######## design 1 ########
### Clock wires, drivers and flops, design 1

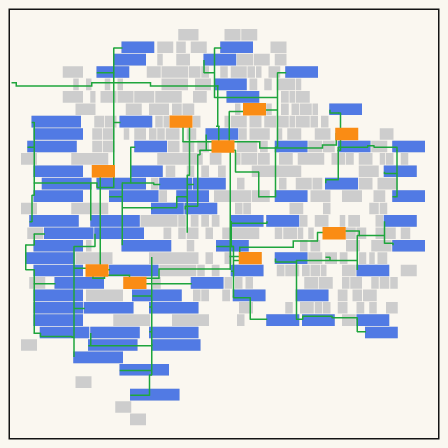

## config.mk

```make
export PLATFORM = sky130hd
export DESIGN_NAME = uart_byte_tx
export DESIGN_NICKNAME = d
export VERILOG_FILES = /design/src/rtl/uart_pkg.sv /design/src/rtl/byte_fifo.sv /design/src/rtl/uart_byte_tx.sv
export SDC_FILE = /design/constraint.sdc
export NUM_CORES = 1
export LEC_CHECK = 0
export CORE_MARGIN = 2
export CORE_UTILIZATION = 40
export DETAILED_ROUTE_END_ITERATION = 16
export PLACE_DENSITY = 0.67
export SYNTH_ARGS = -nofsm -noshare
export SYNTH_HDL_FRONTEND = slang
export SYNTH_SLANG_ARGS = --single-unit
```

## constraint.sdc

```tcl
create_clock -name clk -period 2.6 [get_ports clk]
set_clock_uncertainty 0.1 [all_clocks]
set_input_delay 0.52 -clock clk [delete_from_list [all_inputs] [get_ports clk]]
set_output_delay 0.52 -clock clk [all_outputs]
set_load 0.01 [all_outputs]
```

## src/rtl/uart_pkg.sv

```systemverilog
// Shared constants and FSM state encoding for the UART byte transmitter.
// Optional feature macro: UART_TX_PARITY_EN (even parity bit after data).
package uart_pkg;

    localparam int UART_DATA_BITS = 8;
    localparam int DEF_CLK_DIV    = 868;
    localparam int DEF_FIFO_DEPTH = 4;

    typedef enum logic [2:0] {
        IDLE   = 3'd0,
        START  = 3'd1,
        DATA   = 3'd2,
        PARITY = 3'd3,
        STOP   = 3'd4
    } tx_state_t;

endpackage

```

## src/rtl/byte_fifo.sv

```systemverilog
// Byte FIFO with wrap-around pointers and an extra pointer bit so that
// full and empty can be told apart without a separate occupancy counter.
module byte_fifo #(
    parameter int DEPTH = 4
) (
    input  logic       clk,
    input  logic       rst,
    input  logic       push,
    input  logic       pop,
    input  logic [7:0] din,
    output logic [7:0] dout,
    output logic       full,
    output logic       empty
);

    localparam int AW = $clog2(DEPTH);
    localparam logic [AW:0] PTR_ONE = 1;

    logic [AW:0] wr_ptr;
    logic [AW:0] rd_ptr;
    logic [7:0]  mem [DEPTH];

    // Pointer update; reset flushes the queue.
    always_ff @(posedge clk) begin
        if (!rst) begin
            wr_ptr <= '0;
            rd_ptr <= '0;
        end else begin
            if (push) wr_ptr <= wr_ptr + PTR_ONE;
            if (pop)  rd_ptr <= rd_ptr + PTR_ONE;
        end
    end

    // Storage write; contents need no reset because the pointers gate them.
    always_ff @(posedge clk) begin
        if (rst && push) mem[wr_ptr[AW-1:0]] <= din;
    end

    assign dout  = mem[rd_ptr[AW-1:0]];
    assign empty = (wr_ptr == rd_ptr);
    assign full  = (wr_ptr[AW] != rd_ptr[AW]) &&
                   (wr_ptr[AW-1:0] == rd_ptr[AW-1:0]);

endmodule

```

## src/rtl/uart_byte_tx.sv

```systemverilog
// UART transmitter with a small byte FIFO; 8N1 frames, or 8E1 when
// UART_TX_PARITY_EN is defined.
module uart_byte_tx
    import uart_pkg::*;
#(
    parameter int CLK_DIV    = DEF_CLK_DIV,
    parameter int FIFO_DEPTH = DEF_FIFO_DEPTH
) (
    input  logic       clk,
    input  logic       rst,
    input  logic       ce,
    input  logic       byte_dv,
    input  logic [7:0] byte_in,
    output logic       tx,
    output logic       busy,
    output logic       fifo_full,
    output logic       overflow
);

    localparam int BW = $clog2(UART_DATA_BITS);
    localparam logic [15:0]   BAUD_LAST = 16'(CLK_DIV - 1);
    localparam logic [BW-1:0] BIT_LAST  = BW'(UART_DATA_BITS - 1);
    localparam logic [BW-1:0] BIT_ONE   = 1;

    tx_state_t     state;
    logic [15:0]   baud_cnt;
    logic [BW-1:0] bit_cnt;
    logic [7:0]    shift;
    logic [7:0]    fifo_dout;
    logic          fifo_empty;
    logic          baud_end;
    logic          push;
    logic          pop;
    logic          line;

    assign baud_end = (baud_cnt == BAUD_LAST);

    // The FSM takes the head byte when idle or at the last STOP cycle,
    // which lets back-to-back frames run without an idle bit.
    assign pop  = rst && ce && !fifo_empty &&
                  ((state == IDLE) || ((state == STOP) && baud_end));
    assign push = rst && ce && byte_dv && (!fifo_full || pop);

    assign busy = (state != IDLE) || !fifo_empty;

    byte_fifo #(
        .DEPTH(FIFO_DEPTH)
    ) u_fifo (
        .clk  (clk),
        .rst  (rst),
        .push (push),
        .pop  (pop),
        .din  (byte_in),
        .dout (fifo_dout),
        .full (fifo_full),
        .empty(fifo_empty)
    );

    // Frame sequencer: each bit period is CLK_DIV enabled cycles.
    always_ff @(posedge clk) begin
        if (!rst) begin
            state    <= IDLE;
            baud_cnt <= '0;
            bit_cnt  <= '0;
            shift    <= '0;
        end else if (ce) begin
            unique case (state)
                IDLE: begin
                    baud_cnt <= '0;
                    bit_cnt  <= '0;
                    if (!fifo_empty) begin
                        shift <= fifo_dout;
                        state <= START;
                    end
                end
                START: begin
                    if (baud_end) begin
                        baud_cnt <= '0;
                        bit_cnt  <= '0;
                        state    <= DATA;
                    end else begin
                        baud_cnt <= baud_cnt + 16'd1;
                    end
                end
                DATA: begin
                    if (baud_end) begin
                        baud_cnt <= '0;
                        if (bit_cnt == BIT_LAST) begin
                            bit_cnt <= '0;
`ifdef UART_TX_PARITY_EN
                            state   <= PARITY;
`else
                            state   <= STOP;
`endif
                        end else begin
                            bit_cnt <= bit_cnt + BIT_ONE;
                        end
                    end else begin
                        baud_cnt <= baud_cnt + 16'd1;
                    end
                end
`ifdef UART_TX_PARITY_EN
                PARITY: begin
                    if (baud_end) begin
                        baud_cnt <= '0;
                        state    <= STOP;
                    end else begin
                        baud_cnt <= baud_cnt + 16'd1;
                    end
                end
`endif
                STOP: begin
                    if (baud_end) begin
                        baud_cnt <= '0;
                        bit_cnt  <= '0;
                        if (!fifo_empty) begin
                            shift <= fifo_dout;
                            state <= START;
                        end else begin
                            state <= IDLE;
                        end
                    end else begin
                        baud_cnt <= baud_cnt + 16'd1;
                    end
                end
                default: begin
                    baud_cnt <= '0;
                    bit_cnt  <= '0;
                    state    <= IDLE;
                end
            endcase
        end
    end

    // Line level implied by the current state.
    always_comb begin
        line = 1'b1;
        case (state)
            START:  line = 1'b0;
            DATA:   line = shift[bit_cnt];
`ifdef UART_TX_PARITY_EN
            PARITY: line = ^shift;
`endif
            default: line = 1'b1;
        endcase
    end

    // Registered serial output, idle high.
    always_ff @(posedge clk) begin
        if (!rst) tx <= 1'b1;
        else if (ce) tx <= line;
    end

    // One-cycle pulse when an offered byte finds no room.
    always_ff @(posedge clk) begin
        if (!rst) overflow <= 1'b0;
        else overflow <= ce && byte_dv && fifo_full && !pop;
    end

endmodule
```

######## design 2 ########
[config.mk]
export PLATFORM = sky130hd
export DESIGN_NAME = sink_line_sched_flat
export DESIGN_NICKNAME = d
export VERILOG_FILES = /design/src/rtl/sink_line_sched_if.sv /design/src/rtl/sink_line_sched.sv /design/src/flat_wrapper.sv
export SDC_FILE = /design/constraint.sdc
export NUM_CORES = 1
export LEC_CHECK = 0
export ABC_CLOCK_PERIOD_IN_PS = 5300
export CAP_MARGIN = 20
export CORE_ASPECT_RATIO = 0.6
export CORE_MARGIN = 1
export CORE_UTILIZATION = 46
export CTS_CLUSTER_SIZE = 16
export DETAILED_ROUTE_END_ITERATION = 6
export PLACE_DENSITY_LB_ADDON = 0.08
export SLEW_MARGIN = 20
export SYNTH_ARGS = -nofsm -noshare
export SYNTH_HDL_FRONTEND = slang
export SYNTH_SLANG_ARGS = --single-unit
[constraint.sdc]
create_clock -name clk_i -period 5.3 [get_ports clk_i]
set_input_delay 0.53 -clock clk_i [delete_from_list [all_inputs] [get_ports clk_i]]
set_output_delay 0.53 -clock clk_i [all_outputs]
set_load 0.01 [all_outputs]
[src/rtl/sink_line_sched_if.sv]
// Control/status bundle between the line scheduler and its axi_sink / video timing / read side.
interface sink_line_sched_if #(
  parameter int unsigned LINE_W = 11
) ();
  logic              frame_start_i;
  logic              line_start_i;
  logic [31:0]       base0_i;
  logic [31:0]       base1_i;
  logic              bvalid_i;
  logic [1:0]        bresp_i;
  logic              aval_o;
  logic [31:0]       addr_o;
  logic              en_o;
  logic [LINE_W-1:0] line_o;
  logic              rd_buf_o;
  logic              frame_done_o;
  logic              overrun_o;
  logic              err_o;

  modport master (
    input  frame_start_i, line_start_i, base0_i, base1_i, bvalid_i, bresp_i,
    output aval_o, addr_o, en_o, line_o, rd_buf_o, frame_done_o, overrun_o, err_o
  );

  modport slave (
    output frame_start_i, line_start_i, base0_i, base1_i, bvalid_i, bresp_i,
    input  aval_o, addr_o, en_o, line_o, rd_buf_o, frame_done_o, overrun_o, err_o
  );
endinterface

[src/rtl/sink_line_sched.sv]
// Per-frame line sequencer for one axi_sink: issues line addresses, counts B responses,
// ping-pongs between two frame buffers and flags overruns and write errors.
module sink_line_sched #(
  parameter int unsigned WIDTH  = 24,
  parameter int unsigned SIZE   = 1920,
  parameter int unsigned HEIGHT = 1080
) (
  input  logic              clk_i,
  input  logic              srst_i,
  sink_line_sched_if.master bus
);

  localparam int unsigned NBATCH = (WIDTH * SIZE + 1023) / 1024;
  localparam int unsigned STRIDE = NBATCH * 128;
  localparam int unsigned LINE_W = $clog2(HEIGHT + 1);
  localparam int unsigned CNT_W  = $clog2(NBATCH + 1);
  localparam logic [31:0] STRIDE_32 = 32'(STRIDE);

  typedef enum logic [1:0] {
    ST_IDLE,
    ST_WAIT,
    ST_RUN
  } state_t;

  state_t            state_q, state_d;
  logic              wbuf_q, wbuf_d;
  logic [31:0]       base0_q, base0_d;
  logic [31:0]       base1_q, base1_d;
  logic [LINE_W-1:0] line_q, line_d;
  logic [CNT_W-1:0]  bcnt_q, bcnt_d;
  logic [31:0]       addr_q, addr_d;
  logic              aval_q, aval_d;
  logic              rd_buf_q, rd_buf_d;
  logic              frame_done_q, frame_done_d;
  logic              overrun_q, overrun_d;
  logic              err_q, err_d;

  logic [LINE_W-1:0] line_inc;
  logic [31:0]       base_sel;
  logic [31:0]       addr_cur;
  logic [31:0]       addr_next;
  logic              commit;
  logic              last_line;

  always_comb begin
    line_inc  = line_q + LINE_W'(1);
    base_sel  = wbuf_q ? base1_q : base0_q;
    addr_cur  = base_sel + 32'(line_q) * STRIDE_32;
    addr_next = base_sel + 32'(line_inc) * STRIDE_32;
    commit    = (state_q == ST_RUN) && bus.bvalid_i && (bcnt_q == CNT_W'(NBATCH - 1));
    last_line = (line_q == LINE_W'(HEIGHT - 1));
  end

  always_comb begin
    state_d      = state_q;
    wbuf_d       = wbuf_q;
    base0_d      = base0_q;
    base1_d      = base1_q;
    line_d       = line_q;
    bcnt_d       = bcnt_q;
    addr_d       = addr_q;
    aval_d       = 1'b0;
    rd_buf_d     = rd_buf_q;
    frame_done_d = 1'b0;
    overrun_d    = overrun_q;
    err_d        = err_q;

    if (bus.bvalid_i && (bus.bresp_i != 2'b00)) begin
      err_d = 1'b1;
    end

    if (bus.frame_start_i) begin
      wbuf_d    = ~rd_buf_q;
      base0_d   = bus.base0_i;
      base1_d   = bus.base1_i;
      line_d    = '0;
      bcnt_d    = '0;
      overrun_d = (state_q == ST_RUN);
      err_d     = 1'b0;
      state_d   = ST_WAIT;
    end else begin
      unique case (state_q)
        ST_IDLE: ;
        ST_WAIT: begin
          if (bus.line_start_i) begin
            aval_d  = 1'b1;
            addr_d  = addr_cur;
            bcnt_d  = '0;
            state_d = ST_RUN;
          end
        end
        ST_RUN: begin
          if (bus.bvalid_i) begin
            bcnt_d = bcnt_q + CNT_W'(1);
          end
          if (commit) begin
            line_d = line_inc;
            bcnt_d = '0;
            if (last_line) begin
              rd_buf_d     = wbuf_q;
              frame_done_d = 1'b1;
              state_d      = ST_IDLE;
            end else if (bus.line_start_i) begin
              // Back-to-back line: the new address already uses the committed line index.
              aval_d  = 1'b1;
              addr_d  = addr_next;
              state_d = ST_RUN;
            end else begin
              state_d = ST_WAIT;
            end
          end else if (bus.line_start_i) begin
            overrun_d = 1'b1;
            line_d    = line_inc;
            bcnt_d    = '0;
            if (last_line) begin
              state_d = ST_IDLE;
            end else begin
              aval_d = 1'b1;
              addr_d = addr_next;
            end
          end
        end
        default: state_d = ST_IDLE;
      endcase
    end
  end

  always_ff @(posedge clk_i) begin
    if (srst_i) begin
      state_q      <= ST_IDLE;
      wbuf_q       <= 1'b0;
      base0_q      <= '0;
      base1_q      <= '0;
      line_q       <= '0;
      bcnt_q       <= '0;
      addr_q       <= '0;
      aval_q       <= 1'b0;
      rd_buf_q     <= 1'b1;
      frame_done_q <= 1'b0;
      overrun_q    <= 1'b0;
      err_q        <= 1'b0;
    end else begin
      state_q      <= state_d;
      wbuf_q       <= wbuf_d;
      base0_q      <= base0_d;
      base1_q      <= base1_d;
      line_q       <= line_d;
      bcnt_q       <= bcnt_d;
      addr_q       <= addr_d;
      aval_q       <= aval_d;
      rd_buf_q     <= rd_buf_d;
      frame_done_q <= frame_done_d;
      overrun_q    <= overrun_d;
      err_q        <= err_d;
    end
  end

  assign bus.aval_o       = aval_q;
  assign bus.addr_o       = addr_q;
  assign bus.en_o         = (state_q != ST_IDLE);
  assign bus.line_o       = line_q;
  assign bus.rd_buf_o     = rd_buf_q;
  assign bus.frame_done_o = frame_done_q;
  assign bus.overrun_o    = overrun_q;
  assign bus.err_o        = err_q;

endmodule
[src/flat_wrapper.sv]
// flat-port wrapper written by rule: the top's interface ports become plain ports
module sink_line_sched_flat 
#(
  parameter int unsigned WIDTH  = 24,
  parameter int unsigned SIZE   = 1920,
  parameter int unsigned HEIGHT = 1080
)
  (clk_i, srst_i, bus_frame_start_i, bus_line_start_i, bus_base0_i, bus_base1_i, bus_bvalid_i, bus_bresp_i, bus_aval_o, bus_addr_o, bus_en_o, bus_line_o, bus_rd_buf_o, bus_frame_done_o, bus_overrun_o, bus_err_o);
  sink_line_sched_if bus_i ();
  input  logic clk_i;
  input  logic srst_i;
  input wire logic [$bits(bus_i.frame_start_i)-1:0] bus_frame_start_i;
  input wire logic [$bits(bus_i.line_start_i)-1:0] bus_line_start_i;
  input wire logic [$bits(bus_i.base0_i)-1:0] bus_base0_i;
  input wire logic [$bits(bus_i.base1_i)-1:0] bus_base1_i;
  input wire logic [$bits(bus_i.bvalid_i)-1:0] bus_bvalid_i;
  input wire logic [$bits(bus_i.bresp_i)-1:0] bus_bresp_i;
  output wire logic [$bits(bus_i.aval_o)-1:0] bus_aval_o;
  output wire logic [$bits(bus_i.addr_o)-1:0] bus_addr_o;
  output wire logic [$bits(bus_i.en_o)-1:0] bus_en_o;
  output wire logic [$bits(bus_i.line_o)-1:0] bus_line_o;
  output wire logic [$bits(bus_i.rd_buf_o)-1:0] bus_rd_buf_o;
  output wire logic [$bits(bus_i.frame_done_o)-1:0] bus_frame_done_o;
  output wire logic [$bits(bus_i.overrun_o)-1:0] bus_overrun_o;
  output wire logic [$bits(bus_i.err_o)-1:0] bus_err_o;
  assign bus_i.frame_start_i = bus_frame_start_i;
  assign bus_i.line_start_i = bus_line_start_i;
  assign bus_i.base0_i = bus_base0_i;
  assign bus_i.base1_i = bus_base1_i;
  assign bus_i.bvalid_i = bus_bvalid_i;
  assign bus_i.bresp_i = bus_bresp_i;
  assign bus_aval_o = bus_i.aval_o;
  assign bus_addr_o = bus_i.addr_o;
  assign bus_en_o = bus_i.en_o;
  assign bus_line_o = bus_i.line_o;
  assign bus_rd_buf_o = bus_i.rd_buf_o;
  assign bus_frame_done_o = bus_i.frame_done_o;
  assign bus_overrun_o = bus_i.overrun_o;
  assign bus_err_o = bus_i.err_o;
  sink_line_sched #(.WIDTH(WIDTH), .SIZE(SIZE), .HEIGHT(HEIGHT)) u_core (.clk_i(clk_i), .srst_i(srst_i), .bus(bus_i));
endmodule
######## design 3 ########
`config.mk`:
```
export PLATFORM = sky130hd
export DESIGN_NAME = fsm_out_capture
export DESIGN_NICKNAME = d
export VERILOG_FILES = /design/src/rtl/fsm_cap_pkg.sv /design/src/rtl/fsm_cap_fifo.sv /design/src/rtl/fsm_out_capture.sv
export SDC_FILE = /design/constraint.sdc
export NUM_CORES = 1
export LEC_CHECK = 0
export ABC_AREA = 1
export CORE_ASPECT_RATIO = 0.9
export CORE_UTILIZATION = 32
export CTS_BUF_LIST = sky130_fd_sc_hd__clkbuf_4 sky130_fd_sc_hd__clkbuf_8 sky130_fd_sc_hd__clkbuf_16
export DETAILED_ROUTE_END_ITERATION = 8
export PLACE_DENSITY = 0.6
export SETUP_SLACK_MARGIN = 0.05
export SLEW_MARGIN = 5
export SYNTH_ARGS = -nofsm -noshare
export SYNTH_HDL_FRONTEND = slang
export SYNTH_SLANG_ARGS = --single-unit
```
`constraint.sdc`:
```
create_clock -name clk -period 2.8 [get_ports clk]
set_clock_uncertainty 0.2 [all_clocks]
set_input_delay 0.56 -clock clk [delete_from_list [all_inputs] [get_ports clk]]
set_output_delay 0.56 -clock clk [all_outputs]
set_load 0.02 [all_outputs]
```
`src/rtl/fsm_cap_pkg.sv`:
```
// Shared types and constants for the FSM output capture block.
// State encoding, stamp/signature widths and the MISR polynomial live here.
package fsm_cap_pkg;

    typedef enum logic [1:0] {
        IDLE  = 2'd0,
        RUN   = 2'd1,
        FLUSH = 2'd2
    } state_t;

    localparam int STAMP_W = 8;
    localparam int SIG_W   = 16;

    // x^16 + x^12 + x^3 + x + 1 (x^16 term implicit)
    localparam logic [SIG_W-1:0] MISR_POLY = 16'h100B;
    localparam logic [SIG_W-1:0] MISR_SEED = 16'hFFFF;

    // One Galois MISR step: shift, fold the carry, absorb the data word.
    function automatic logic [SIG_W-1:0] misr_step(
        input logic [SIG_W-1:0] sig,
        input logic [SIG_W-1:0] din
    );
        logic [SIG_W-1:0] sh;
        sh = {sig[SIG_W-2:0], 1'b0};
        if (sig[SIG_W-1]) begin
            sh = sh ^ MISR_POLY;
        end
        return sh ^ din;
    endfunction

endpackage

```
`src/rtl/fsm_cap_fifo.sv`:
```
// Synchronous FIFO holding captured {stamp, y} entries.
// Head word reads as zero while empty; a push is visible the next cycle.
module fsm_cap_fifo #(
    parameter int W     = 21,
    parameter int DEPTH = 8
) (
    input  logic         clk,
    input  logic         rst,
    input  logic         push,
    input  logic         pop,
    input  logic [W-1:0] wdata,
    output logic [W-1:0] rdata,
    output logic         full,
    output logic         empty
);

    localparam int AW = $clog2(DEPTH);
    localparam logic [AW:0]   CNT_ONE  = (AW+1)'(1);
    localparam logic [AW:0]   CNT_FULL = (AW+1)'(DEPTH);
    localparam logic [AW-1:0] PTR_ONE  = AW'(1);

    logic [W-1:0]  mem [DEPTH];
    logic [AW-1:0] wr_ptr;
    logic [AW-1:0] rd_ptr;
    logic [AW:0]   count;
    logic          do_push;
    logic          do_pop;

    assign full    = (count == CNT_FULL);
    assign empty   = (count == '0);
    assign do_pop  = pop && !empty;
    assign do_push = push && (!full || do_pop);
    assign rdata   = empty ? '0 : mem[rd_ptr];

    // Storage write; contents are don't-care until counted as occupied.
    always_ff @(posedge clk) begin
        if (do_push) begin
            mem[wr_ptr] <= wdata;
        end
    end

    // Pointers wrap naturally modulo DEPTH; count tracks occupancy.
    always_ff @(posedge clk) begin
        if (rst) begin
            wr_ptr <= '0;
            rd_ptr <= '0;
            count  <= '0;
        end else begin
            if (do_push) begin
                wr_ptr <= wr_ptr + PTR_ONE;
            end
            if (do_pop) begin
                rd_ptr <= rd_ptr + PTR_ONE;
            end
            if (do_push && !do_pop) begin
                count <= count + CNT_ONE;
            end else if (!do_push && do_pop) begin
                count <= count - CNT_ONE;
            end
        end
    end

endmodule

```
`src/rtl/fsm_out_capture.sv`:
```
// Captures changes of an upstream FSM output vector with a time stamp.
// Optional MISR signature is built when FSM_CAP_MISR_EN is defined.
module fsm_out_capture
    import fsm_cap_pkg::*;
#(
    parameter int YW    = 13,
    parameter int DEPTH = 8
) (
    input  logic                  clk,
    input  logic                  rst,
    input  logic                  start,
    input  logic                  stop,
    input  logic [YW-1:0]         y_in,
    input  logic                  y_valid,
    input  logic                  out_ready,
    output logic                  out_valid,
    output logic [YW+STAMP_W-1:0] out_data,
    output logic                  busy,
    output logic                  overflow,
    output logic [SIG_W-1:0]      signature
);

    localparam logic [STAMP_W-1:0] STAMP_ONE = STAMP_W'(1);

    state_t             state;
    logic [STAMP_W-1:0] stamp;
    logic [YW-1:0]      last_y;
    logic               first;
    logic               sample;
    logic               push;
    logic               pop;
    logic               full;
    logic               empty;
    logic               begin_run;

    assign sample    = (state == RUN) && y_valid;
    assign push      = sample && (first || (y_in != last_y));
    assign pop       = !empty && out_ready;
    assign out_valid = !empty;
    assign begin_run = (state == IDLE) && start && !stop;

    fsm_cap_fifo #(
        .W     (YW + STAMP_W),
        .DEPTH (DEPTH)
    ) u_fifo (
        .clk   (clk),
        .rst   (rst),
        .push  (push),
        .pop   (pop),
        .wdata ({stamp, y_in}),
        .rdata (out_data),
        .full  (full),
        .empty (empty)
    );

    // Control FSM with stamp, change tracking and sticky overflow.
    always_ff @(posedge clk) begin
        if (rst) begin
            state    <= IDLE;
            busy     <= 1'b0;
            stamp    <= '0;
            last_y   <= '0;
            first    <= 1'b0;
            overflow <= 1'b0;
        end else begin
            if (sample) begin
                stamp  <= stamp + STAMP_ONE;
                last_y <= y_in;
                first  <= 1'b0;
            end
            if (push && full && !pop) begin
                overflow <= 1'b1;
            end
            unique case (state)
                IDLE: begin
                    if (begin_run) begin
                        state    <= RUN;
                        busy     <= 1'b1;
                        stamp    <= '0;
                        first    <= 1'b1;
                        overflow <= 1'b0;
                    end
                end
                RUN: begin
                    if (stop) begin
                        if (!empty || push) begin
                            state <= FLUSH;
                        end else begin
                            state <= IDLE;
                            busy  <= 1'b0;
                        end
                    end
                end
                FLUSH: begin
                    if (empty) begin
                        state <= IDLE;
                        busy  <= 1'b0;
                    end
                end
                default: begin
                    state <= IDLE;
                    busy  <= 1'b0;
                end
            endcase
        end
    end

`ifdef FSM_CAP_MISR_EN
    logic [SIG_W-1:0] sig_q;

    // MISR compacts every RUN sample; reseeded at each capture start.
    always_ff @(posedge clk) begin
        if (rst) begin
            sig_q <= '0;
        end else if (begin_run) begin
            sig_q <= MISR_SEED;
        end else if (sample) begin
            sig_q <= misr_step(sig_q, SIG_W'(y_in));
        end
    end

    assign signature = sig_q;
`else
    assign signature = '0;
`endif

endmodule
```
######## design 4 ########
File: src/rtl/systolic_pkg.sv
// systolic_pkg
// Shared definitions for the systolic array sequencer.
//   state_t       : sequencer FSM states
//   DEF_N         : default array dimension
//   DEF_MAX_ROWS  : default largest input row count per job
//   RD_LAT        : tile buffer read latency in cycles
package systolic_pkg;

  localparam int DEF_N        = 4;
  localparam int DEF_MAX_ROWS = 256;
  localparam int RD_LAT       = 1;

  typedef enum logic [1:0] {
    IDLE,
    LOAD,
    COMPUTE,
    DRAIN
  } state_t;

endpackage

File: src/rtl/systolic_ctrl_dly.sv
// systolic_ctrl_dly
// Fixed-depth shift register carrying a {valid, idx} pair. It tracks an input
// row index from its buffer read strobe to the cycle its result leaves the array.
//   clk, rst      : clock, synchronous active-high reset (clears every stage)
//   i_valid/i_idx : entry into stage 0
//   o_valid/o_idx : last stage, DEPTH cycles after entry
//   o_any_valid   : any stage holds a valid entry (rows still in flight)
module systolic_ctrl_dly #(
  parameter int DEPTH = 5,
  parameter int W     = 9
) (
  input  logic         clk,
  input  logic         rst,
  input  logic         i_valid,
  input  logic [W-1:0] i_idx,
  output logic         o_valid,
  output logic [W-1:0] o_idx,
  output logic         o_any_valid
);

  logic [DEPTH-1:0] w_valid;

  genvar gi;
  generate
    for (gi = 0; gi < DEPTH; gi++) begin : g_stage
      logic         r_v;
      logic [W-1:0] r_i;
      logic         w_v_in;
      logic [W-1:0] w_i_in;

      if (gi == 0) begin : g_head
        assign w_v_in = i_valid;
        assign w_i_in = i_idx;
      end else begin : g_tail
        assign w_v_in = g_stage[gi-1].r_v;
        assign w_i_in = g_stage[gi-1].r_i;
      end

      always_ff @(posedge clk) begin
        if (rst) begin
          r_v <= 1'b0;
          r_i <= '0;
        end else begin
          r_v <= w_v_in;
          r_i <= w_i_in;
        end
      end

      assign w_valid[gi] = r_v;
    end
  endgenerate

  assign o_valid     = g_stage[DEPTH-1].r_v;
  assign o_idx       = g_stage[DEPTH-1].r_i;
  assign o_any_valid = |w_valid;

endmodule

File: src/rtl/systolic_ctrl.sv
// systolic_ctrl
// Sequencer for the NxN systolic array: loads one weight tile by vertical
// shifting, streams M input rows, then drains the array. Control only, no data.
//   clk, rst              : clock, synchronous active-high reset
//   start, cfg_rows       : job request (sampled in IDLE) and its row count M
//   busy, done            : job in progress, one-cycle end-of-job pulse
//   w_rd_en, w_rd_addr    : weight buffer read port (1-cycle latency)
//   i_rd_en, i_rd_addr    : input buffer read port (1-cycle latency)
//   wshift, pe_en,
//   mul_en, adder_en      : array control enables
//   out_valid, out_idx    : result row present on the array output, and its index
// N must not exceed MAX_ROWS (the shared counter is RW bits wide).
module systolic_ctrl
  import systolic_pkg::*;
#(
  parameter int N         = DEF_N,
  parameter int MAX_ROWS  = DEF_MAX_ROWS,
  parameter int ARRAY_LAT = N,
  localparam int RW       = $clog2(MAX_ROWS + 1),
  localparam int NW       = $clog2(N)
) (
  input  logic          clk,
  input  logic          rst,
  input  logic          start,
  input  logic [RW-1:0] cfg_rows,
  output logic          busy,
  output logic          done,
  output logic          w_rd_en,
  output logic [NW-1:0] w_rd_addr,
  output logic          i_rd_en,
  output logic [RW-1:0] i_rd_addr,
  output logic          wshift,
  output logic          pe_en,
  output logic          mul_en,
  output logic          adder_en,
  output logic          out_valid,
  output logic [RW-1:0] out_idx
);

  state_t        r_state, w_state_next;
  logic [RW-1:0] r_rows, w_rows_next;
  logic [RW-1:0] r_cnt, w_cnt_next;
  logic          r_wshift;
  logic          r_done, w_done_next;
  logic          w_any_valid;

  // Next state, counters and buffer read strobes. The read strobes are
  // combinational from state so they line up with the counter value.
  always_comb begin
    w_state_next = r_state;
    w_rows_next  = r_rows;
    w_cnt_next   = r_cnt;
    w_done_next  = 1'b0;
    w_rd_en      = 1'b0;
    w_rd_addr    = '0;
    i_rd_en      = 1'b0;
    i_rd_addr    = '0;

    case (r_state)
      IDLE: begin
        if (start) begin
          w_state_next = LOAD;
          w_rows_next  = cfg_rows;
          w_cnt_next   = '0;
        end
      end
      LOAD: begin
        w_rd_en   = 1'b1;
        w_rd_addr = r_cnt[NW-1:0];
        if (r_cnt == RW'(N - 1)) begin
          w_cnt_next   = '0;
          w_state_next = (r_rows == '0) ? DRAIN : COMPUTE;
        end else begin
          w_cnt_next = r_cnt + RW'(1);
        end
      end
      COMPUTE: begin
        i_rd_en   = 1'b1;
        i_rd_addr = r_cnt;
        if (r_cnt == r_rows - RW'(1)) begin
          w_cnt_next   = '0;
          w_state_next = DRAIN;
        end else begin
          w_cnt_next = r_cnt + RW'(1);
        end
      end
      DRAIN: begin
        // Leave once the last row's result is on the output; an empty job
        // has nothing in flight and spends a single cycle here.
        if ((r_rows == '0) || (out_valid && (out_idx == r_rows - RW'(1)))) begin
          w_state_next = IDLE;
          w_done_next  = 1'b1;
        end
      end
      default: begin
        w_state_next = IDLE;
      end
    endcase
  end

  always_ff @(posedge clk) begin
    if (rst) begin
      r_state  <= IDLE;
      r_rows   <= '0;
      r_cnt    <= '0;
      r_wshift <= 1'b0;
      r_done   <= 1'b0;
    end else begin
      r_state  <= w_state_next;
      r_rows   <= w_rows_next;
      r_cnt    <= w_cnt_next;
      r_wshift <= w_rd_en;
      r_done   <= w_done_next;
    end
  end

  // Stage 0 of this line is i_rd_en delayed by the buffer latency, i.e. the
  // first array cycle of a row; the last stage is the row's result cycle.
  // So "any stage valid" is exactly the multiply/accumulate window,
  // including the drain tail.
  systolic_ctrl_dly #(
    .DEPTH(RD_LAT + ARRAY_LAT),
    .W    (RW)
  ) u_out_dly (
    .clk        (clk),
    .rst        (rst),
    .i_valid    (i_rd_en),
    .i_idx      (i_rd_addr),
    .o_valid    (out_valid),
    .o_idx      (out_idx),
    .o_any_valid(w_any_valid)
  );

  assign busy     = (r_state != IDLE);
  assign done     = r_done;
  assign wshift   = r_wshift;
  assign mul_en   = w_any_valid;
  assign adder_en = w_any_valid;
  assign pe_en    = r_wshift | w_any_valid;

endmodule

File: config.mk
export PLATFORM = sky130hd
export DESIGN_NAME = systolic_ctrl
export DESIGN_NICKNAME = d
export VERILOG_FILES = /design/src/rtl/systolic_pkg.sv /design/src/rtl/systolic_ctrl_dly.sv /design/src/rtl/systolic_ctrl.sv
export SDC_FILE = /design/constraint.sdc
export NUM_CORES = 1
export LEC_CHECK = 0
export ABC_AREA = 1
export ABC_CLOCK_PERIOD_IN_PS = 3400
export CORE_MARGIN = 5
export CORE_UTILIZATION = 55
export DETAILED_ROUTE_END_ITERATION = 10
export GPL_ROUTABILITY_DRIVEN = 0
export GPL_TIMING_DRIVEN = 0
export PLACE_DENSITY_LB_ADDON = 0.25
export SYNTH_ARGS = -nofsm -noshare
export SYNTH_HDL_FRONTEND = slang
export SYNTH_HIERARCHICAL = 1
export SYNTH_SLANG_ARGS = --single-unit
File: constraint.sdc
create_clock -name clk -period 3.4 [get_ports clk]
set_clock_uncertainty 0.05 [all_clocks]
set_input_delay 0.34 -clock clk [delete_from_list [all_inputs] [get_ports clk]]
set_output_delay 0.34 -clock clk [all_outputs]
set_load 0.05 [all_outputs]
### Clock wires, drivers and flops, design 3

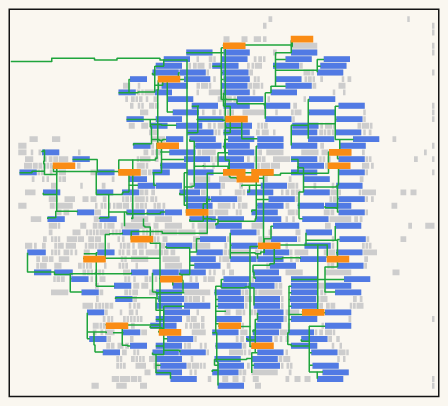
- flip-flops: blue (count 207)
- clock wires: green (length 2340 µm)
- cells driving clock nets: orange (count 23)
- routed clock nets: 24

==> impl_metrics.toml, design 3 <==
# implementation run metrics
[route]
drt_iter0_markers = 333

[clocking]
cts-root-buf = "clkbuf_16"
cts_hold_buf = 0
cts-resized-gates = 105

[outcome]
outcome = "finished, final reports clean"

[final_timing]
rsz0062_at_grt = "true"
fin_crit_ps = 2763

[placed_design]
placed_area_um2 = 9834

[logic_synthesis]
yosysMostFrequentCell = "nor2_1"
syn_avg_cell_area_um2 = 11.17

[setup_path]
critPathKind = "reg -> out"

[finish]
design_area_um2 = 10850
logic_gate_count = 476

[power_and_ir_drop]
clockPowerShare_pct = 32.4
pwr-share-comb_pct = 32.7

[die]
taps = 348

[grt]
grt_use_total_pct = 14.27

[flow_run]
warning_count = 28
## design 3: flip-flops by register name, indices dropped and copies added (netlist names), named ones only
name / count
u_fifo.wr_ptr: 3
first: 1
u_fifo.count: 4
stamp: 8
overflow: 1
u_fifo.rd_ptr: 3
state: 2
busy: 1
last_y: 13
u_fifo.mem: 168
## design 3: cell families (layout without fill, tap and decap cells)
| kind of cell | after synthesis | count (layout) | synth area share, % |
|---|---|---|---|
| buffers and inverters | 101 | 190 | 5.522 |
| and+or+nand+nor | 292 | 292 | 13.80 |
| muxes | 1 | 1 | 0.1166 |
| DFF | 207 | 207 | 67.84 |
| AOI/OAI and AO/OA | 152 | 152 | 10.75 |
| other | 1 | 16 | 0.04367 |
| xor gates and xnor gates | 8 | 8 | 0.8160 |
| adders and majority gates | 7 | 7 | 1.107 |
## design 3: power groups by stage
stage	Sequential [µW]	Clock, µW	Combinational (µW)
detailed placement	3540	0	3110
global route	3510	3410	3580
floorplan	3510	0	1810
CTS	3490	3290	3070
global placement	3540	0	3090
finish	3500	3250	3270
## design 3: layer usage
layer | wire, µm | global-route usage [%]
met4 | 311 | 3.478
met2 | 9472 | 24.11
met1 | 9155 | 19.12
met5 | 0 | 0
met3 | 982 | 2.319
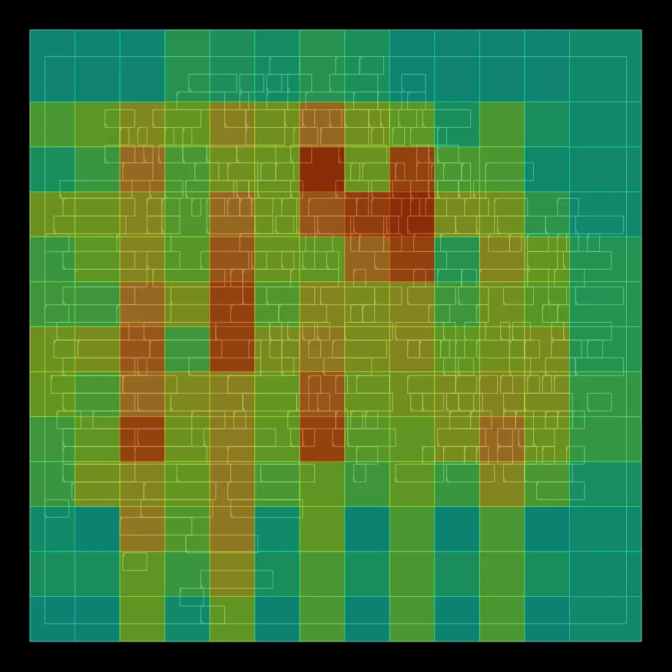
*Track usage over the die, design 1*
GRT Util Overall: 14.77%
WL/cell: 14.57 µm
final core occ: 48.92%
met1 usage: 17.34%
M2 GR Usage: 25.89%

Notes on 'Clock wires, drivers and flops' of design 1 above:
- flip-flops: blue (count 72)
- cells driving clock nets: orange (count 9)
- clock wires: green (length 849 µm)
- routed clock nets: 10

==> impl_metrics.toml, design 1 <==
# implementation run metrics
[power_and_ir_drop]
power_density_nw_per_um2 = 640.6
power_uw = 2434

[setup_path]
r2r_end = "u_fifo.mem[2][0]"
r2r_cells = 6

[die]
initCoreUtil_pct = 41.56
taps = 102
fp.dieW_um = 93.84
core_region_area_um2 = 7767
die_area_um2 = 8805

[finish]
clk_share_pct = 5.795
numSequentialCells = 72
inv_count = 8
biggestCellCategory = "registers"
nonClkBufAreaFrac_pct = 7.112
nFillCells = 726

[logic_synthesis]
yosysWarnings = 0
synth_flops = 72
ys_cells = 268
ff_type = "dfxtp_1"
syn_nets = 288

[final_timing]
fin_crit_sh_pct = 95.18
finalHoldViolCount = 0

[min_path]
hp-class = "reg -> reg"
hold_path_depth = 2

[outcome]
outcome = "finished, final reports clean"

[placed_design]
port_buffers = 15

[grt]
gr-max-usage-layer = "met2"

[clocking]
cts_sinks = 72
design 1: sequential cells by signal (all words and copies together) (netlist names), named ones only:
name           flops
overflow           1
shift              8
tx                 1
u_fifo.rd_ptr      3
state              3
baud_cnt          16
u_fifo.wr_ptr      3
bit_cnt            3
u_fifo.mem        32
design 1: power groups by stage:
stage / combinational [µW] / sequential [µW] / clock [µW]
after floorplan: 150 / 1250 / 0
after global placement: 210 / 1270 / 0
after detailed placement: 214 / 1270 / 0
after CTS: 218 / 1240 / 997
after global routing: 239 / 1250 / 1050
final: 218 / 1240 / 973
design 1: repair_timing:
action | CTS | global route
cloned | 0 | 0
setup buffers | 0 | 1
endpoints found under the setup margin | 1 | 1
hold buffers | 0 | 0
gates resized | 3 | 0
pin swaps | 1 | 1
design 1: critical path: stages (launching register included):
cell,delay (ps)
dfxtp_1,470
xor2_2,330
nor3_1,90
nand3_1,90
clkdlybuf4s50_1,530
design 1: cells by family after synthesis:
kind of cell               after synthesis  synth area share, %
DFF                                     72                54.57
xor gates and xnor gates                17                4.613
buffers and inverters                   23                3.023
muxes                                   21                10.47
adders and majority gates                8                3.101
AOI/OAI and AO/OA                       44                9.187
and+or+nand+nor                         83                15.04
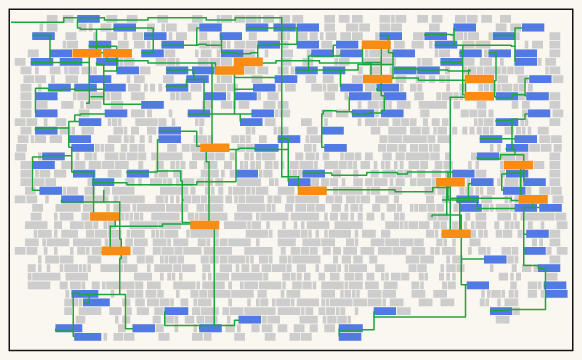
*Clock wires, drivers and flops, design 2*
- flip-flops: blue (count 121)
- cells driving clock nets: orange (count 17)
- clock wires: green (length 2010 µm)
- routed clock nets: 18
- flops lie: widely spread

==> impl_metrics.toml, design 2 <==
# implementation run metrics
[finish]
final_cell_mix = "133 x nor2_1, 117 x clkdlybuf4s50_1, 114 x dfxtp_1"
comb_share_pct = 52.57
design_area_um2 = 11820
seqCellArea_um2 = 2441
inv_count = 94
nFillCells = 1517
n_antenna_cell = 0
finish.utilization_pct = 65.24

[setup_path]
cp.arrival_ps = 5640
start_kind = "register"
rrSetupSlack_ps = -40
path_cells = "and3_4 -> xor2_1 -> ha_1 -> inv_1 -> fa_1 -> fa_1 -> inv_1 -> ha_4 -> a211oi_4 -> o21bai_2 -> nor3_2 -> o21bai_1 -> xor2_1 -> nand2_1 -> o21ai_1 -> ha_1 -> a21o_1 -> a21o_1 -> a21oi_2 -> nor2b_1 -> a311o_1 -> a31oi_4 -> nor4_1 -> a311o_1"

[logic_synthesis]
synth_cell_types = 55
syn_avg_cell_area_um2 = 8.610
simple_gate_area_share_pct = 14.06
ys_sh_mux_pct = 12.79
postSynth.asyncResetShare_pct = 0
largest_area_cell = "dfxtp_1"

[clocking]
insertion_delay_ps = 430

[die]
fp.dieW_um = 177.9
pin_count = 120
die_area_um2 = 19130
rows = 38

[route]
routedWlPerCell_um = 16.03
vias = 7414
postRouteAntennaNets = 0
drt_iter0_markers = 509

[final_timing]
worst_slew_pin_slew_ps = 1079
slew_headroom_pct = 28.05
final_critical_path_setup_slack_ps = -35.53
setup_tns_ps = -58.51
setup_viol = 2
slew_violations = 0

[power_and_ir_drop]
maxPowerGroup = "the clock network"
comb-power_uw = 267

[grt]
gr-usage-met1_pct = 37.48
grt_pass1_wl_um = 35890

[outcome]
outcome = "finished with violations"
violations = "negative setup slack"

[placed_design]
port_buffers = 119
## design 2: Yosys cell counts, drive strengths merged (2+ instances only)
library cell / count
a21o: 13
nor2b: 11
o21ai: 38
dfxtp: 121
mux2i: 81
nand4b: 2
nand3b: 3
nand2b: 8
nand4: 6
a21oi: 61
mux2: 25
nor3b: 2
o21bai: 4
a211oi: 19
xor2: 31
o21a: 4
fa: 28
a31o: 3
a311o: 2
o211ai: 2
buf: 17
inv: 92
or3: 2
nand2: 70
a211o: 2
o22ai: 4
clkbuf: 24
xnor2: 33
nand3: 15
nor4: 2
nor2: 136
a31oi: 8
clkinv: 2
and3: 9
nor3: 8
ha: 87
o31ai: 5
## design 2: repair_timing
action,CTS,global route
cloned,0,0
buffers inserted,4,7
endpoints found under the hold margin,0,0
pin swaps,21,64
setup endpoints to repair,12,13
resized,44,67
## design 2: worst paths after layout
kind,start,endpoint,cells after the start
setup / recovery,u_core.bus.line_o[2],u_core.bus.addr_o[26],24
hold / removal,u_core.bus.err_o,u_core.bus.err_o,2
setup reg to reg,u_core.bus.line_o[2],u_core.bus.addr_o[26],24
hold reg to reg,u_core.bus.err_o,u_core.bus.err_o,2
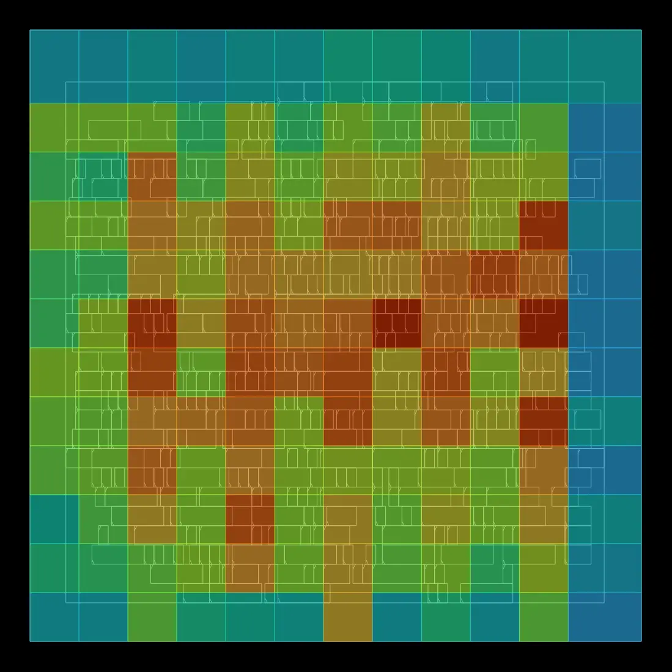
*Track usage over the die, design 4*
GRT met3 Usage: 4.183%
WL/cell: 12.54 µm

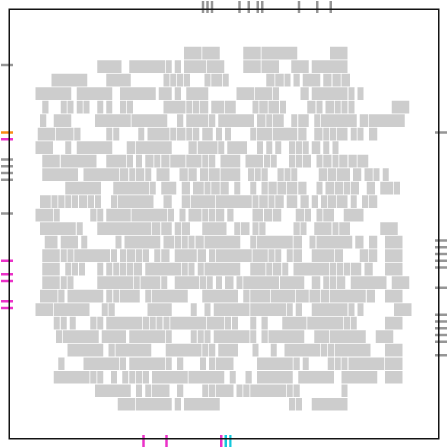
*Pin map, design 4*
Pins as bars across the die edge, other pins in grey.
- `i_rd_addr`: magenta (pins 9; direction output; edge 6 left, 3 bottom)
- `i_rd_en`: orange (pins 1; direction output; edge left)
- `w_rd_addr`: cyan (pins 2; direction output; edge bottom)
- all pins by edge: 13 left, 13 right, 10 top, 5 bottom

==> impl_metrics.toml, design 4 <==
# implementation run metrics
[logic_synthesis]
postSynthSeqShare_pct = 45.12
yosysWarnings = 6
synth-xor-area-share_pct = 1.371
postSynth.asyncResetShare_pct = 0

[finish]
final_cell_mix = "92 x inv_1, 74 x nor2_1, 72 x dfxtp_1"
nets = 513
seqCellArea_um2 = 1441

[setup_path]
path_max_fanout = 10
slowest_delay_ps = 800
critPathKind = "reg -> out"
r2r_cells = 17

[route]
met3_length_um = 405
routed_via_density = 4.946
wl_um = 7158

[flow_run]
warning_count = 30

[final_timing]
whs_ps = 350.9
setup_viol = 0
worst_slew_pin_slew_ps = 509.0

[clocking]
post-cts-setup-buffers = 0
insertion_delay_ps = 350
cts_buffers = 9

[die]
rows = 27

[grt]
grt_pass1_vias = 2628
overflow = 0
gr-usage-met1_pct = 25.68
grt_pass1_wl_um = 11850

[outcome]
outcome = "finished, final reports clean"

[placed_design]
placed_area_um2 = 3685
-- design 4: layout make-up --
cell class              instances  share of cell area, %
clock inverters                 3                  1.219
flip-flops and latches         72                  36.95
inverters                      94                  9.044
multi-input cells             264                  33.35
well taps                      72                  2.309
plain buffers                  13                  2.534
repair buffers                 40                  10.26
clock buffers                  13                  4.330
-- design 4: worst max-delay path by stage --
stage                 startpoint           end  slack [ps]  cells past startpoint
2_1_floorplan  u_out_dly/o_valid         pe_en        1380                      3
3_3_place_gp          r_state[0]  i_rd_addr[6]        1070                      6
3_5_place_dp          r_state[0]  i_rd_addr[2]        1050                      6
4_1_cts               r_state[0]  i_rd_addr[5]         660                      6
5_1_grt               r_state[0]  i_rd_addr[4]         530                      6
6_report              r_state[0]  i_rd_addr[5]         670                      6
-- design 4: cells by family after synthesis --
| logic type | Yosys count |
|---|---|
| and+or+nand+nor | 214 |
| buffers and inverters | 107 |
| DFF | 72 |
| AOI/OAI and AO/OA | 38 |
| adders and majority gates | 7 |
| xor gates and xnor gates | 5 |
-- design 4: report_power, final --
group	switching, µW	internal, µW
clock	314	403
combinational	678	340
sequential	69.2	898
total	1060	1640

######## design 5 ########
### Placed cells, one colour a class, design 5

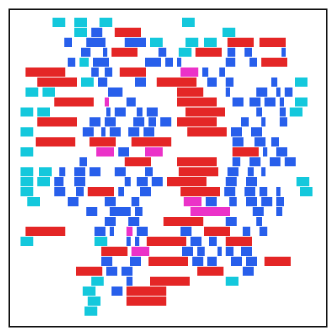

--- src/rtl/forward_hazard_ctrl.sv ---
// -----------------------------------------------------------------------------
// forward_hazard_ctrl
//
// Control block for the EXE-stage forwarding multiplexers and the pipeline
// stall. It keeps a destination tag for each in-flight instruction in EXE,
// MEM and WB. It compares those tags with the sources of the instruction in
// EXE to produce the operand / store-value selects. It compares them with the
// sources of the instruction in ID to produce the load-use / no-forwarding
// stall.
//
// Ports
//   clk, rst                      : clock, synchronous active-high reset
//   forward_en                    : 1 = forward, 0 = resolve RAW hazards by stalling
//   flush                         : instruction in ID is wrong-path (branch taken)
//   id_valid                      : ID holds a real instruction
//   id_src1/id_src2/id_st_src     : ID source / second source / store-data register
//   id_src2_used, id_st_used      : id_src2 / id_st_src are actually read
//   id_dest, id_wb_en, id_mem_read: ID destination, writes back, is a load
//   val1_sel/val2_sel/ST_val_sel  : 0 = own operand, 1 = MEM ALU result, 2 = WB result
//   stall                         : hold PC and IF/ID, bubble into EXE
// -----------------------------------------------------------------------------
module forward_hazard_ctrl #(
   parameter int REG_ADDR_LEN = 5,
   parameter int FORW_SEL_LEN = 2
) (
   input  logic                    clk,
   input  logic                    rst,
   input  logic                    forward_en,
   input  logic                    flush,
   input  logic                    id_valid,
   input  logic [REG_ADDR_LEN-1:0] id_src1,
   input  logic [REG_ADDR_LEN-1:0] id_src2,
   input  logic [REG_ADDR_LEN-1:0] id_st_src,
   input  logic                    id_src2_used,
   input  logic                    id_st_used,
   input  logic [REG_ADDR_LEN-1:0] id_dest,
   input  logic                    id_wb_en,
   input  logic                    id_mem_read,
   output logic [FORW_SEL_LEN-1:0] val1_sel,
   output logic [FORW_SEL_LEN-1:0] val2_sel,
   output logic [FORW_SEL_LEN-1:0] ST_val_sel,
   output logic                    stall
);

   localparam logic [FORW_SEL_LEN-1:0] SEL_OWN = FORW_SEL_LEN'(0);
   localparam logic [FORW_SEL_LEN-1:0] SEL_MEM = FORW_SEL_LEN'(1);
   localparam logic [FORW_SEL_LEN-1:0] SEL_WB  = FORW_SEL_LEN'(2);

   // EXE tag (p0), MEM tag (p1), WB tag (p2)
   logic                    vld_p0, wb_en_p0, mem_rd_p0;
   logic [REG_ADDR_LEN-1:0] dest_p0, src1_p0, src2_p0, st_src_p0;
   logic                    src2_used_p0, st_used_p0;
   logic                    vld_p1, wb_en_p1, mem_rd_p1;
   logic [REG_ADDR_LEN-1:0] dest_p1;
   logic                    vld_p2, wb_en_p2;
   logic [REG_ADDR_LEN-1:0] dest_p2;

   // A tag hits register r only if it is a live, writing instruction;
   // r0 is hard-wired zero and never creates a dependence.
   function automatic logic tag_hit(input logic                    vld,
                                    input logic                    wb_en,
                                    input logic [REG_ADDR_LEN-1:0] dest,
                                    input logic [REG_ADDR_LEN-1:0] r);
      return vld & wb_en & (dest == r) & (r != '0);
   endfunction

   // MEM is younger than WB, so it wins. A load still in MEM has no data
   // yet; the load-use stall guarantees the consumer meets it in WB instead.
   function automatic logic [FORW_SEL_LEN-1:0] fwd_sel(input logic used,
                                                       input logic mem_hit,
                                                       input logic mem_is_load,
                                                       input logic wb_hit);
      logic [FORW_SEL_LEN-1:0] sel;
      sel = SEL_OWN;
      if (used) begin
         if (mem_hit && !mem_is_load) sel = SEL_MEM;
         else if (wb_hit)             sel = SEL_WB;
      end
      return sel;
   endfunction

   logic fwd_active;
   logic exe_hit_id, mem_hit_id, raw_hazard, id_advance;

   // Selects: derived from the EXE tag, and only for a live EXE instruction
   // so a bubble never picks up a stale forward.
   assign fwd_active = forward_en & vld_p0;

   assign val1_sel = fwd_sel(fwd_active,
                             tag_hit(vld_p1, wb_en_p1, dest_p1, src1_p0), mem_rd_p1,
                             tag_hit(vld_p2, wb_en_p2, dest_p2, src1_p0));

   assign val2_sel = fwd_sel(fwd_active & src2_used_p0,
                             tag_hit(vld_p1, wb_en_p1, dest_p1, src2_p0), mem_rd_p1,
                             tag_hit(vld_p2, wb_en_p2, dest_p2, src2_p0));

   assign ST_val_sel = fwd_sel(fwd_active & st_used_p0,
                               tag_hit(vld_p1, wb_en_p1, dest_p1, st_src_p0), mem_rd_p1,
                               tag_hit(vld_p2, wb_en_p2, dest_p2, st_src_p0));

   // Stall: the ID instruction's used sources against the EXE and MEM tags.
   // WB needs no check; the register file writes before it is read.
   assign exe_hit_id = tag_hit(vld_p0, wb_en_p0, dest_p0, id_src1)
                     | (id_src2_used & tag_hit(vld_p0, wb_en_p0, dest_p0, id_src2))
                     | (id_st_used   & tag_hit(vld_p0, wb_en_p0, dest_p0, id_st_src));

   assign mem_hit_id = tag_hit(vld_p1, wb_en_p1, dest_p1, id_src1)
                     | (id_src2_used & tag_hit(vld_p1, wb_en_p1, dest_p1, id_src2))
                     | (id_st_used   & tag_hit(vld_p1, wb_en_p1, dest_p1, id_st_src));

   assign raw_hazard = forward_en ? (mem_rd_p0 & exe_hit_id)
                                  : (exe_hit_id | mem_hit_id);

   // A wrong-path instruction never stalls; it is dropped instead.
   assign stall      = id_valid & ~flush & raw_hazard;
   assign id_advance = id_valid & ~stall & ~flush;

   // ---- ID -> EXE boundary ----
   always_ff @(posedge clk) begin
      if (rst) begin
         vld_p0    <= 1'b0;
         wb_en_p0  <= 1'b0;
         mem_rd_p0 <= 1'b0;
      end else begin
         vld_p0    <= id_advance;
         wb_en_p0  <= id_advance & id_wb_en;
         mem_rd_p0 <= id_advance & id_mem_read;
      end
   end

   always_ff @(posedge clk) begin
      if (id_advance) begin
         dest_p0      <= id_dest;
         src1_p0      <= id_src1;
         src2_p0      <= id_src2;
         st_src_p0    <= id_st_src;
         src2_used_p0 <= id_src2_used;
         st_used_p0   <= id_st_used;
      end
   end

   // ---- EXE -> MEM boundary ----
   always_ff @(posedge clk) begin
      if (rst) begin
         vld_p1    <= 1'b0;
         wb_en_p1  <= 1'b0;
         mem_rd_p1 <= 1'b0;
      end else begin
         vld_p1    <= vld_p0;
         wb_en_p1  <= wb_en_p0;
         mem_rd_p1 <= mem_rd_p0;
      end
   end

   always_ff @(posedge clk) begin
      dest_p1 <= dest_p0;
   end

   // ---- MEM -> WB boundary ----
   always_ff @(posedge clk) begin
      if (rst) begin
         vld_p2   <= 1'b0;
         wb_en_p2 <= 1'b0;
      end else begin
         vld_p2   <= vld_p1;
         wb_en_p2 <= wb_en_p1;
      end
   end

   always_ff @(posedge clk) begin
      dest_p2 <= dest_p1;
   end

endmodule

--- config.mk ---
export PLATFORM = sky130hd
export DESIGN_NAME = forward_hazard_ctrl
export DESIGN_NICKNAME = d
export VERILOG_FILES = /design/src/rtl/forward_hazard_ctrl.sv
export SDC_FILE = /design/constraint.sdc
export NUM_CORES = 1
export LEC_CHECK = 0
export CELL_PAD_IN_SITES_DETAIL_PLACEMENT = 1
export CELL_PAD_IN_SITES_GLOBAL_PLACEMENT = 1
export CORE_MARGIN = 2
export CORE_UTILIZATION = 30
export DETAILED_ROUTE_END_ITERATION = 8
export HOLD_SLACK_MARGIN = 0.06
export PLACE_DENSITY_LB_ADDON = 0.15
export SYNTH_ARGS = -nofsm -noshare
export SYNTH_HDL_FRONTEND = slang
export SYNTH_SLANG_ARGS = --single-unit
--- constraint.sdc ---
create_clock -name clk -period 6.2 [get_ports clk]
set_input_delay 1.55 -clock clk [delete_from_list [all_inputs] [get_ports clk]]
set_output_delay 1.55 -clock clk [all_outputs]
set_load 0.02 [all_outputs]
######## design 6 ########
**config.mk**
```make
export PLATFORM = sky130hd
export DESIGN_NAME = ex_flag_stage_flat
export DESIGN_NICKNAME = d
export VERILOG_FILES = /design/src/rtl/ex_flag_if.sv /design/src/rtl/ex_flag_stage.sv /design/src/flat_wrapper.sv
export SDC_FILE = /design/constraint.sdc
export NUM_CORES = 1
export LEC_CHECK = 0
export CAP_MARGIN = 20
export CORE_MARGIN = 2
export CORE_UTILIZATION = 39
export DETAILED_ROUTE_END_ITERATION = 6
export PLACE_DENSITY = 0.9
export SYNTH_ARGS = -nofsm -noshare
export SYNTH_HDL_FRONTEND = slang
export SYNTH_SLANG_ARGS = --single-unit
export TNS_END_PERCENT = 5
```
**constraint.sdc**
```tcl
create_clock -name clk -period 1.4 [get_ports clk]
set_input_delay 0.28 -clock clk [delete_from_list [all_inputs] [get_ports clk]]
set_output_delay 0.28 -clock clk [all_outputs]
set_load 0.1 [all_outputs]
```
**src/rtl/ex_flag_if.sv**
```systemverilog
// Execute-stage bundle: ALU result and branch request in, EX/WB register,
// flags and branch resolution out.
interface ex_flag_if #(
  parameter int WIDTH = 16
);
  logic             ex_vld;
  logic [2:0]       alu_op;
  logic [WIDTH-1:0] alu_dst;
  logic             alu_ov;
  logic             alu_zr;
  logic             alu_n;
  logic [3:0]       ex_rd;
  logic             ex_we;
  logic             br_vld;
  logic [2:0]       br_cc;

  logic [WIDTH-1:0] wb_data;
  logic [3:0]       wb_rd;
  logic             wb_we;
  logic             flag_zr;
  logic             flag_ov;
  logic             flag_n;
  logic             br_taken;
  logic             br_done;

  modport master (
    output ex_vld, alu_op, alu_dst, alu_ov, alu_zr, alu_n, ex_rd, ex_we,
           br_vld, br_cc,
    input  wb_data, wb_rd, wb_we, flag_zr, flag_ov, flag_n, br_taken, br_done
  );

  modport slave (
    input  ex_vld, alu_op, alu_dst, alu_ov, alu_zr, alu_n, ex_rd, ex_we,
           br_vld, br_cc,
    output wb_data, wb_rd, wb_we, flag_zr, flag_ov, flag_n, br_taken, br_done
  );
endinterface

```
**src/rtl/ex_flag_stage.sv**
```systemverilog
// Execute-stage back end: EX/WB pipeline register, architectural flags and
// branch resolution with same-cycle bypass of the flags being written.
module ex_flag_stage #(
  parameter int WIDTH = 16
) (
  input  logic       clk,
  input  logic       rst_n,
  input  logic       stall,
  input  logic       flush,
  ex_flag_if.slave   bus
);

  localparam logic [2:0] OP_ADD = 3'd0;
  localparam logic [2:0] OP_SUB = 3'd1;
  localparam logic [2:0] OP_XOR = 3'd2;
  localparam logic [2:0] OP_SLL = 3'd3;
  localparam logic [2:0] OP_SRL = 3'd4;
  localparam logic [2:0] OP_SRA = 3'd5;

  logic acc;
  logic bacc;
  logic nzr;
  logic nov;
  logic nn;
  logic cond;

  assign acc  = bus.ex_vld & ~stall & ~flush;
  assign bacc = bus.br_vld & ~stall & ~flush;

  // Flags as they will be after this edge; branches evaluate on these so an
  // ALU op and a branch in the same cycle resolve ALU-first.
  always_comb begin
    nzr = bus.flag_zr;
    nov = bus.flag_ov;
    nn  = bus.flag_n;
    if (acc) begin
      case (bus.alu_op)
        OP_ADD, OP_SUB: begin
          nzr = bus.alu_zr;
          nov = bus.alu_ov;
          nn  = bus.alu_n;
        end
        OP_XOR, OP_SLL, OP_SRL, OP_SRA: nzr = bus.alu_zr;
        default: ;
      endcase
    end
  end

  always_comb begin
    case (bus.br_cc)
      3'd0:    cond = ~nzr;
      3'd1:    cond = nzr;
      3'd2:    cond = ~nzr & ~nn;
      3'd3:    cond = nn;
      3'd4:    cond = nzr | ~nn;
      3'd5:    cond = nzr | nn;
      3'd6:    cond = nov;
      default: cond = 1'b1;
    endcase
  end

  // Flush overrides stall for the valid-type outputs only; data and flags
  // never move while flush is high.
  always_ff @(posedge clk or negedge rst_n) begin
    if (!rst_n) begin
      bus.wb_data  <= '0;
      bus.wb_rd    <= '0;
      bus.wb_we    <= 1'b0;
      bus.flag_zr  <= 1'b0;
      bus.flag_ov  <= 1'b0;
      bus.flag_n   <= 1'b0;
      bus.br_taken <= 1'b0;
      bus.br_done  <= 1'b0;
    end else if (flush) begin
      bus.wb_we    <= 1'b0;
      bus.br_taken <= 1'b0;
      bus.br_done  <= 1'b0;
    end else if (!stall) begin
      if (acc) begin
        bus.wb_data <= bus.alu_dst;
        bus.wb_rd   <= bus.ex_rd;
        bus.wb_we   <= bus.ex_we;
      end else begin
        bus.wb_we   <= 1'b0;
      end
      bus.flag_zr  <= nzr;
      bus.flag_ov  <= nov;
      bus.flag_n   <= nn;
      bus.br_done  <= bacc;
      bus.br_taken <= bacc & cond;
    end
  end

endmodule

```
**src/flat_wrapper.sv**
```systemverilog
// flat-port wrapper written by rule: the top's interface ports become plain ports
module ex_flag_stage_flat 
#(
  parameter int WIDTH = 16
)
  (clk, rst_n, stall, flush, bus_ex_vld, bus_alu_op, bus_alu_dst, bus_alu_ov, bus_alu_zr, bus_alu_n, bus_ex_rd, bus_ex_we, bus_br_vld, bus_br_cc, bus_wb_data, bus_wb_rd, bus_wb_we, bus_flag_zr, bus_flag_ov, bus_flag_n, bus_br_taken, bus_br_done);
  ex_flag_if #(.WIDTH(WIDTH)) bus_i ();
  input  logic clk;
  input  logic rst_n;
  input  logic stall;
  input  logic flush;
  input wire logic [$bits(bus_i.ex_vld)-1:0] bus_ex_vld;
  input wire logic [$bits(bus_i.alu_op)-1:0] bus_alu_op;
  input wire logic [$bits(bus_i.alu_dst)-1:0] bus_alu_dst;
  input wire logic [$bits(bus_i.alu_ov)-1:0] bus_alu_ov;
  input wire logic [$bits(bus_i.alu_zr)-1:0] bus_alu_zr;
  input wire logic [$bits(bus_i.alu_n)-1:0] bus_alu_n;
  input wire logic [$bits(bus_i.ex_rd)-1:0] bus_ex_rd;
  input wire logic [$bits(bus_i.ex_we)-1:0] bus_ex_we;
  input wire logic [$bits(bus_i.br_vld)-1:0] bus_br_vld;
  input wire logic [$bits(bus_i.br_cc)-1:0] bus_br_cc;
  output wire logic [$bits(bus_i.wb_data)-1:0] bus_wb_data;
  output wire logic [$bits(bus_i.wb_rd)-1:0] bus_wb_rd;
  output wire logic [$bits(bus_i.wb_we)-1:0] bus_wb_we;
  output wire logic [$bits(bus_i.flag_zr)-1:0] bus_flag_zr;
  output wire logic [$bits(bus_i.flag_ov)-1:0] bus_flag_ov;
  output wire logic [$bits(bus_i.flag_n)-1:0] bus_flag_n;
  output wire logic [$bits(bus_i.br_taken)-1:0] bus_br_taken;
  output wire logic [$bits(bus_i.br_done)-1:0] bus_br_done;
  assign bus_i.ex_vld = bus_ex_vld;
  assign bus_i.alu_op = bus_alu_op;
  assign bus_i.alu_dst = bus_alu_dst;
  assign bus_i.alu_ov = bus_alu_ov;
  assign bus_i.alu_zr = bus_alu_zr;
  assign bus_i.alu_n = bus_alu_n;
  assign bus_i.ex_rd = bus_ex_rd;
  assign bus_i.ex_we = bus_ex_we;
  assign bus_i.br_vld = bus_br_vld;
  assign bus_i.br_cc = bus_br_cc;
  assign bus_wb_data = bus_i.wb_data;
  assign bus_wb_rd = bus_i.wb_rd;
  assign bus_wb_we = bus_i.wb_we;
  assign bus_flag_zr = bus_i.flag_zr;
  assign bus_flag_ov = bus_i.flag_ov;
  assign bus_flag_n = bus_i.flag_n;
  assign bus_br_taken = bus_i.br_taken;
  assign bus_br_done = bus_i.br_done;
  ex_flag_stage #(.WIDTH(WIDTH)) u_core (.clk(clk), .rst_n(rst_n), .stall(stall), .flush(flush), .bus(bus_i));
endmodule
```

==> layout pictures side by side <==
Metal layers overlaid.
Two of the layers only.
(a)
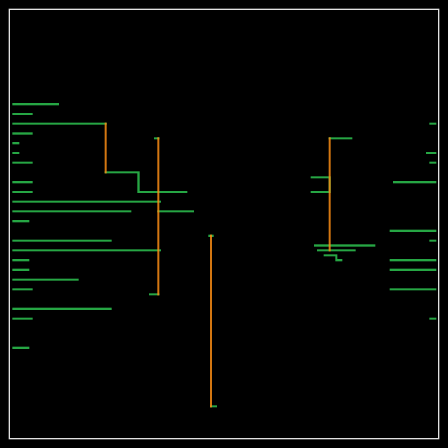
(b)
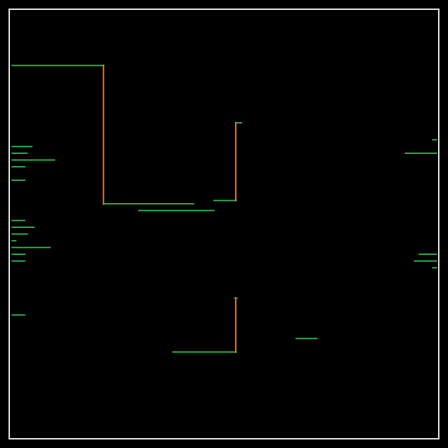
- design 6 = (a)
- design 5 = (b)
Of these, most wire: (b)

Key to (b):
- met3: green (wire length 136 µm)
- met4: orange (wire length 54.4 µm)

### Track usage over the die, design 6

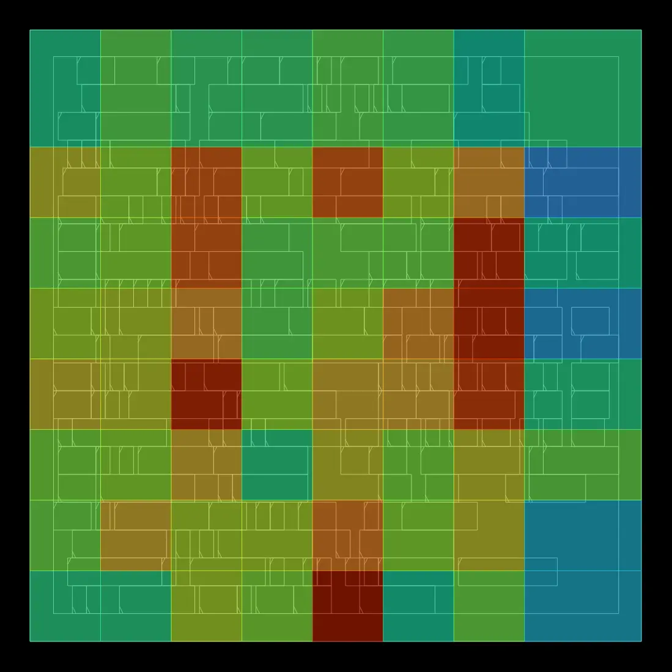
Most Crowded Layer GR: met2
final core occ: 75.38%
met1 usage: 24.48%
WL/cell: 14.34 µm
GRT Util Overall: 20.37%

==> impl_metrics.toml, design 6 <==
# implementation run metrics
[logic_synthesis]
synth-xor-area-share_pct = 0
yosysMostFrequentCell = "nand2_1"
syn_nets = 175

[power_and_ir_drop]
maxPowerGroup = "combinational cells"
clk-power_uw = 381
p_seq_uw = 1000

[setup_path]
cp_num_buf_inv = 2
path_cells = "clkdlybuf4s15_2 -> nor3b_2 -> buf_4 -> a21bo_2 -> and2_1 -> a311oi_1 -> a211oi_1"
rrSetupSlack_ps = 70
start_kind = "input pin"

[route]
wl_met1_um = 1349

[finish]
design_area_um2 = 2263
drive_gt1_share_pct = 31.43

[clocking]
clk_pin_slew_ps = 140

[grt]
grt_pass1_wl_um = 5478

[outcome]
outcome = "finished, final reports clean"

[final_timing]
fin_crit_sh_pct = 96.00
setup_viol = 0
whs_ps = 288.0
-- design 6: tightest hold or removal path, cell delays in order --
cell	delay, ps
buf_2	110
buf_4	150
nor2_1	50
-- design 6: cell usage in the layout (no fill, tap or decap), types with 2 or more instances in the layout --
cell type,Yosys,routed
and4b_1,2,2
clkbuf_4,0,3
buf_12,0,26
buf_2,1,2
dfrtp_1,26,22
nor2_1,6,5
nand3_1,5,4
nand2b_1,2,2
dfrtp_2,0,4
clkdlybuf4s50_1,0,27
buf_4,1,14
a211oi_1,2,2
nor3b_2,1,2
inv_1,4,4
nand2_1,66,66
dlygate4sd2_1,0,3
-- design 6: cell type report --
type | count | area [µm²]
Multi-Input combinational cell | 102 | 559.3
Clock buffer | 4 | 36.28
Tap cell | 33 | 41.29
Timing Repair Buffer | 74 | 955.9
Fill cell | 206 | 739.5
Sequential cell | 26 | 655.6
Inverter | 4 | 15.01
-- design 6: sequential cells by signal, summed over array words and instances, names as in the netlist --
register and flops:
u_core.bus.br_taken 1, u_core.bus.wb_rd 4, u_core.bus.br_done 1, u_core.bus.flag_ov 1
u_core.bus.wb_we 1, u_core.bus.wb_data 16, u_core.bus.flag_n 1, u_core.bus.flag_zr 1
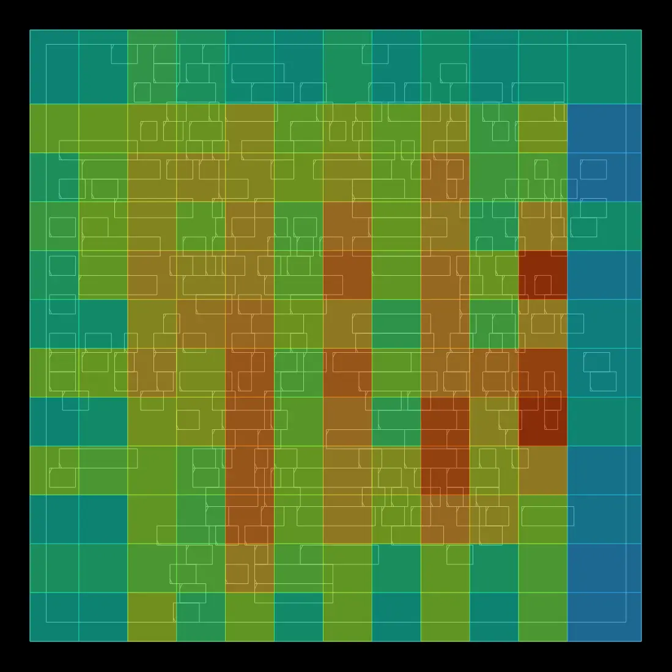
*Track usage over the die, design 5*
M2 GR Usage: 27.27%
WL/cell: 17.58 µm
met1 usage: 18.58%
Most Crowded Layer GR: met2
GRT Util Overall: 15.31%

## Picture notes: 'Placed cells, one colour a class' of design 5
- clock drivers and dummy loads: magenta (cells 8; share of their area 4.3%)
- flip-flops: red (cells 40; share of their area 41%)
- other buffers and delay cells: cyan (cells 36; share of their area 14%)
- all other logic: blue (cells 134; share of their area 40%)

==> impl_metrics.toml, design 5 <==
# implementation run metrics
[logic_synthesis]
synth_area_um2 = 2034
ff_type = "edfxtp_1"
synth-edff-count = 22
postSynth.asyncResetShare_pct = 0
synth_flops = 40
synthTopLogicFamily = "XOR/XNOR gates"
synth-xor-area-share_pct = 25.83
ys_sh_adder_pct = 0

[grt]
antenna_found_initial = 0

[power_and_ir_drop]
p_sw_share_pct = 24.09
intPower_uw = 459.9
p_switching_uw = 146.0
p_leak_uw = 0.0008420

[die]
pin_count = 36
initCoreUtil_pct = 30.45

[outcome]
outcome = "finished, final reports clean"

[placed_design]
placed_cells = 290
port_buffers = 35
dp.final_hpwl_um = 4272
routabilityCongestion = 0.8381

[setup_path]
crit_path_end_kind = "output port"
critPathMostFrequentCell = "clkdlybuf4s50_1"
path_max_fanout = 6
crit_slowest_cell = "clkdlybuf4s50_1"
cp.required_ps = 4650

[finish]
seq_area_share_pct = 39.55
nFillCells = 762
logic_gate_count = 133
inv_count = 1

[clocking]
insertion_delay_ps = 290
post-cts-setup-buffers = 0

[route]
drt_iter0_markers = 43

[final_timing]
worst_slew_pin_slew_ps = 686.7
setup_tns_ps = 0
final_critical_path_setup_slack_ps = 761.0

[min_path]
hold_path_depth = 1
[design 5: cells by family (layout without fill, tap and decap cells)]
logic type,count (synthesis),in the layout
AND-OR/OR-AND,7,7
XOR/XNOR,60,60
buffers and inverters,6,45
flip-flops,40,40
AND/OR/NAND/NOR,66,66
[design 5: routing by layer]
metal | vias to the layer above | GRT usage, % | wire length, µm
met5 | - | 0 | 0
met4 | 0 | 4.688 | 54
met3 | 6 | 3.048 | 135
met2 | 28 | 27.27 | 2754
met1 | 730 | 18.58 | 2296
li1 | 712 | - | -
[design 5: through the flow]
stage / utilization (%) / hold slack [ps] / total power, µW
5_1_grt: 38.63 / 507.0 / 633.7
3_5_place_dp: 37.02 / 479.1 / 403.6
2_1_floorplan: - / 325.8 / 363.5
4_1_cts: 38.63 / 492.7 / 613.2
6_report: 38.63 / 492.9 / 605.9
3_3_place_gp: 37.02 / 468.3 / 398.8
[design 5: worst max-delay path: cells and delay by family]
| kind | cells | cell delay, ps |
|---|---|---|
| compound gates | 2 | 480 |
| buf+inv | 2 | 1090 |
| simple gates | 3 | 770 |

######## design 7 ########
### Placed cells, one colour a class, design 7

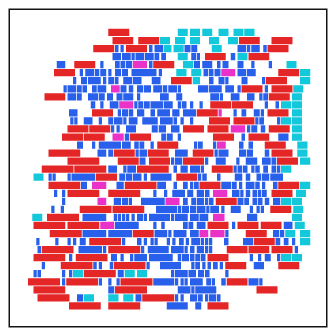

## src/rtl/als_pkg.sv

```systemverilog
// Shared types and constants for the ambient-light processing path:
// frame geometry, hysteresis state encoding and the LED bar-graph helper.
package als_pkg;

  localparam int ALS_FRAME_W    = 16;
  localparam int ALS_SAMPLE_W   = 8;
  localparam int ALS_LEAD_ZEROS = 3;

  typedef enum logic {
    ST_BRIGHT = 1'b0,
    ST_DARK   = 1'b1
  } als_state_e;

  // Thermometer code: the lowest 'level' LEDs lit, 0..15 of them.
  function automatic logic [14:0] bar_graph(input logic [3:0] level);
    logic [15:0] full;
    full = (16'd1 << level) - 16'd1;
    return full[14:0];
  endfunction

endpackage

```

## src/rtl/als_moving_avg.sv

```systemverilog
// Running-sum moving average over the last 2^AVG_LOG2 samples.
// The sum is updated one cycle after in_valid, and the average follows one cycle later.
module als_moving_avg #(
  parameter int AVG_LOG2 = 2,
  parameter int W        = 8
) (
  input  logic         clk,
  input  logic         rst,
  input  logic         in_valid,
  input  logic [W-1:0] in_data,
  output logic         out_valid,
  output logic [W-1:0] out_avg
);

  localparam int DEPTH = 1 << AVG_LOG2;
  localparam int SUM_W = W + AVG_LOG2;

  logic [W-1:0]        smp_buf_q [DEPTH];
  logic [AVG_LOG2-1:0] ptr_q;
  logic [SUM_W-1:0]    sum_p1_q;
  logic [SUM_W-1:0]    sum_p1_d;
  logic                vld_p1_q;
  logic [W-1:0]        avg_p2_q;
  logic                vld_p2_q;

  function automatic logic [W-1:0] avg_trunc(input logic [SUM_W-1:0] s);
    return s[SUM_W-1:AVG_LOG2];
  endfunction

  // The evicted sample is always part of the sum, so the subtraction never underflows.
  assign sum_p1_d = sum_p1_q + SUM_W'(in_data) - SUM_W'(smp_buf_q[ptr_q]);

  // Stage 1: window update
  always_ff @(posedge clk) begin
    if (rst) begin
      vld_p1_q <= 1'b0;
      sum_p1_q <= '0;
      ptr_q    <= '0;
      for (int i = 0; i < DEPTH; i++) smp_buf_q[i] <= '0;
    end else begin
      vld_p1_q <= in_valid;
      if (in_valid) begin
        sum_p1_q         <= sum_p1_d;
        smp_buf_q[ptr_q] <= in_data;
        ptr_q            <= ptr_q + AVG_LOG2'(1);
      end
    end
  end

  // Stage 2: average output
  always_ff @(posedge clk) begin
    if (rst) begin
      vld_p2_q <= 1'b0;
      avg_p2_q <= '0;
    end else begin
      vld_p2_q <= vld_p1_q;
      if (vld_p1_q) avg_p2_q <= avg_trunc(sum_p1_q);
    end
  end

  assign out_valid = vld_p2_q;
  assign out_avg   = avg_p2_q;

endmodule

```

## src/rtl/als_light_processor.sv

```systemverilog
// PmodALS frame checker, smoothing, dark/bright hysteresis, stale-data watchdog
// and LED driver between the SPI reader and the board LEDs.
module als_light_processor
  import als_pkg::*;
#(
  parameter int                      LEAD_ZEROS = ALS_LEAD_ZEROS,
  parameter int                      AVG_LOG2   = 2,
  parameter logic [ALS_SAMPLE_W-1:0] TH_DARK    = 8'd40,
  parameter logic [ALS_SAMPLE_W-1:0] TH_BRIGHT  = 8'd60,
  parameter int                      TIMEOUT    = 1_000_000
) (
  input  logic                    clk,
  input  logic                    rst,
  input  logic [ALS_FRAME_W-1:0]  frame,
  input  logic                    frame_valid,
  input  logic                    sw,
  output logic [15:0]             led,
  output logic [ALS_SAMPLE_W-1:0] light,
  output logic                    avg_valid,
  output logic                    dark,
  output logic                    stale,
  output logic [7:0]              err_cnt
);

  localparam int CNT_W = $clog2(TIMEOUT + 1);
  localparam logic [CNT_W-1:0] TO_CNT = CNT_W'(TIMEOUT);
  localparam logic [ALS_FRAME_W-1:0] SAMPLE_MASK =
    ALS_FRAME_W'({ALS_SAMPLE_W{1'b1}}) << LEAD_ZEROS;

  logic [ALS_SAMPLE_W-1:0] sample_p0;
  logic                    fmt_ok_p0;
  logic                    accept_p0;
  logic                    reject_p0;
  logic                    vld_p2;
  logic [ALS_SAMPLE_W-1:0] avg_p2;
  logic [CNT_W-1:0]        wd_q, wd_d;
  logic                    stale_q;
  logic [7:0]              err_q, err_d;
  als_state_e              state_q;
  logic [15:0]             led_q, led_d;
  logic [14:0]             bar;

  // Stage 0: format check and bit-order reversal (MSB arrives first)
  always_comb begin
    sample_p0 = '0;
    for (int k = 0; k < ALS_SAMPLE_W; k++)
      sample_p0[ALS_SAMPLE_W-1-k] = frame[LEAD_ZEROS+k];
  end

  assign fmt_ok_p0 = ((frame & ~SAMPLE_MASK) == '0);
  assign accept_p0 = frame_valid && fmt_ok_p0;
  assign reject_p0 = frame_valid && !fmt_ok_p0;

  always_comb begin
    err_d = err_q;
    if (reject_p0 && err_q != 8'hFF) err_d = err_q + 8'd1;
  end

  // An accepted frame wins over the counter reaching TIMEOUT in the same cycle.
  always_comb begin
    wd_d = wd_q;
    if (accept_p0) wd_d = '0;
    else if (wd_q != TO_CNT) wd_d = wd_q + CNT_W'(1);
  end

  always_ff @(posedge clk) begin
    if (rst) begin
      err_q   <= '0;
      wd_q    <= '0;
      stale_q <= 1'b0;
    end else begin
      err_q   <= err_d;
      wd_q    <= wd_d;
      stale_q <= (wd_d == TO_CNT);
    end
  end

  als_moving_avg #(
    .AVG_LOG2 (AVG_LOG2),
    .W        (ALS_SAMPLE_W)
  ) u_avg (
    .clk       (clk),
    .rst       (rst),
    .in_valid  (accept_p0),
    .in_data   (sample_p0),
    .out_valid (vld_p2),
    .out_avg   (avg_p2)
  );

  // Stage 2: hysteresis on each fresh average
  always_ff @(posedge clk) begin
    if (rst) begin
      state_q <= ST_BRIGHT;
    end else if (vld_p2) begin
      case (state_q)
        ST_BRIGHT: if (avg_p2 < TH_DARK)   state_q <= ST_DARK;
        ST_DARK:   if (avg_p2 > TH_BRIGHT) state_q <= ST_BRIGHT;
        default:   state_q <= ST_BRIGHT;
      endcase
    end
  end

  assign bar = bar_graph(avg_p2[7:4]);

  always_comb begin
    led_d = 16'h0000;
    if (sw) led_d = {stale_q, bar};
    else if (state_q == ST_DARK && !stale_q) led_d = 16'hFFFF;
  end

  always_ff @(posedge clk) begin
    if (rst) led_q <= '0;
    else     led_q <= led_d;
  end

  assign led       = led_q;
  assign light     = avg_p2;
  assign avg_valid = vld_p2;
  assign dark      = (state_q == ST_DARK);
  assign stale     = stale_q;
  assign err_cnt   = err_q;

endmodule

```

## config.mk

```make
export PLATFORM = sky130hd
export DESIGN_NAME = als_light_processor
export DESIGN_NICKNAME = d
export VERILOG_FILES = /design/src/rtl/als_pkg.sv /design/src/rtl/als_moving_avg.sv /design/src/rtl/als_light_processor.sv
export SDC_FILE = /design/constraint.sdc
export NUM_CORES = 1
export LEC_CHECK = 0
export CORE_MARGIN = 5
export CORE_UTILIZATION = 55
export DETAILED_ROUTE_END_ITERATION = 16
export MAX_ROUTING_LAYER = met4
export PLACE_DENSITY = 0.78
export SETUP_SLACK_MARGIN = 0.3
export SLEW_MARGIN = 0
export SYNTH_ARGS = -nofsm -noshare
export SYNTH_HDL_FRONTEND = slang
export SYNTH_SLANG_ARGS = --single-unit
```

## constraint.sdc

```tcl
create_clock -name clk -period 10 [get_ports clk]
set_clock_uncertainty 0.15 [all_clocks]
set_input_delay 1.5 -clock clk [delete_from_list [all_inputs] [get_ports clk]]
set_output_delay 1.5 -clock clk [all_outputs]
set_load 0.05 [all_outputs]
```

######## design 8 ########
<file path="config.mk">
export PLATFORM = sky130hd
export DESIGN_NAME = digit_sequencer_flat
export DESIGN_NICKNAME = d
export VERILOG_FILES = /design/src/rtl/digit_sequencer_if.sv /design/src/rtl/digit_sequencer.sv /design/src/flat_wrapper.sv
export SDC_FILE = /design/constraint.sdc
export NUM_CORES = 1
export LEC_CHECK = 0
export CORE_MARGIN = 2
export CORE_UTILIZATION = 46
export CTS_CLUSTER_DIAMETER = 200
export DETAILED_ROUTE_END_ITERATION = 10
export GPL_ROUTABILITY_DRIVEN = 0
export PLACE_DENSITY = 0.8
export SLEW_MARGIN = 25
export SYNTH_ARGS = -nofsm -noshare
export SYNTH_HDL_FRONTEND = slang
export SYNTH_SLANG_ARGS = --single-unit
</file>
<file path="constraint.sdc">
create_clock -name pix_clk -period 1.52 [get_ports pix_clk]
set_clock_uncertainty 0.05 [all_clocks]
set_input_delay 0.228 -clock pix_clk [delete_from_list [all_inputs] [get_ports pix_clk]]
set_output_delay 0.228 -clock pix_clk [all_outputs]
set_load 0.03 [all_outputs]
</file>
<file path="src/rtl/digit_sequencer_if.sv">
// Control and renderer-facing signals of the digit sequencer.
// The master side drives the user controls and vSync; the slave side is the sequencer.
interface digit_sequencer_if;
  logic       vSync;
  logic       run_en;
  logic       step;
  logic       load;
  logic [3:0] load_val;
  logic [3:0] digit;
  logic       running;
  logic       frame_tick;
  logic       pending;

  modport master (
    output vSync, run_en, step, load, load_val,
    input  digit, running, frame_tick, pending
  );

  modport slave (
    input  vSync, run_en, step, load, load_val,
    output digit, running, frame_tick, pending
  );
endinterface

</file>
<file path="src/rtl/digit_sequencer.sv">
// Chooses the digit shown by the renderer. Changes happen only at frame start (vSync fall),
// either from a latched load/step request or from the RUN-mode frame counter.
module digit_sequencer #(
  parameter int FRAMES_PER_STEP = 60,
  parameter int MAX_DIGIT       = 9
) (
  input  logic              pix_clk,
  input  logic              reset,
  digit_sequencer_if.slave  bus
);

  localparam int CNT_W = (FRAMES_PER_STEP > 1) ? $clog2(FRAMES_PER_STEP) : 1;
  localparam logic [CNT_W-1:0] CNT_LAST = CNT_W'(FRAMES_PER_STEP - 1);
  localparam logic [3:0]       MAX_D    = 4'(MAX_DIGIT);

  typedef enum logic {PAUSE = 1'b0, RUN = 1'b1} state_t;

  function automatic logic [3:0] clamp_digit(input logic [3:0] v);
    return (v > MAX_D) ? MAX_D : v;
  endfunction

  function automatic logic [3:0] wrap_inc(input logic [3:0] v);
    return (v == MAX_D) ? 4'd0 : v + 4'd1;
  endfunction

  state_t           state_q, state_d;
  logic             vsync_q;
  logic             armed_q;
  logic             tick_q;
  logic [3:0]       digit_q, digit_d;
  logic [CNT_W-1:0] cnt_q, cnt_d;
  logic             load_pend_q, load_pend_d;
  logic             step_pend_q, step_pend_d;
  logic [3:0]       ld_val_q, ld_val_d;

  logic             fall;
  logic             load_now;
  logic             step_now;
  logic [3:0]       ld_now;

  // armed_q keeps a vSync held low across reset release from looking like an edge.
  assign fall     = armed_q & vsync_q & ~bus.vSync;
  assign load_now = load_pend_q | bus.load;
  assign ld_now   = bus.load ? clamp_digit(bus.load_val) : ld_val_q;
  assign step_now = step_pend_q | (bus.step & (state_q == PAUSE));

  always_comb begin
    state_d     = bus.run_en ? RUN : PAUSE;
    digit_d     = digit_q;
    cnt_d       = cnt_q;
    load_pend_d = load_now;
    ld_val_d    = ld_now;
    step_pend_d = step_now;
    if (fall) begin
      if (load_now) begin
        digit_d     = ld_now;
        cnt_d       = '0;
        load_pend_d = 1'b0;
        step_pend_d = 1'b0;
      end else if ((state_q == PAUSE) && step_now) begin
        digit_d     = wrap_inc(digit_q);
        step_pend_d = 1'b0;
      end else if (state_q == RUN) begin
        if (cnt_q == CNT_LAST) begin
          cnt_d   = '0;
          digit_d = wrap_inc(digit_q);
        end else begin
          cnt_d = cnt_q + CNT_W'(1);
        end
      end
    end
    // A step requested while paused is dropped once RUN takes over.
    if ((state_q == PAUSE) && bus.run_en) step_pend_d = 1'b0;
  end

  always_ff @(posedge pix_clk or posedge reset) begin
    if (reset) begin
      state_q     <= PAUSE;
      vsync_q     <= 1'b1;
      armed_q     <= 1'b0;
      tick_q      <= 1'b0;
      digit_q     <= 4'd0;
      cnt_q       <= '0;
      load_pend_q <= 1'b0;
      step_pend_q <= 1'b0;
      ld_val_q    <= 4'd0;
    end else begin
      state_q     <= state_d;
      vsync_q     <= bus.vSync;
      armed_q     <= 1'b1;
      tick_q      <= fall;
      digit_q     <= digit_d;
      cnt_q       <= cnt_d;
      load_pend_q <= load_pend_d;
      step_pend_q <= step_pend_d;
      ld_val_q    <= ld_val_d;
    end
  end

  assign bus.digit      = digit_q;
  assign bus.running    = (state_q == RUN);
  assign bus.frame_tick = tick_q;
  assign bus.pending    = load_pend_q | step_pend_q;

endmodule

</file>
<file path="src/flat_wrapper.sv">
// flat-port wrapper written by rule: the top's interface ports become plain ports
module digit_sequencer_flat 
#(
  parameter int FRAMES_PER_STEP = 60,
  parameter int MAX_DIGIT       = 9
)
  (pix_clk, reset, bus_vSync, bus_run_en, bus_step, bus_load, bus_load_val, bus_digit, bus_running, bus_frame_tick, bus_pending);
  digit_sequencer_if bus_i ();
  input  logic pix_clk;
  input  logic reset;
  input wire logic [$bits(bus_i.vSync)-1:0] bus_vSync;
  input wire logic [$bits(bus_i.run_en)-1:0] bus_run_en;
  input wire logic [$bits(bus_i.step)-1:0] bus_step;
  input wire logic [$bits(bus_i.load)-1:0] bus_load;
  input wire logic [$bits(bus_i.load_val)-1:0] bus_load_val;
  output wire logic [$bits(bus_i.digit)-1:0] bus_digit;
  output wire logic [$bits(bus_i.running)-1:0] bus_running;
  output wire logic [$bits(bus_i.frame_tick)-1:0] bus_frame_tick;
  output wire logic [$bits(bus_i.pending)-1:0] bus_pending;
  assign bus_i.vSync = bus_vSync;
  assign bus_i.run_en = bus_run_en;
  assign bus_i.step = bus_step;
  assign bus_i.load = bus_load;
  assign bus_i.load_val = bus_load_val;
  assign bus_digit = bus_i.digit;
  assign bus_running = bus_i.running;
  assign bus_frame_tick = bus_i.frame_tick;
  assign bus_pending = bus_i.pending;
  digit_sequencer #(.FRAMES_PER_STEP(FRAMES_PER_STEP), .MAX_DIGIT(MAX_DIGIT)) u_core (.pix_clk(pix_clk), .reset(reset), .bus(bus_i));
endmodule
</file>
######## design 9 ########
$ cat src/rtl/rf_wb_arbiter.sv
// Shares the scalar regfile write port among writeback, divider and vector results,
// and keeps a busy scoreboard of registers awaiting long-latency writes.
module rf_wb_arbiter #(
    parameter int WORD_WIDTH   = 32,
    parameter int REGFILE_BITS = 5,
    parameter int STARVE_LIMIT = 4
) (
    input  logic                    clk,
    input  logic                    nrst,
    input  logic                    wb_en,
    input  logic [REGFILE_BITS-1:0] wb_rd,
    input  logic [WORD_WIDTH-1:0]   wb_data,
    output logic                    wb_stall,
    input  logic                    div_valid,
    output logic                    div_ready,
    input  logic [REGFILE_BITS-1:0] div_rd,
    input  logic [WORD_WIDTH-1:0]   div_data,
    input  logic                    vec_valid,
    output logic                    vec_ready,
    input  logic [REGFILE_BITS-1:0] vec_rd,
    input  logic [WORD_WIDTH-1:0]   vec_data,
    input  logic                    iss_div_en,
    input  logic                    iss_vec_en,
    input  logic [REGFILE_BITS-1:0] iss_rd,
    input  logic [REGFILE_BITS-1:0] chk_rs1,
    input  logic [REGFILE_BITS-1:0] chk_rs2,
    output logic                    rs1_busy,
    output logic                    rs2_busy,
    output logic                    rf_wr_en,
    output logic [REGFILE_BITS-1:0] rf_dest_addr,
    output logic [WORD_WIDTH-1:0]   rf_wr_data
);

    localparam int NUM_REGS = 1 << REGFILE_BITS;
    localparam int AGE_W    = $clog2(STARVE_LIMIT + 1);
    localparam logic [AGE_W-1:0] AGE_MAX = AGE_W'(STARVE_LIMIT);

    typedef struct packed {
        logic                    full;
        logic [REGFILE_BITS-1:0] rd;
        logic [WORD_WIDTH-1:0]   data;
        logic [AGE_W-1:0]        age;
    } hold_t;

    typedef enum logic [1:0] {
        GNT_NONE,
        GNT_WB,
        GNT_DIV,
        GNT_VEC
    } grant_e;

    hold_t               div_q, div_d;
    hold_t               vec_q, vec_d;
    logic [NUM_REGS-1:0] busy_q, busy_d;
    grant_e              grant;
    logic                wb_cand, div_cand, vec_cand;
    logic                div_starved, vec_starved;

    // A new capture always wins over draining; an rd==0 entry empties without a grant.
    function automatic hold_t hold_next(input hold_t                   cur,
                                        input logic                    acc,
                                        input logic [REGFILE_BITS-1:0] rd,
                                        input logic [WORD_WIDTH-1:0]   data,
                                        input logic                    granted);
        hold_t nxt;
        nxt = cur;
        if (acc) begin
            nxt.full = 1'b1;
            nxt.rd   = rd;
            nxt.data = data;
            nxt.age  = '0;
        end else if (granted || (cur.full && cur.rd == '0)) begin
            nxt.full = 1'b0;
            nxt.age  = '0;
        end else if (cur.full && cur.age != AGE_MAX) begin
            nxt.age = cur.age + AGE_W'(1);
        end
        return nxt;
    endfunction

    // NOTE: every always_comb output gets a default first so no path can infer a latch.
    always_comb begin
        wb_cand     = wb_en && (wb_rd != '0);
        div_cand    = div_q.full && (div_q.rd != '0);
        vec_cand    = vec_q.full && (vec_q.rd != '0);
        div_starved = div_cand && (div_q.age >= AGE_MAX);
        vec_starved = vec_cand && (vec_q.age >= AGE_MAX);
        grant       = GNT_NONE;
        if (!nrst)            grant = GNT_NONE;
        else if (div_starved) grant = GNT_DIV;
        else if (vec_starved) grant = GNT_VEC;
        else if (wb_cand)     grant = GNT_WB;
        else if (div_cand)    grant = GNT_DIV;
        else if (vec_cand)    grant = GNT_VEC;
    end

    always_comb begin
        rf_wr_en     = 1'b0;
        rf_dest_addr = '0;
        rf_wr_data   = '0;
        case (grant)
            GNT_WB: begin
                rf_wr_en     = 1'b1;
                rf_dest_addr = wb_rd;
                rf_wr_data   = wb_data;
            end
            GNT_DIV: begin
                rf_wr_en     = 1'b1;
                rf_dest_addr = div_q.rd;
                rf_wr_data   = div_q.data;
            end
            GNT_VEC: begin
                rf_wr_en     = 1'b1;
                rf_dest_addr = vec_q.rd;
                rf_wr_data   = vec_q.data;
            end
            default: ;
        endcase
        wb_stall  = nrst && wb_cand && (grant != GNT_WB);
        div_ready = nrst && (!div_q.full || grant == GNT_DIV);
        vec_ready = nrst && (!vec_q.full || grant == GNT_VEC);
        rs1_busy  = nrst && busy_q[chk_rs1];
        rs2_busy  = nrst && busy_q[chk_rs2];
    end

    always_comb begin
        div_d  = hold_next(div_q, div_valid && div_ready, div_rd, div_data, grant == GNT_DIV);
        vec_d  = hold_next(vec_q, vec_valid && vec_ready, vec_rd, vec_data, grant == GNT_VEC);
        busy_d = busy_q;
        if (grant == GNT_DIV) busy_d[div_q.rd] = 1'b0;
        if (grant == GNT_VEC) busy_d[vec_q.rd] = 1'b0;
        // Applied after the clears so a same-cycle reissue to the same rd stays busy.
        if (iss_div_en || iss_vec_en) busy_d[iss_rd] = 1'b1;
        busy_d[0] = 1'b0;
    end

    // NOTE: state registers use non-blocking assignments so every flop samples pre-edge values.
    always_ff @(posedge clk) begin
        if (!nrst) begin
            div_q  <= '0;
            vec_q  <= '0;
            busy_q <= '0;
        end else begin
            div_q  <= div_d;
            vec_q  <= vec_d;
            busy_q <= busy_d;
        end
    end

endmodule
$ cat config.mk
export PLATFORM = sky130hd
export DESIGN_NAME = rf_wb_arbiter
export DESIGN_NICKNAME = d
export VERILOG_FILES = /design/src/rtl/rf_wb_arbiter.sv
export SDC_FILE = /design/constraint.sdc
export NUM_CORES = 1
export LEC_CHECK = 0
export ABC_AREA = 1
export CAP_MARGIN = 20
export CORE_MARGIN = 2
export CORE_UTILIZATION = 46
export DETAILED_ROUTE_END_ITERATION = 8
export PLACE_DENSITY = 0.79
export SYNTH_ARGS = -nofsm -noshare
export SYNTH_HDL_FRONTEND = slang
export SYNTH_SLANG_ARGS = --single-unit
$ cat constraint.sdc
create_clock -name clk -period 2.6 [get_ports clk]
set_clock_uncertainty 0.15 [all_clocks]
set_input_delay 0.26 -clock clk [delete_from_list [all_inputs] [get_ports clk]]
set_output_delay 0.26 -clock clk [all_outputs]
set_load 0.02 [all_outputs]
######## design 10 ########
**src/rtl/risc_v_mike_pkg.sv**
```systemverilog
// risc_v_mike_pkg: UART register offsets, STATUS/CTRL bit indices and the TX/RX state enum
package risc_v_mike_pkg;
  localparam logic [3:0] ADDR_DATA   = 4'h0;
  localparam logic [3:0] ADDR_STATUS = 4'h4;
  localparam logic [3:0] ADDR_CTRL   = 4'h8;
  localparam logic [3:0] ADDR_BAUD   = 4'hC;
  localparam int ST_RX_NE = 0, ST_RX_FULL = 1, ST_TX_EMPTY = 2, ST_TX_FULL = 3;
  localparam int ST_PERR = 4, ST_OVR = 5, ST_FERR = 6, ST_TX_BUSY = 7;
  localparam int CT_EN = 0, CT_PEN = 1, CT_PODD = 2, CT_TWO = 3, CT_RXIE = 4, CT_TXIE = 5;
  typedef enum logic [2:0] {S_IDLE, S_START, S_DATA, S_PARITY, S_STOP} uart_state_e;
endpackage

```
**src/rtl/risc_v_mike_sync_fifo.sv**
```systemverilog
// risc_v_mike_sync_fifo: power-of-two FIFO; push/pop/wr_data in, rd_data (head)/full/empty/count out
module risc_v_mike_sync_fifo #(
  parameter int WIDTH = 8,
  parameter int DEPTH = 16
) (
  input  logic                   clk,
  input  logic                   rst,
  input  logic                   push,
  input  logic                   pop,
  input  logic [WIDTH-1:0]       wr_data,
  output logic [WIDTH-1:0]       rd_data,
  output logic                   full,
  output logic                   empty,
  output logic [$clog2(DEPTH):0] count
);
  localparam int AW = $clog2(DEPTH);
  logic [WIDTH-1:0] r_mem [DEPTH];
  logic [AW-1:0] r_wp, r_rp;
  logic [AW:0] r_cnt;
  logic w_push, w_pop;
  assign w_pop = pop & ~empty;
  assign w_push = push & (~full | w_pop);
  assign empty = r_cnt == '0;
  assign full = r_cnt == (AW+1)'(DEPTH);
  assign count = r_cnt;
  assign rd_data = r_mem[r_rp];
  always_ff @(posedge clk or posedge rst)
    if (rst) begin
      r_wp <= '0;
      r_rp <= '0;
      r_cnt <= '0;
    end else begin
      r_wp <= r_wp + AW'(w_push);
      r_rp <= r_rp + AW'(w_pop);
      r_cnt <= r_cnt + (AW+1)'(w_push) - (AW+1)'(w_pop);
    end
  always_ff @(posedge clk)
    if (w_push) r_mem[r_wp] <= wr_data;
endmodule

```
**src/rtl/risc_v_mike_uart_fifo.sv**
```systemverilog
// risc_v_mike_uart_fifo: FIFO-buffered UART; bus_addr/bus_wr/bus_rd/bus_wr_data -> bus_rd_data registers, rx in, tx/irq out
module risc_v_mike_uart_fifo
  import risc_v_mike_pkg::*;
#(
  parameter int          DATA_W       = 8,
  parameter int          FIFO_DEPTH   = 16,
  parameter logic [15:0] BAUD_DIV_RST = 16'd433
) (
  input  logic        clk,
  input  logic        rst,
  input  logic [3:0]  bus_addr,
  input  logic        bus_wr,
  input  logic        bus_rd,
  input  logic [31:0] bus_wr_data,
  output logic [31:0] bus_rd_data,
  input  logic        rx,
  output logic        tx,
  output logic        irq
);
  localparam int CW = $clog2(FIFO_DEPTH) + 1;
  logic [5:0] r_ctrl;
  logic [15:0] r_baud;
  logic r_perr, r_ovr, r_ferr;
  logic w_wr_data, w_rd_data, w_wr_stat, w_wr_ctrl, w_wr_baud, w_unused;
  logic [DATA_W-1:0] w_tx_head, w_rx_head;
  logic w_tx_full, w_tx_empty, w_rx_full, w_rx_empty;
  logic [CW-1:0] w_tx_cnt, w_rx_cnt;
  logic [7:0] w_status;
  uart_state_e r_tx_st, r_rx_st;
  logic [15:0] r_tx_cnt, r_tx_div, r_rx_cnt, r_rx_div;
  logic [2:0] r_tx_bit, r_rx_bit;
  logic [DATA_W-1:0] r_tx_sh, r_rx_sh;
  logic r_tx_par, r_tx_stop2, r_rx_par;
  logic r_rx_s1, r_rx_s2, r_rx_prev;
  logic w_tx_tick, w_tx_load, w_rx_samp, w_rx_fall, w_rx_done;
  logic w_rx_ferr, w_rx_perr, w_rx_ok, w_rx_ovr;
  logic [15:0] w_rx_half;
  assign w_wr_data = bus_wr & (bus_addr == ADDR_DATA);
  assign w_rd_data = bus_rd & (bus_addr == ADDR_DATA);
  assign w_wr_stat = bus_wr & (bus_addr == ADDR_STATUS);
  assign w_wr_ctrl = bus_wr & (bus_addr == ADDR_CTRL);
  assign w_wr_baud = bus_wr & (bus_addr == ADDR_BAUD);
  assign w_unused = ^bus_wr_data[31:16];
  risc_v_mike_sync_fifo #(.WIDTH(DATA_W), .DEPTH(FIFO_DEPTH)) u_tx_fifo (
    .clk(clk), .rst(rst), .push(w_wr_data), .pop(w_tx_load), .wr_data(bus_wr_data[DATA_W-1:0]),
    .rd_data(w_tx_head), .full(w_tx_full), .empty(w_tx_empty), .count(w_tx_cnt));
  risc_v_mike_sync_fifo #(.WIDTH(DATA_W), .DEPTH(FIFO_DEPTH)) u_rx_fifo (
    .clk(clk), .rst(rst), .push(w_rx_ok), .pop(w_rd_data), .wr_data(r_rx_sh),
    .rd_data(w_rx_head), .full(w_rx_full), .empty(w_rx_empty), .count(w_rx_cnt));
  assign w_status = {r_tx_st != S_IDLE, r_ferr, r_ovr, r_perr, w_tx_full, w_tx_cnt == '0, w_rx_full, w_rx_cnt != '0};
  assign bus_rd_data = bus_addr == ADDR_DATA   ? (w_rx_empty ? '0 : 32'(w_rx_head)) :
                       bus_addr == ADDR_STATUS ? 32'(w_status) :
                       bus_addr == ADDR_CTRL   ? 32'(r_ctrl) :
                       bus_addr == ADDR_BAUD   ? 32'(r_baud) : '0;
  assign irq = (r_ctrl[CT_RXIE] & (~w_rx_empty | r_perr | r_ovr | r_ferr)) | (r_ctrl[CT_TXIE] & w_tx_empty);
  always_ff @(posedge clk or posedge rst)
    if (rst) begin
      r_ctrl <= 6'h01;
      r_baud <= BAUD_DIV_RST;
      r_perr <= 1'b0;
      r_ovr <= 1'b0;
      r_ferr <= 1'b0;
    end else begin
      if (w_wr_ctrl) r_ctrl <= bus_wr_data[5:0];
      if (w_wr_baud) r_baud <= bus_wr_data[15:0];
      r_perr <= w_rx_perr | (r_perr & ~(w_wr_stat & bus_wr_data[ST_PERR]));
      r_ovr <= w_rx_ovr | (r_ovr & ~(w_wr_stat & bus_wr_data[ST_OVR]));
      r_ferr <= w_rx_ferr | (r_ferr & ~(w_wr_stat & bus_wr_data[ST_FERR]));
    end
  // Divisor is latched per character so a BAUD write only applies at the next start bit.
  assign w_tx_tick = r_tx_cnt == r_tx_div;
  assign w_tx_load = r_ctrl[CT_EN] & ~w_tx_empty &
                     ((r_tx_st == S_IDLE) | ((r_tx_st == S_STOP) & w_tx_tick & (~r_ctrl[CT_TWO] | r_tx_stop2)));
  assign tx = r_tx_st == S_START ? 1'b0 : r_tx_st == S_DATA ? r_tx_sh[0] : r_tx_st == S_PARITY ? r_tx_par : 1'b1;
  always_ff @(posedge clk or posedge rst)
    if (rst) begin
      r_tx_st <= S_IDLE;
      r_tx_cnt <= '0;
      r_tx_div <= '0;
      r_tx_bit <= '0;
      r_tx_sh <= '0;
      r_tx_par <= 1'b0;
      r_tx_stop2 <= 1'b0;
    end else if (w_tx_load) begin
      r_tx_st <= S_START;
      r_tx_cnt <= '0;
      r_tx_div <= r_baud;
      r_tx_sh <= w_tx_head;
      r_tx_par <= ^w_tx_head ^ r_ctrl[CT_PODD];
      r_tx_stop2 <= 1'b0;
    end else if (r_tx_st != S_IDLE) begin
      r_tx_cnt <= w_tx_tick ? '0 : r_tx_cnt + 16'd1;
      if (w_tx_tick)
        case (r_tx_st)
          S_START: begin
            r_tx_st <= S_DATA;
            r_tx_bit <= '0;
          end
          S_DATA: begin
            r_tx_sh <= r_tx_sh >> 1;
            r_tx_bit <= r_tx_bit + 3'd1;
            if (r_tx_bit == 3'(DATA_W-1)) r_tx_st <= r_ctrl[CT_PEN] ? S_PARITY : S_STOP;
          end
          S_PARITY: r_tx_st <= S_STOP;
          default: begin
            r_tx_stop2 <= 1'b1;
            if (~r_ctrl[CT_TWO] | r_tx_stop2) r_tx_st <= S_IDLE;
          end
        endcase
    end
  assign w_rx_fall = r_rx_prev & ~r_rx_s2;
  assign w_rx_half = 16'((17'(r_rx_div) + 17'd1) >> 1);
  assign w_rx_samp = r_rx_cnt == (r_rx_st == S_START ? w_rx_half : r_rx_div);
  assign w_rx_done = (r_rx_st == S_STOP) & w_rx_samp;
  assign w_rx_ferr = w_rx_done & ~r_rx_s2;
  assign w_rx_perr = w_rx_done & r_rx_s2 & r_ctrl[CT_PEN] & (r_rx_par != (^r_rx_sh ^ r_ctrl[CT_PODD]));
  assign w_rx_ok = w_rx_done & r_rx_s2 & ~w_rx_perr;
  // A DATA read in the same cycle frees a slot, so only a genuinely full FIFO overruns.
  assign w_rx_ovr = w_rx_ok & w_rx_full & ~w_rd_data;
  always_ff @(posedge clk or posedge rst)
    if (rst) begin
      r_rx_s1 <= 1'b1;
      r_rx_s2 <= 1'b1;
      r_rx_prev <= 1'b1;
      r_rx_st <= S_IDLE;
      r_rx_cnt <= '0;
      r_rx_div <= '0;
      r_rx_bit <= '0;
      r_rx_sh <= '0;
      r_rx_par <= 1'b0;
    end else begin
      r_rx_s1 <= rx;
      r_rx_s2 <= r_rx_s1;
      r_rx_prev <= r_rx_s2;
      if (r_rx_st == S_IDLE) begin
        if (r_ctrl[CT_EN] & w_rx_fall) begin
          r_rx_st <= S_START;
          r_rx_cnt <= '0;
          r_rx_div <= r_baud;
        end
      end else begin
        r_rx_cnt <= w_rx_samp ? '0 : r_rx_cnt + 16'd1;
        if (w_rx_samp)
          case (r_rx_st)
            S_START: begin
              r_rx_st <= r_rx_s2 ? S_IDLE : S_DATA;
              r_rx_bit <= '0;
            end
            S_DATA: begin
              r_rx_sh <= {r_rx_s2, r_rx_sh[DATA_W-1:1]};
              r_rx_bit <= r_rx_bit + 3'd1;
              if (r_rx_bit == 3'(DATA_W-1)) r_rx_st <= r_ctrl[CT_PEN] ? S_PARITY : S_STOP;
            end
            S_PARITY: begin
              r_rx_par <= r_rx_s2;
              r_rx_st <= S_STOP;
            end
            default: r_rx_st <= S_IDLE;
          endcase
      end
    end
endmodule

```
**config.mk**
```make
export PLATFORM = sky130hd
export DESIGN_NAME = risc_v_mike_uart_fifo
export DESIGN_NICKNAME = d
export VERILOG_FILES = /design/src/rtl/risc_v_mike_pkg.sv /design/src/rtl/risc_v_mike_sync_fifo.sv /design/src/rtl/risc_v_mike_uart_fifo.sv
export SDC_FILE = /design/constraint.sdc
export NUM_CORES = 1
export LEC_CHECK = 0
export CAP_MARGIN = 20
export CELL_PAD_IN_SITES_DETAIL_PLACEMENT = 0
export CELL_PAD_IN_SITES_GLOBAL_PLACEMENT = 1
export CORE_ASPECT_RATIO = 0.7
export CORE_UTILIZATION = 41
export CTS_CLUSTER_DIAMETER = 150
export CTS_CLUSTER_SIZE = 28
export DETAILED_ROUTE_END_ITERATION = 7
export PLACE_DENSITY = 0.68
export SLEW_MARGIN = 20
export SYNTH_ARGS = -nofsm -noshare
export SYNTH_HDL_FRONTEND = slang
export SYNTH_SLANG_ARGS = --single-unit
```
**constraint.sdc**
```tcl
create_clock -name clk -period 6.3 [get_ports clk]
set_input_delay 0.945 -clock clk [delete_from_list [all_inputs] [get_ports clk]]
set_output_delay 0.945 -clock clk [all_outputs]
set_load 0.02 [all_outputs]
```
### Metal layers overlaid, design 8

Two of the layers only.
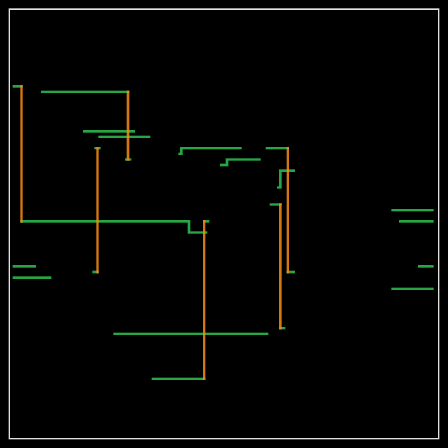
- met3: green (wire length 116 µm)
- met4: orange (wire length 88.4 µm)

==> impl_metrics.toml, design 8 <==
# implementation run metrics
[outcome]
outcome = "finished with violations"
violations = "negative setup slack"

[route]
routedWlPerCell_um = 16.25
drt_pre_antenna_iters = 4
drcViolationCount = 0
drt_iter0_markers = 22

[power_and_ir_drop]
pwr-share-seq_pct = 43.0
p_sw_share_pct = 28.47
maxPowerGroup = "sequential cells"
pwr-share-comb_pct = 25.0

[final_timing]
fmax_mhz = 612.3
setup_viol = 3
finalHoldViolCount = 0
final_critical_path_setup_slack_ps = -113.2
fin_crit_sh_pct = 107.4

[finish]
largest_register = "u_core.cnt_q"
seqCellArea_um2 = 504.2
n_antenna_cell = 0
seq_area_share_pct = 31.22
biggestCellCategory = "multi-input combinational cells"
clkbuf_count = 3
numSequentialCells = 20
nonClkBufAreaFrac_pct = 25.87
layout.cells.non_filler = 187
layout_top_cell = "buf_4"
comb_share_pct = 35.86
syn_to_final_growth_pct = 54.24
nets = 171

[setup_path]
start_kind = "register"
crit_family = "AND-OR/OR-AND gates"

[die]
pin_count = 17
die_area_um2 = 2674

[logic_synthesis]
ys_sh_mux_pct = 1.075
ff_type = "dfrtp_1"
yosysWarnings = 0
topCellsByArea = "dfrtp_1 45%, nand2_1 4.7%, o21ai_0 2.9%"
synth-compound-area-share_pct = 22.22
synthTopLogicFamily = "AND-OR/OR-AND gates"
ys_sh_adder_pct = 1.195
simple_gate_area_share_pct = 21.86

[grt]
grt_pass1_vias = 1035
overflow = 0
grt_use_total_pct = 23.83
grt_max_degree = 21
grt_pass1_wl_um = 4595

[clocking]
cts_hold_buf = 0
cts-resized-gates = 16
cts_sinks = 20

[placed_design]
place_ws_ps = -357.4

[min_path]
hp-class = "in -> async"
-- design 8: layer usage --
metal	wire, µm	up-vias	GRT usage, %
met5	0	-	0
met3	116	12	3.448
met4	88	0	13.16
li1	-	497	-
met2	1618	30	41.03
met1	1214	529	28.44
-- design 8: path summary, 6_finish.rpt --
check	startpoint	endpoint	slack (ps)	depth (start not counted)
setup / recovery	u_core.cnt_q[1]	u_core.bus.digit[3]	-110	5
hold / removal	reset	u_core.armed_q	210	3
setup reg to reg	u_core.cnt_q[1]	u_core.bus.digit[3]	-110	5
hold reg to reg	u_core.cnt_q[5]	u_core.cnt_q[5]	470	1
max in group asynchronous	reset	u_core.vsync_q	950	3
min in group pix_clk	bus_run_en	u_core.bus.running	330	1
-- design 8: per-stage QoR --
step | hold slack (ps) | area, µm² | total power [µW] | utilization, %
final | 208.3 | 1615 | 1407 | 73.73
after detailed placement | 437.3 | 1451 | 948.7 | 66.25
after global routing | 241.5 | 1615 | 1464 | 73.73
after CTS | 204.3 | 1516 | 1389 | 69.22
after global placement | 416.7 | 1451 | 932.8 | 66.25
after floorplan | 140.9 | 1052 | 774.0 | -
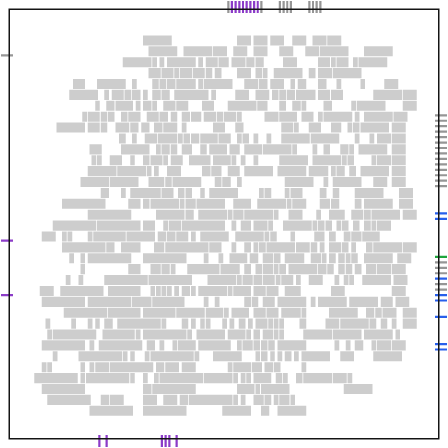
*Pin map, design 7*
Pins as bars across the die edge, other pins in grey.
- `frame`: purple (pins 16; direction input; edge 8 top, 6 bottom, 2 left)
- `dark`: green (pins 1; direction output; edge right)
- `light`: blue (pins 8; direction output; edge right)
- all pins by edge: 28 right, 18 top, 6 bottom, 3 left

Notes on 'Placed cells, one colour a class' of design 7 above:
- clock drivers and dummy loads: magenta (cells 16; share of their area 3.2%)
- flip-flops: red (cells 102; share of their area 41%)
- other buffers and delay cells: cyan (cells 56; share of their area 9.7%)
- all other logic: blue (cells 409; share of their area 46%)

==> impl_metrics.toml, design 7 <==
# implementation run metrics
[route]
routed_via_density = 5.605

[power_and_ir_drop]
clk-power_uw = 254
pwr-share-comb_pct = 8.9
intPower_uw = 560.7
p_switching_uw = 198.8
maxPowerGroup = "sequential cells"
comb-power_uw = 67.3
power_uw = 759.6
p_sw_share_pct = 26.17

[flow_run]
warning_count = 27

[final_timing]
fmax_mhz = 216.4
final_critical_path_setup_slack_ps = 5378
setup_viol = 0
fin_crit_sh_pct = 46.22
worst_slew_pin_slew_ps = 1367
whs_ps = 312.1
finalHoldViolCount = 0

[grt]
overflow = 0
antenna_found_initial = 0

[logic_synthesis]
synth_top_area_share_pct = 27.14
postSynthSeqShare_pct = 45.76
syn_nets = 585
synth-edff-count = 32
topCellsByArea = "dfxtp_1 27%, edfxtp_1 19%, nor2_1 5.3%"
syn_avg_cell_area_um2 = 9.507

[setup_path]
critPathKind = "in -> reg"
r2r_end = "u_avg.sum_p1_q[9]"
start_kind = "input pin"
critPathMostFrequentCell = "inv_1"
rrSetupSlack_ps = 5860
path_cells = "clkdlybuf4s50_1 -> inv_1 -> fa_1 -> inv_1 -> ha_1 -> a211oi_1 -> o21ai_1 -> a2111oi_0 -> o311ai_0 -> a21o_1 -> a21oi_1"

[clocking]
cts_buffers = 9
clk_path_buf_depth = 2
clk_pin_slew_ps = 100

[placed_design]
place_ws_ps = 5072
placed_area_um2 = 5703

[die]
pin_count = 55
die_area_um2 = 11420

[outcome]
outcome = "finished, final reports clean"

[finish]
n_antenna_cell = 0
largest_reg_flops = 32
final_cell_mix = "73 x nor2_1, 70 x dfxtp_1, 54 x clkdlybuf4s50_1"

[min_path]
hold_path_depth = 2
## design 7: routing by layer
| metal | routed length [µm] | share of wire, % | vias up | track usage, % |
|---|---|---|---|---|
| li1 | - | - | 1917 | - |
| met1 | 4565 | 43 | 1843 | 24.13 |
| met2 | 5320 | 50 | 111 | 32.10 |
| met3 | 554 | 5.2 | 19 | 3.010 |
| met4 | 187 | 1.8 | 0 | 7.032 |
| met5 | 0 | 0 | - | - |
## design 7: layout make-up
type	instances	area [µm²]	area share, %
Multi-Input combinational cell	361	2466	41.88
Sequential cell	102	2362	40.12
Timing Repair Buffer	56	555.5	9.435
Inverter	48	180.2	3.060
Tap cell	111	138.9	2.359
Clock buffer	10	127.6	2.167
Clock inverter	6	57.56	0.9775
## design 7: kinds of logic after synthesis
family / count (synthesis) / synth area share, %
multiplexers: 19 / 5.647
XOR/XNOR: 36 / 6.108
flip-flops: 102 / 45.76
AND/OR/NAND/NOR: 208 / 20.36
adder cells (fa/ha/maj): 23 / 6.689
AND-OR/OR-AND: 75 / 8.967
buffers and inverters: 80 / 6.471
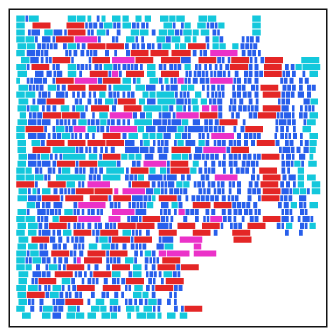
*Placed cells, one colour a class, design 9*
- other buffers and delay cells: cyan (cells 251; share of their area 26%)
- clock drivers and dummy loads: magenta (cells 32; share of their area 6.5%)
- all other logic: blue (cells 871; share of their area 44%)
- flip-flops: red (cells 113; share of their area 24%)

==> impl_metrics.toml, design 9 <==
# implementation run metrics
[outcome]
outcome = "finished with violations"
violations = "negative setup slack"

[die]
rows = 44
initCoreUtil_pct = 46.44
fp.dieH_um = 124.4

[grt]
grt_max_degree = 73
overflow = 0
grt_pass1_vias = 7380
grt_use_total_pct = 28.28

[finish]
logic_gate_count = 791
seq_area_share_pct = 23.17
finish.utilization_pct = 68.09
final_cell_mix = "231 x nand2_1, 225 x nand3_1, 129 x clkdlybuf4s50_1"
design_area_um2 = 9784
numSequentialCells = 113
nFillCells = 1160
layout_top_cell = "nand2_1"

[placed_design]
dp.final_hpwl_um = 15600
port_buffers = 175
placed_area_um2 = 8909
routabilityCongestion = 0.9231

[final_timing]
final_critical_path_setup_slack_ps = -4.394
worst_slew_pin_slew_ps = 761.9
setup_viol = 1
finalHoldViolCount = 0
slew_violations = 0

[power_and_ir_drop]
maxPowerGroup = "the clock network"
intPower_uw = 3998
power_density_nw_per_um2 = 573.9
clockPowerShare_pct = 43.5

[min_path]
hp-class = "in -> reg"
min_from = "nrst"

[setup_path]
critPathMostFrequentCell = "nand3_2"
timing.rr.start = "vec_q[40]"
path_cells = "nor2_4 -> nand3_4 -> nand3_2 -> nand3_2 -> nand3_2 -> inv_4 -> nor2_4 -> bufbuf_16 -> nand2_1 -> nand3_1 -> buf_2"
cp_num_buf_inv = 3
crit_cells = 11
setup.worst_path.start = "vec_q[36]"

[logic_synthesis]
synth_area_um2 = 6673
ys_cells = 1051
yosysWarnings = 0
synthCells = 1051
syn_avg_cell_area_um2 = 6.349
synth_flops = 113

[flow_run]
warning_count = 30

[clocking]
cts-resized-gates = 162
cts_hold_buf = 0
cts_buffers = 17
post-cts-setup-buffers = 3

[route]
routedWlPerCell_um = 15.83
routed_via_density = 5.585
==> design 9: synth_stat cells, types with 5 or more instances <==
library cell	count	area, µm²
dfxtp_1	113	2262
o221ai_1	14	122.6
clkbuf_1	25	93.84
inv_2	5	18.77
nor2_1	112	420.4
buf_1	7	26.28
buf_2	24	120.1
nor3_1	20	100.1
o21ai_0	38	190.2
inv_1	74	277.8
a21oi_1	77	385.4
nand2_1	244	915.9
nand3_1	241	1206
nand3_2	15	150.1
buf_6	9	101.4
==> design 9: registers in the layout, indices dropped and copies added (netlist names) <==
name,flops
busy_q,31
vec_q,41
div_q,41
==> design 9: cell families after synthesis <==
logic type	share of synthesized area, %
adder cells (fa/ha/maj)	0.7501
buffers and inverters	9.957
flip-flops	33.90
AND/OR/NAND/NOR	43.28
AND-OR/OR-AND	11.59
XOR/XNOR	0.5250
==> design 9: metal layers <==
metal,vias to the layer above,global-route usage (%)
met3,85,7.388
li1,3910,-
met1,3679,33.89
met2,436,46.71
met5,-,0
met4,0,14.47
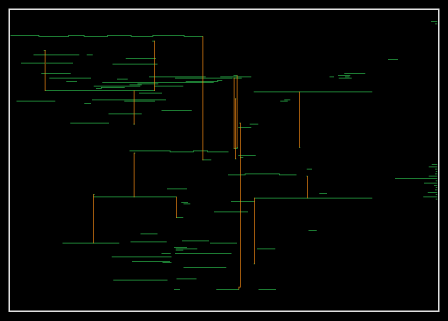
*Metal layers overlaid, design 10*
Two of the layers only.
- met3: green (wire length 1590 µm)
- met4: orange (wire length 514 µm)

==> impl_metrics.toml, design 10 <==
# implementation run metrics
[finish]
logic_area_um2 = 6143
comb_share_pct = 31.33
nonClkBufAreaFrac_pct = 3.408

[setup_path]
cp.arrival_ps = 5580
cp.required_ps = 6740
path_max_fanout = 17
r2r_end = "u_rx_fifo.count[4]"
crit_path_end_kind = "register"

[grt]
gr-max-usage-layer = "met1"
overflow = 0
gr-usage-met1_pct = 27.74

[min_path]
hp-class = "reg -> reg"
holdPathEnd = "r_rx_s2"

[logic_synthesis]
synthCells = 1236
postSynthSeqShare_pct = 63.63

[flow_run]
maxCapViolCount = 0

[power_and_ir_drop]
clockPowerShare_pct = 18.9
p_leak_uw = 0.007127

[final_timing]
setup_viol = 0
whs_ps = 370.6
setup_tns_ps = 0

[route]
drt_iter0_markers = 820

[outcome]
outcome = "finished, final reports clean"

[clocking]
cts_sinks = 405
cts_buffers = 18

[die]
fp.dieH_um = 177.1
-- design 10: critical path, cell delays in order (launching register included) --
cell      delay [ps]
dfrtp_1          470
nand4_1          400
or3_1            510
a221oi_2         260
xnor2_1          110
or4b_1           520
or4_4            560
or3_4            440
or3_1            670
inv_1            270
ha_1             250
fa_1             240
a21oi_1           90
nor2_1            90
nor2_1            50
xnor2_1          120
-- design 10: logic make-up after synthesis --
group	synth area share [%]
AND-OR/OR-AND	4.807
AND/OR/NAND/NOR	9.245
flip-flops	63.63
multiplexers	13.69
XOR/XNOR	3.999
adder cells (fa/ha/maj)	2.104
other	0.02088
buffers and inverters	2.501
-- design 10: worst max path at each step --
stage,end,depth (start not counted)
floorplan,r_baud[10],1
global placement,u_rx_fifo.count[4],15
detailed placement,u_rx_fifo.count[4],15
CTS,u_rx_fifo.count[4],15
global route,u_rx_fifo.count[4],15
finish,u_rx_fifo.count[4],15
-- design 10: metrics by stage --
stage | instance area (µm²) | utilization (%)
2_1_floorplan | 18010 | -
3_3_place_gp | 19080 | 44.66
3_5_place_dp | 19080 | 44.66
4_1_cts | 19610 | 45.89
6_report | 19610 | 45.89
5_1_grt | 19610 | 45.89

## Gallery

Track usage over the die.
shot_01.png
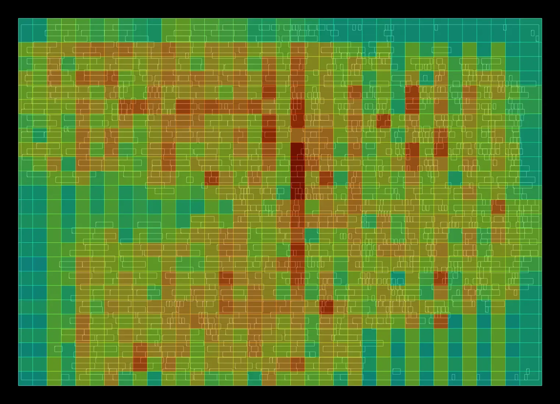
shot_02.png
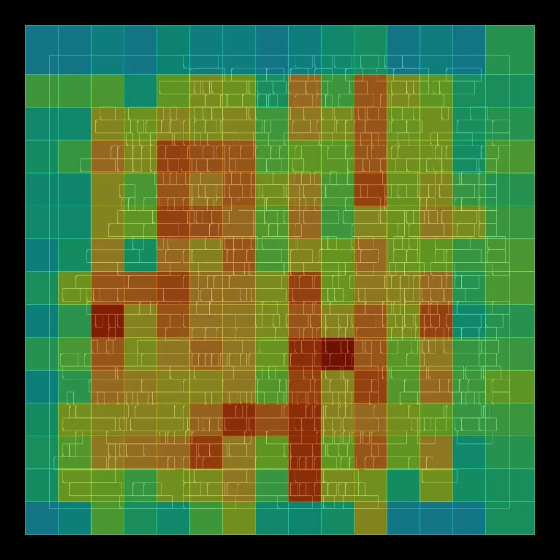
shot_03.png
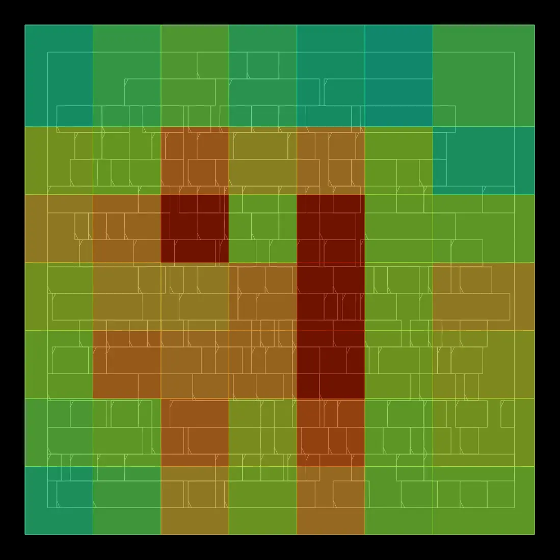
shot_04.png
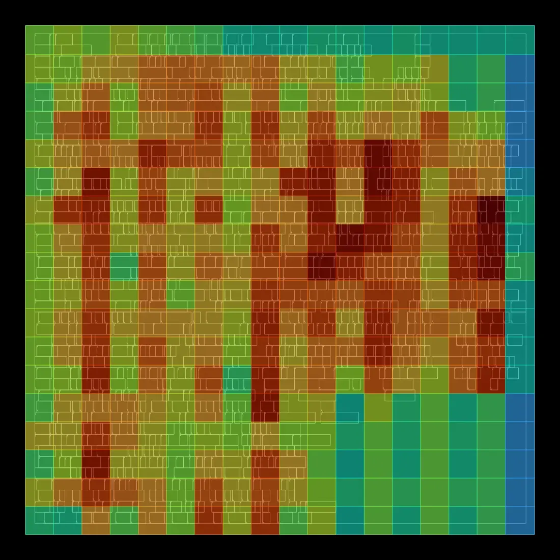
Of these, highest track usage: shot_04.png
Of these, lowest utilization: shot_01.png
For design 9, see shot_04.png.
For design 7, see shot_02.png.
For design 8, see shot_03.png.
For design 10, see shot_01.png.



==> layout pictures side by side <==
Metal layers overlaid.
Two of the layers only.
panel A
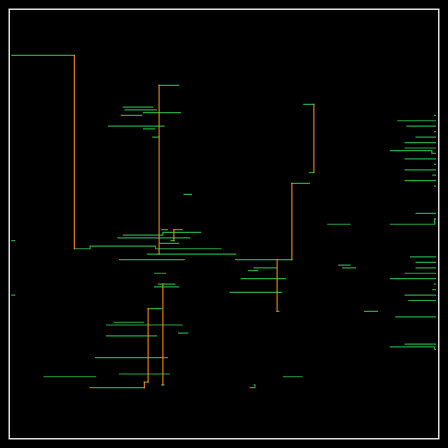
panel B
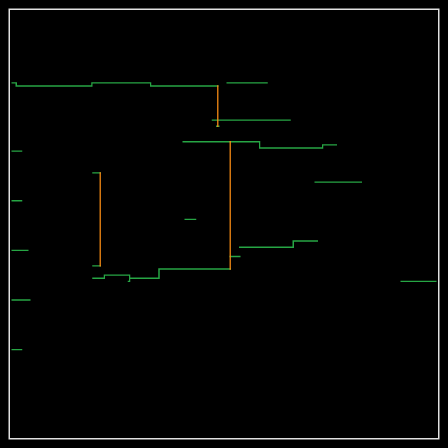
panel C
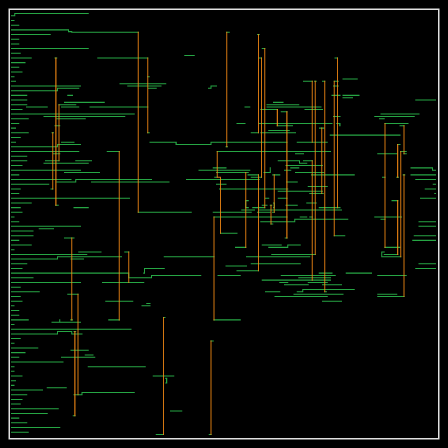
panel D
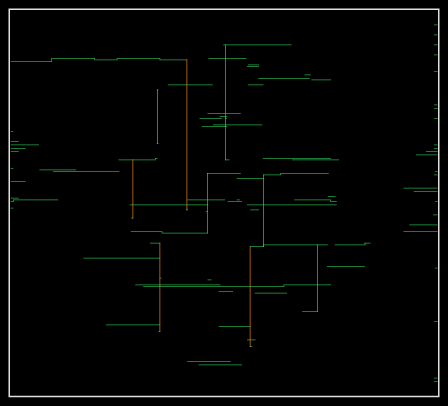
panel E
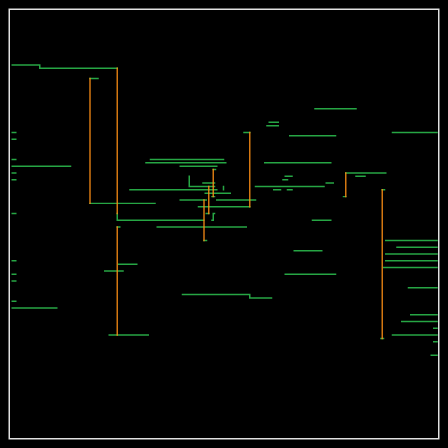
panel F
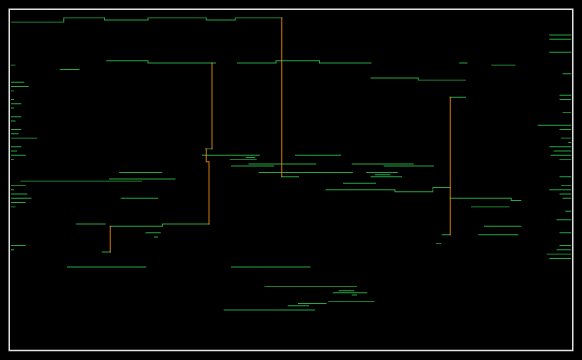
- least wire: panel B
- panel B = design 1
- panel A = design 7
- panel D = design 3
- panel C = design 9
- panel F = design 2
- panel E = design 4


==> notes/layouts.md <==
Pictures saved along the way, in no particular order.

Clock wires, drivers and flops.
Plate I
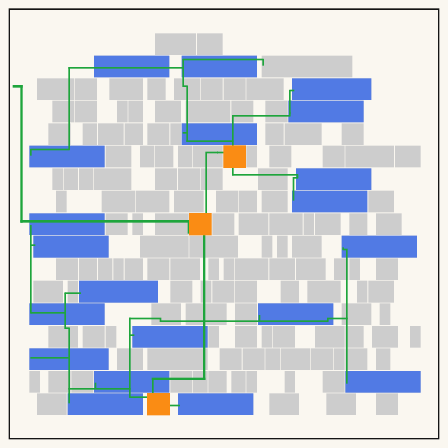
Plate II
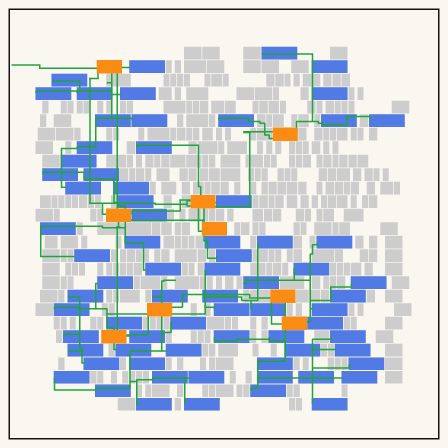
Plate III
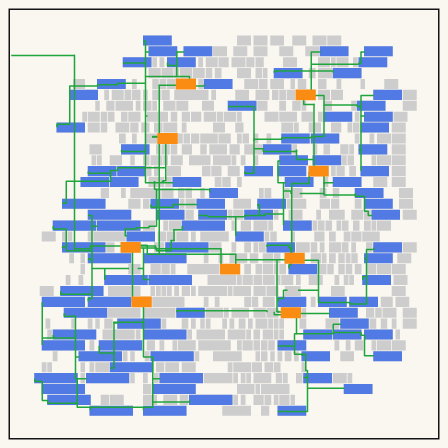
Plate IV
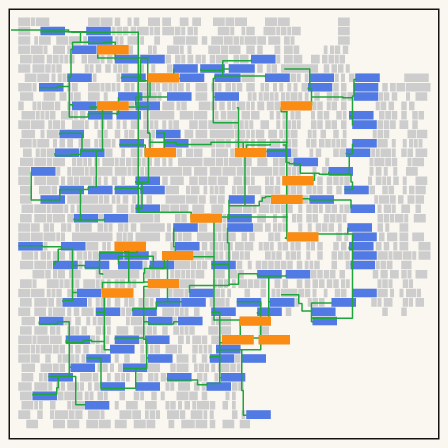
Plate V
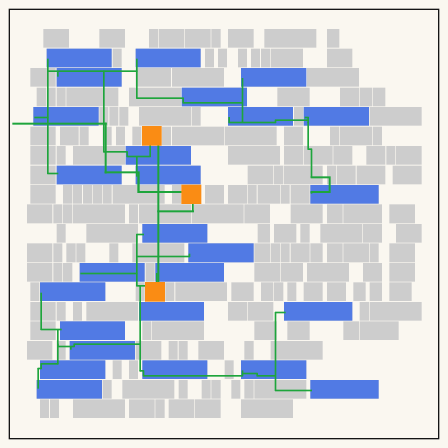
Plate VI
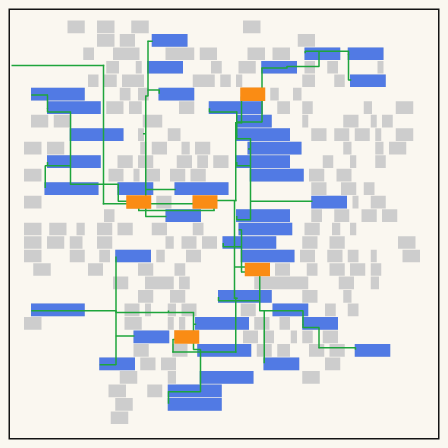
Design 4 is Plate II.
Design 7 is Plate III.
Design 6 is Plate V.
Design 8 is Plate I.
Design 9 is Plate IV.
Design 5 is Plate VI.

Key to Plate IV:
- cells driving clock nets: orange (count 17)
- flip-flops: blue (count 113)
- clock wires: green (length 1530 µm)
- routed clock nets: 18
- flops lie: widely spread

Power and IR drop assume default switching activity.
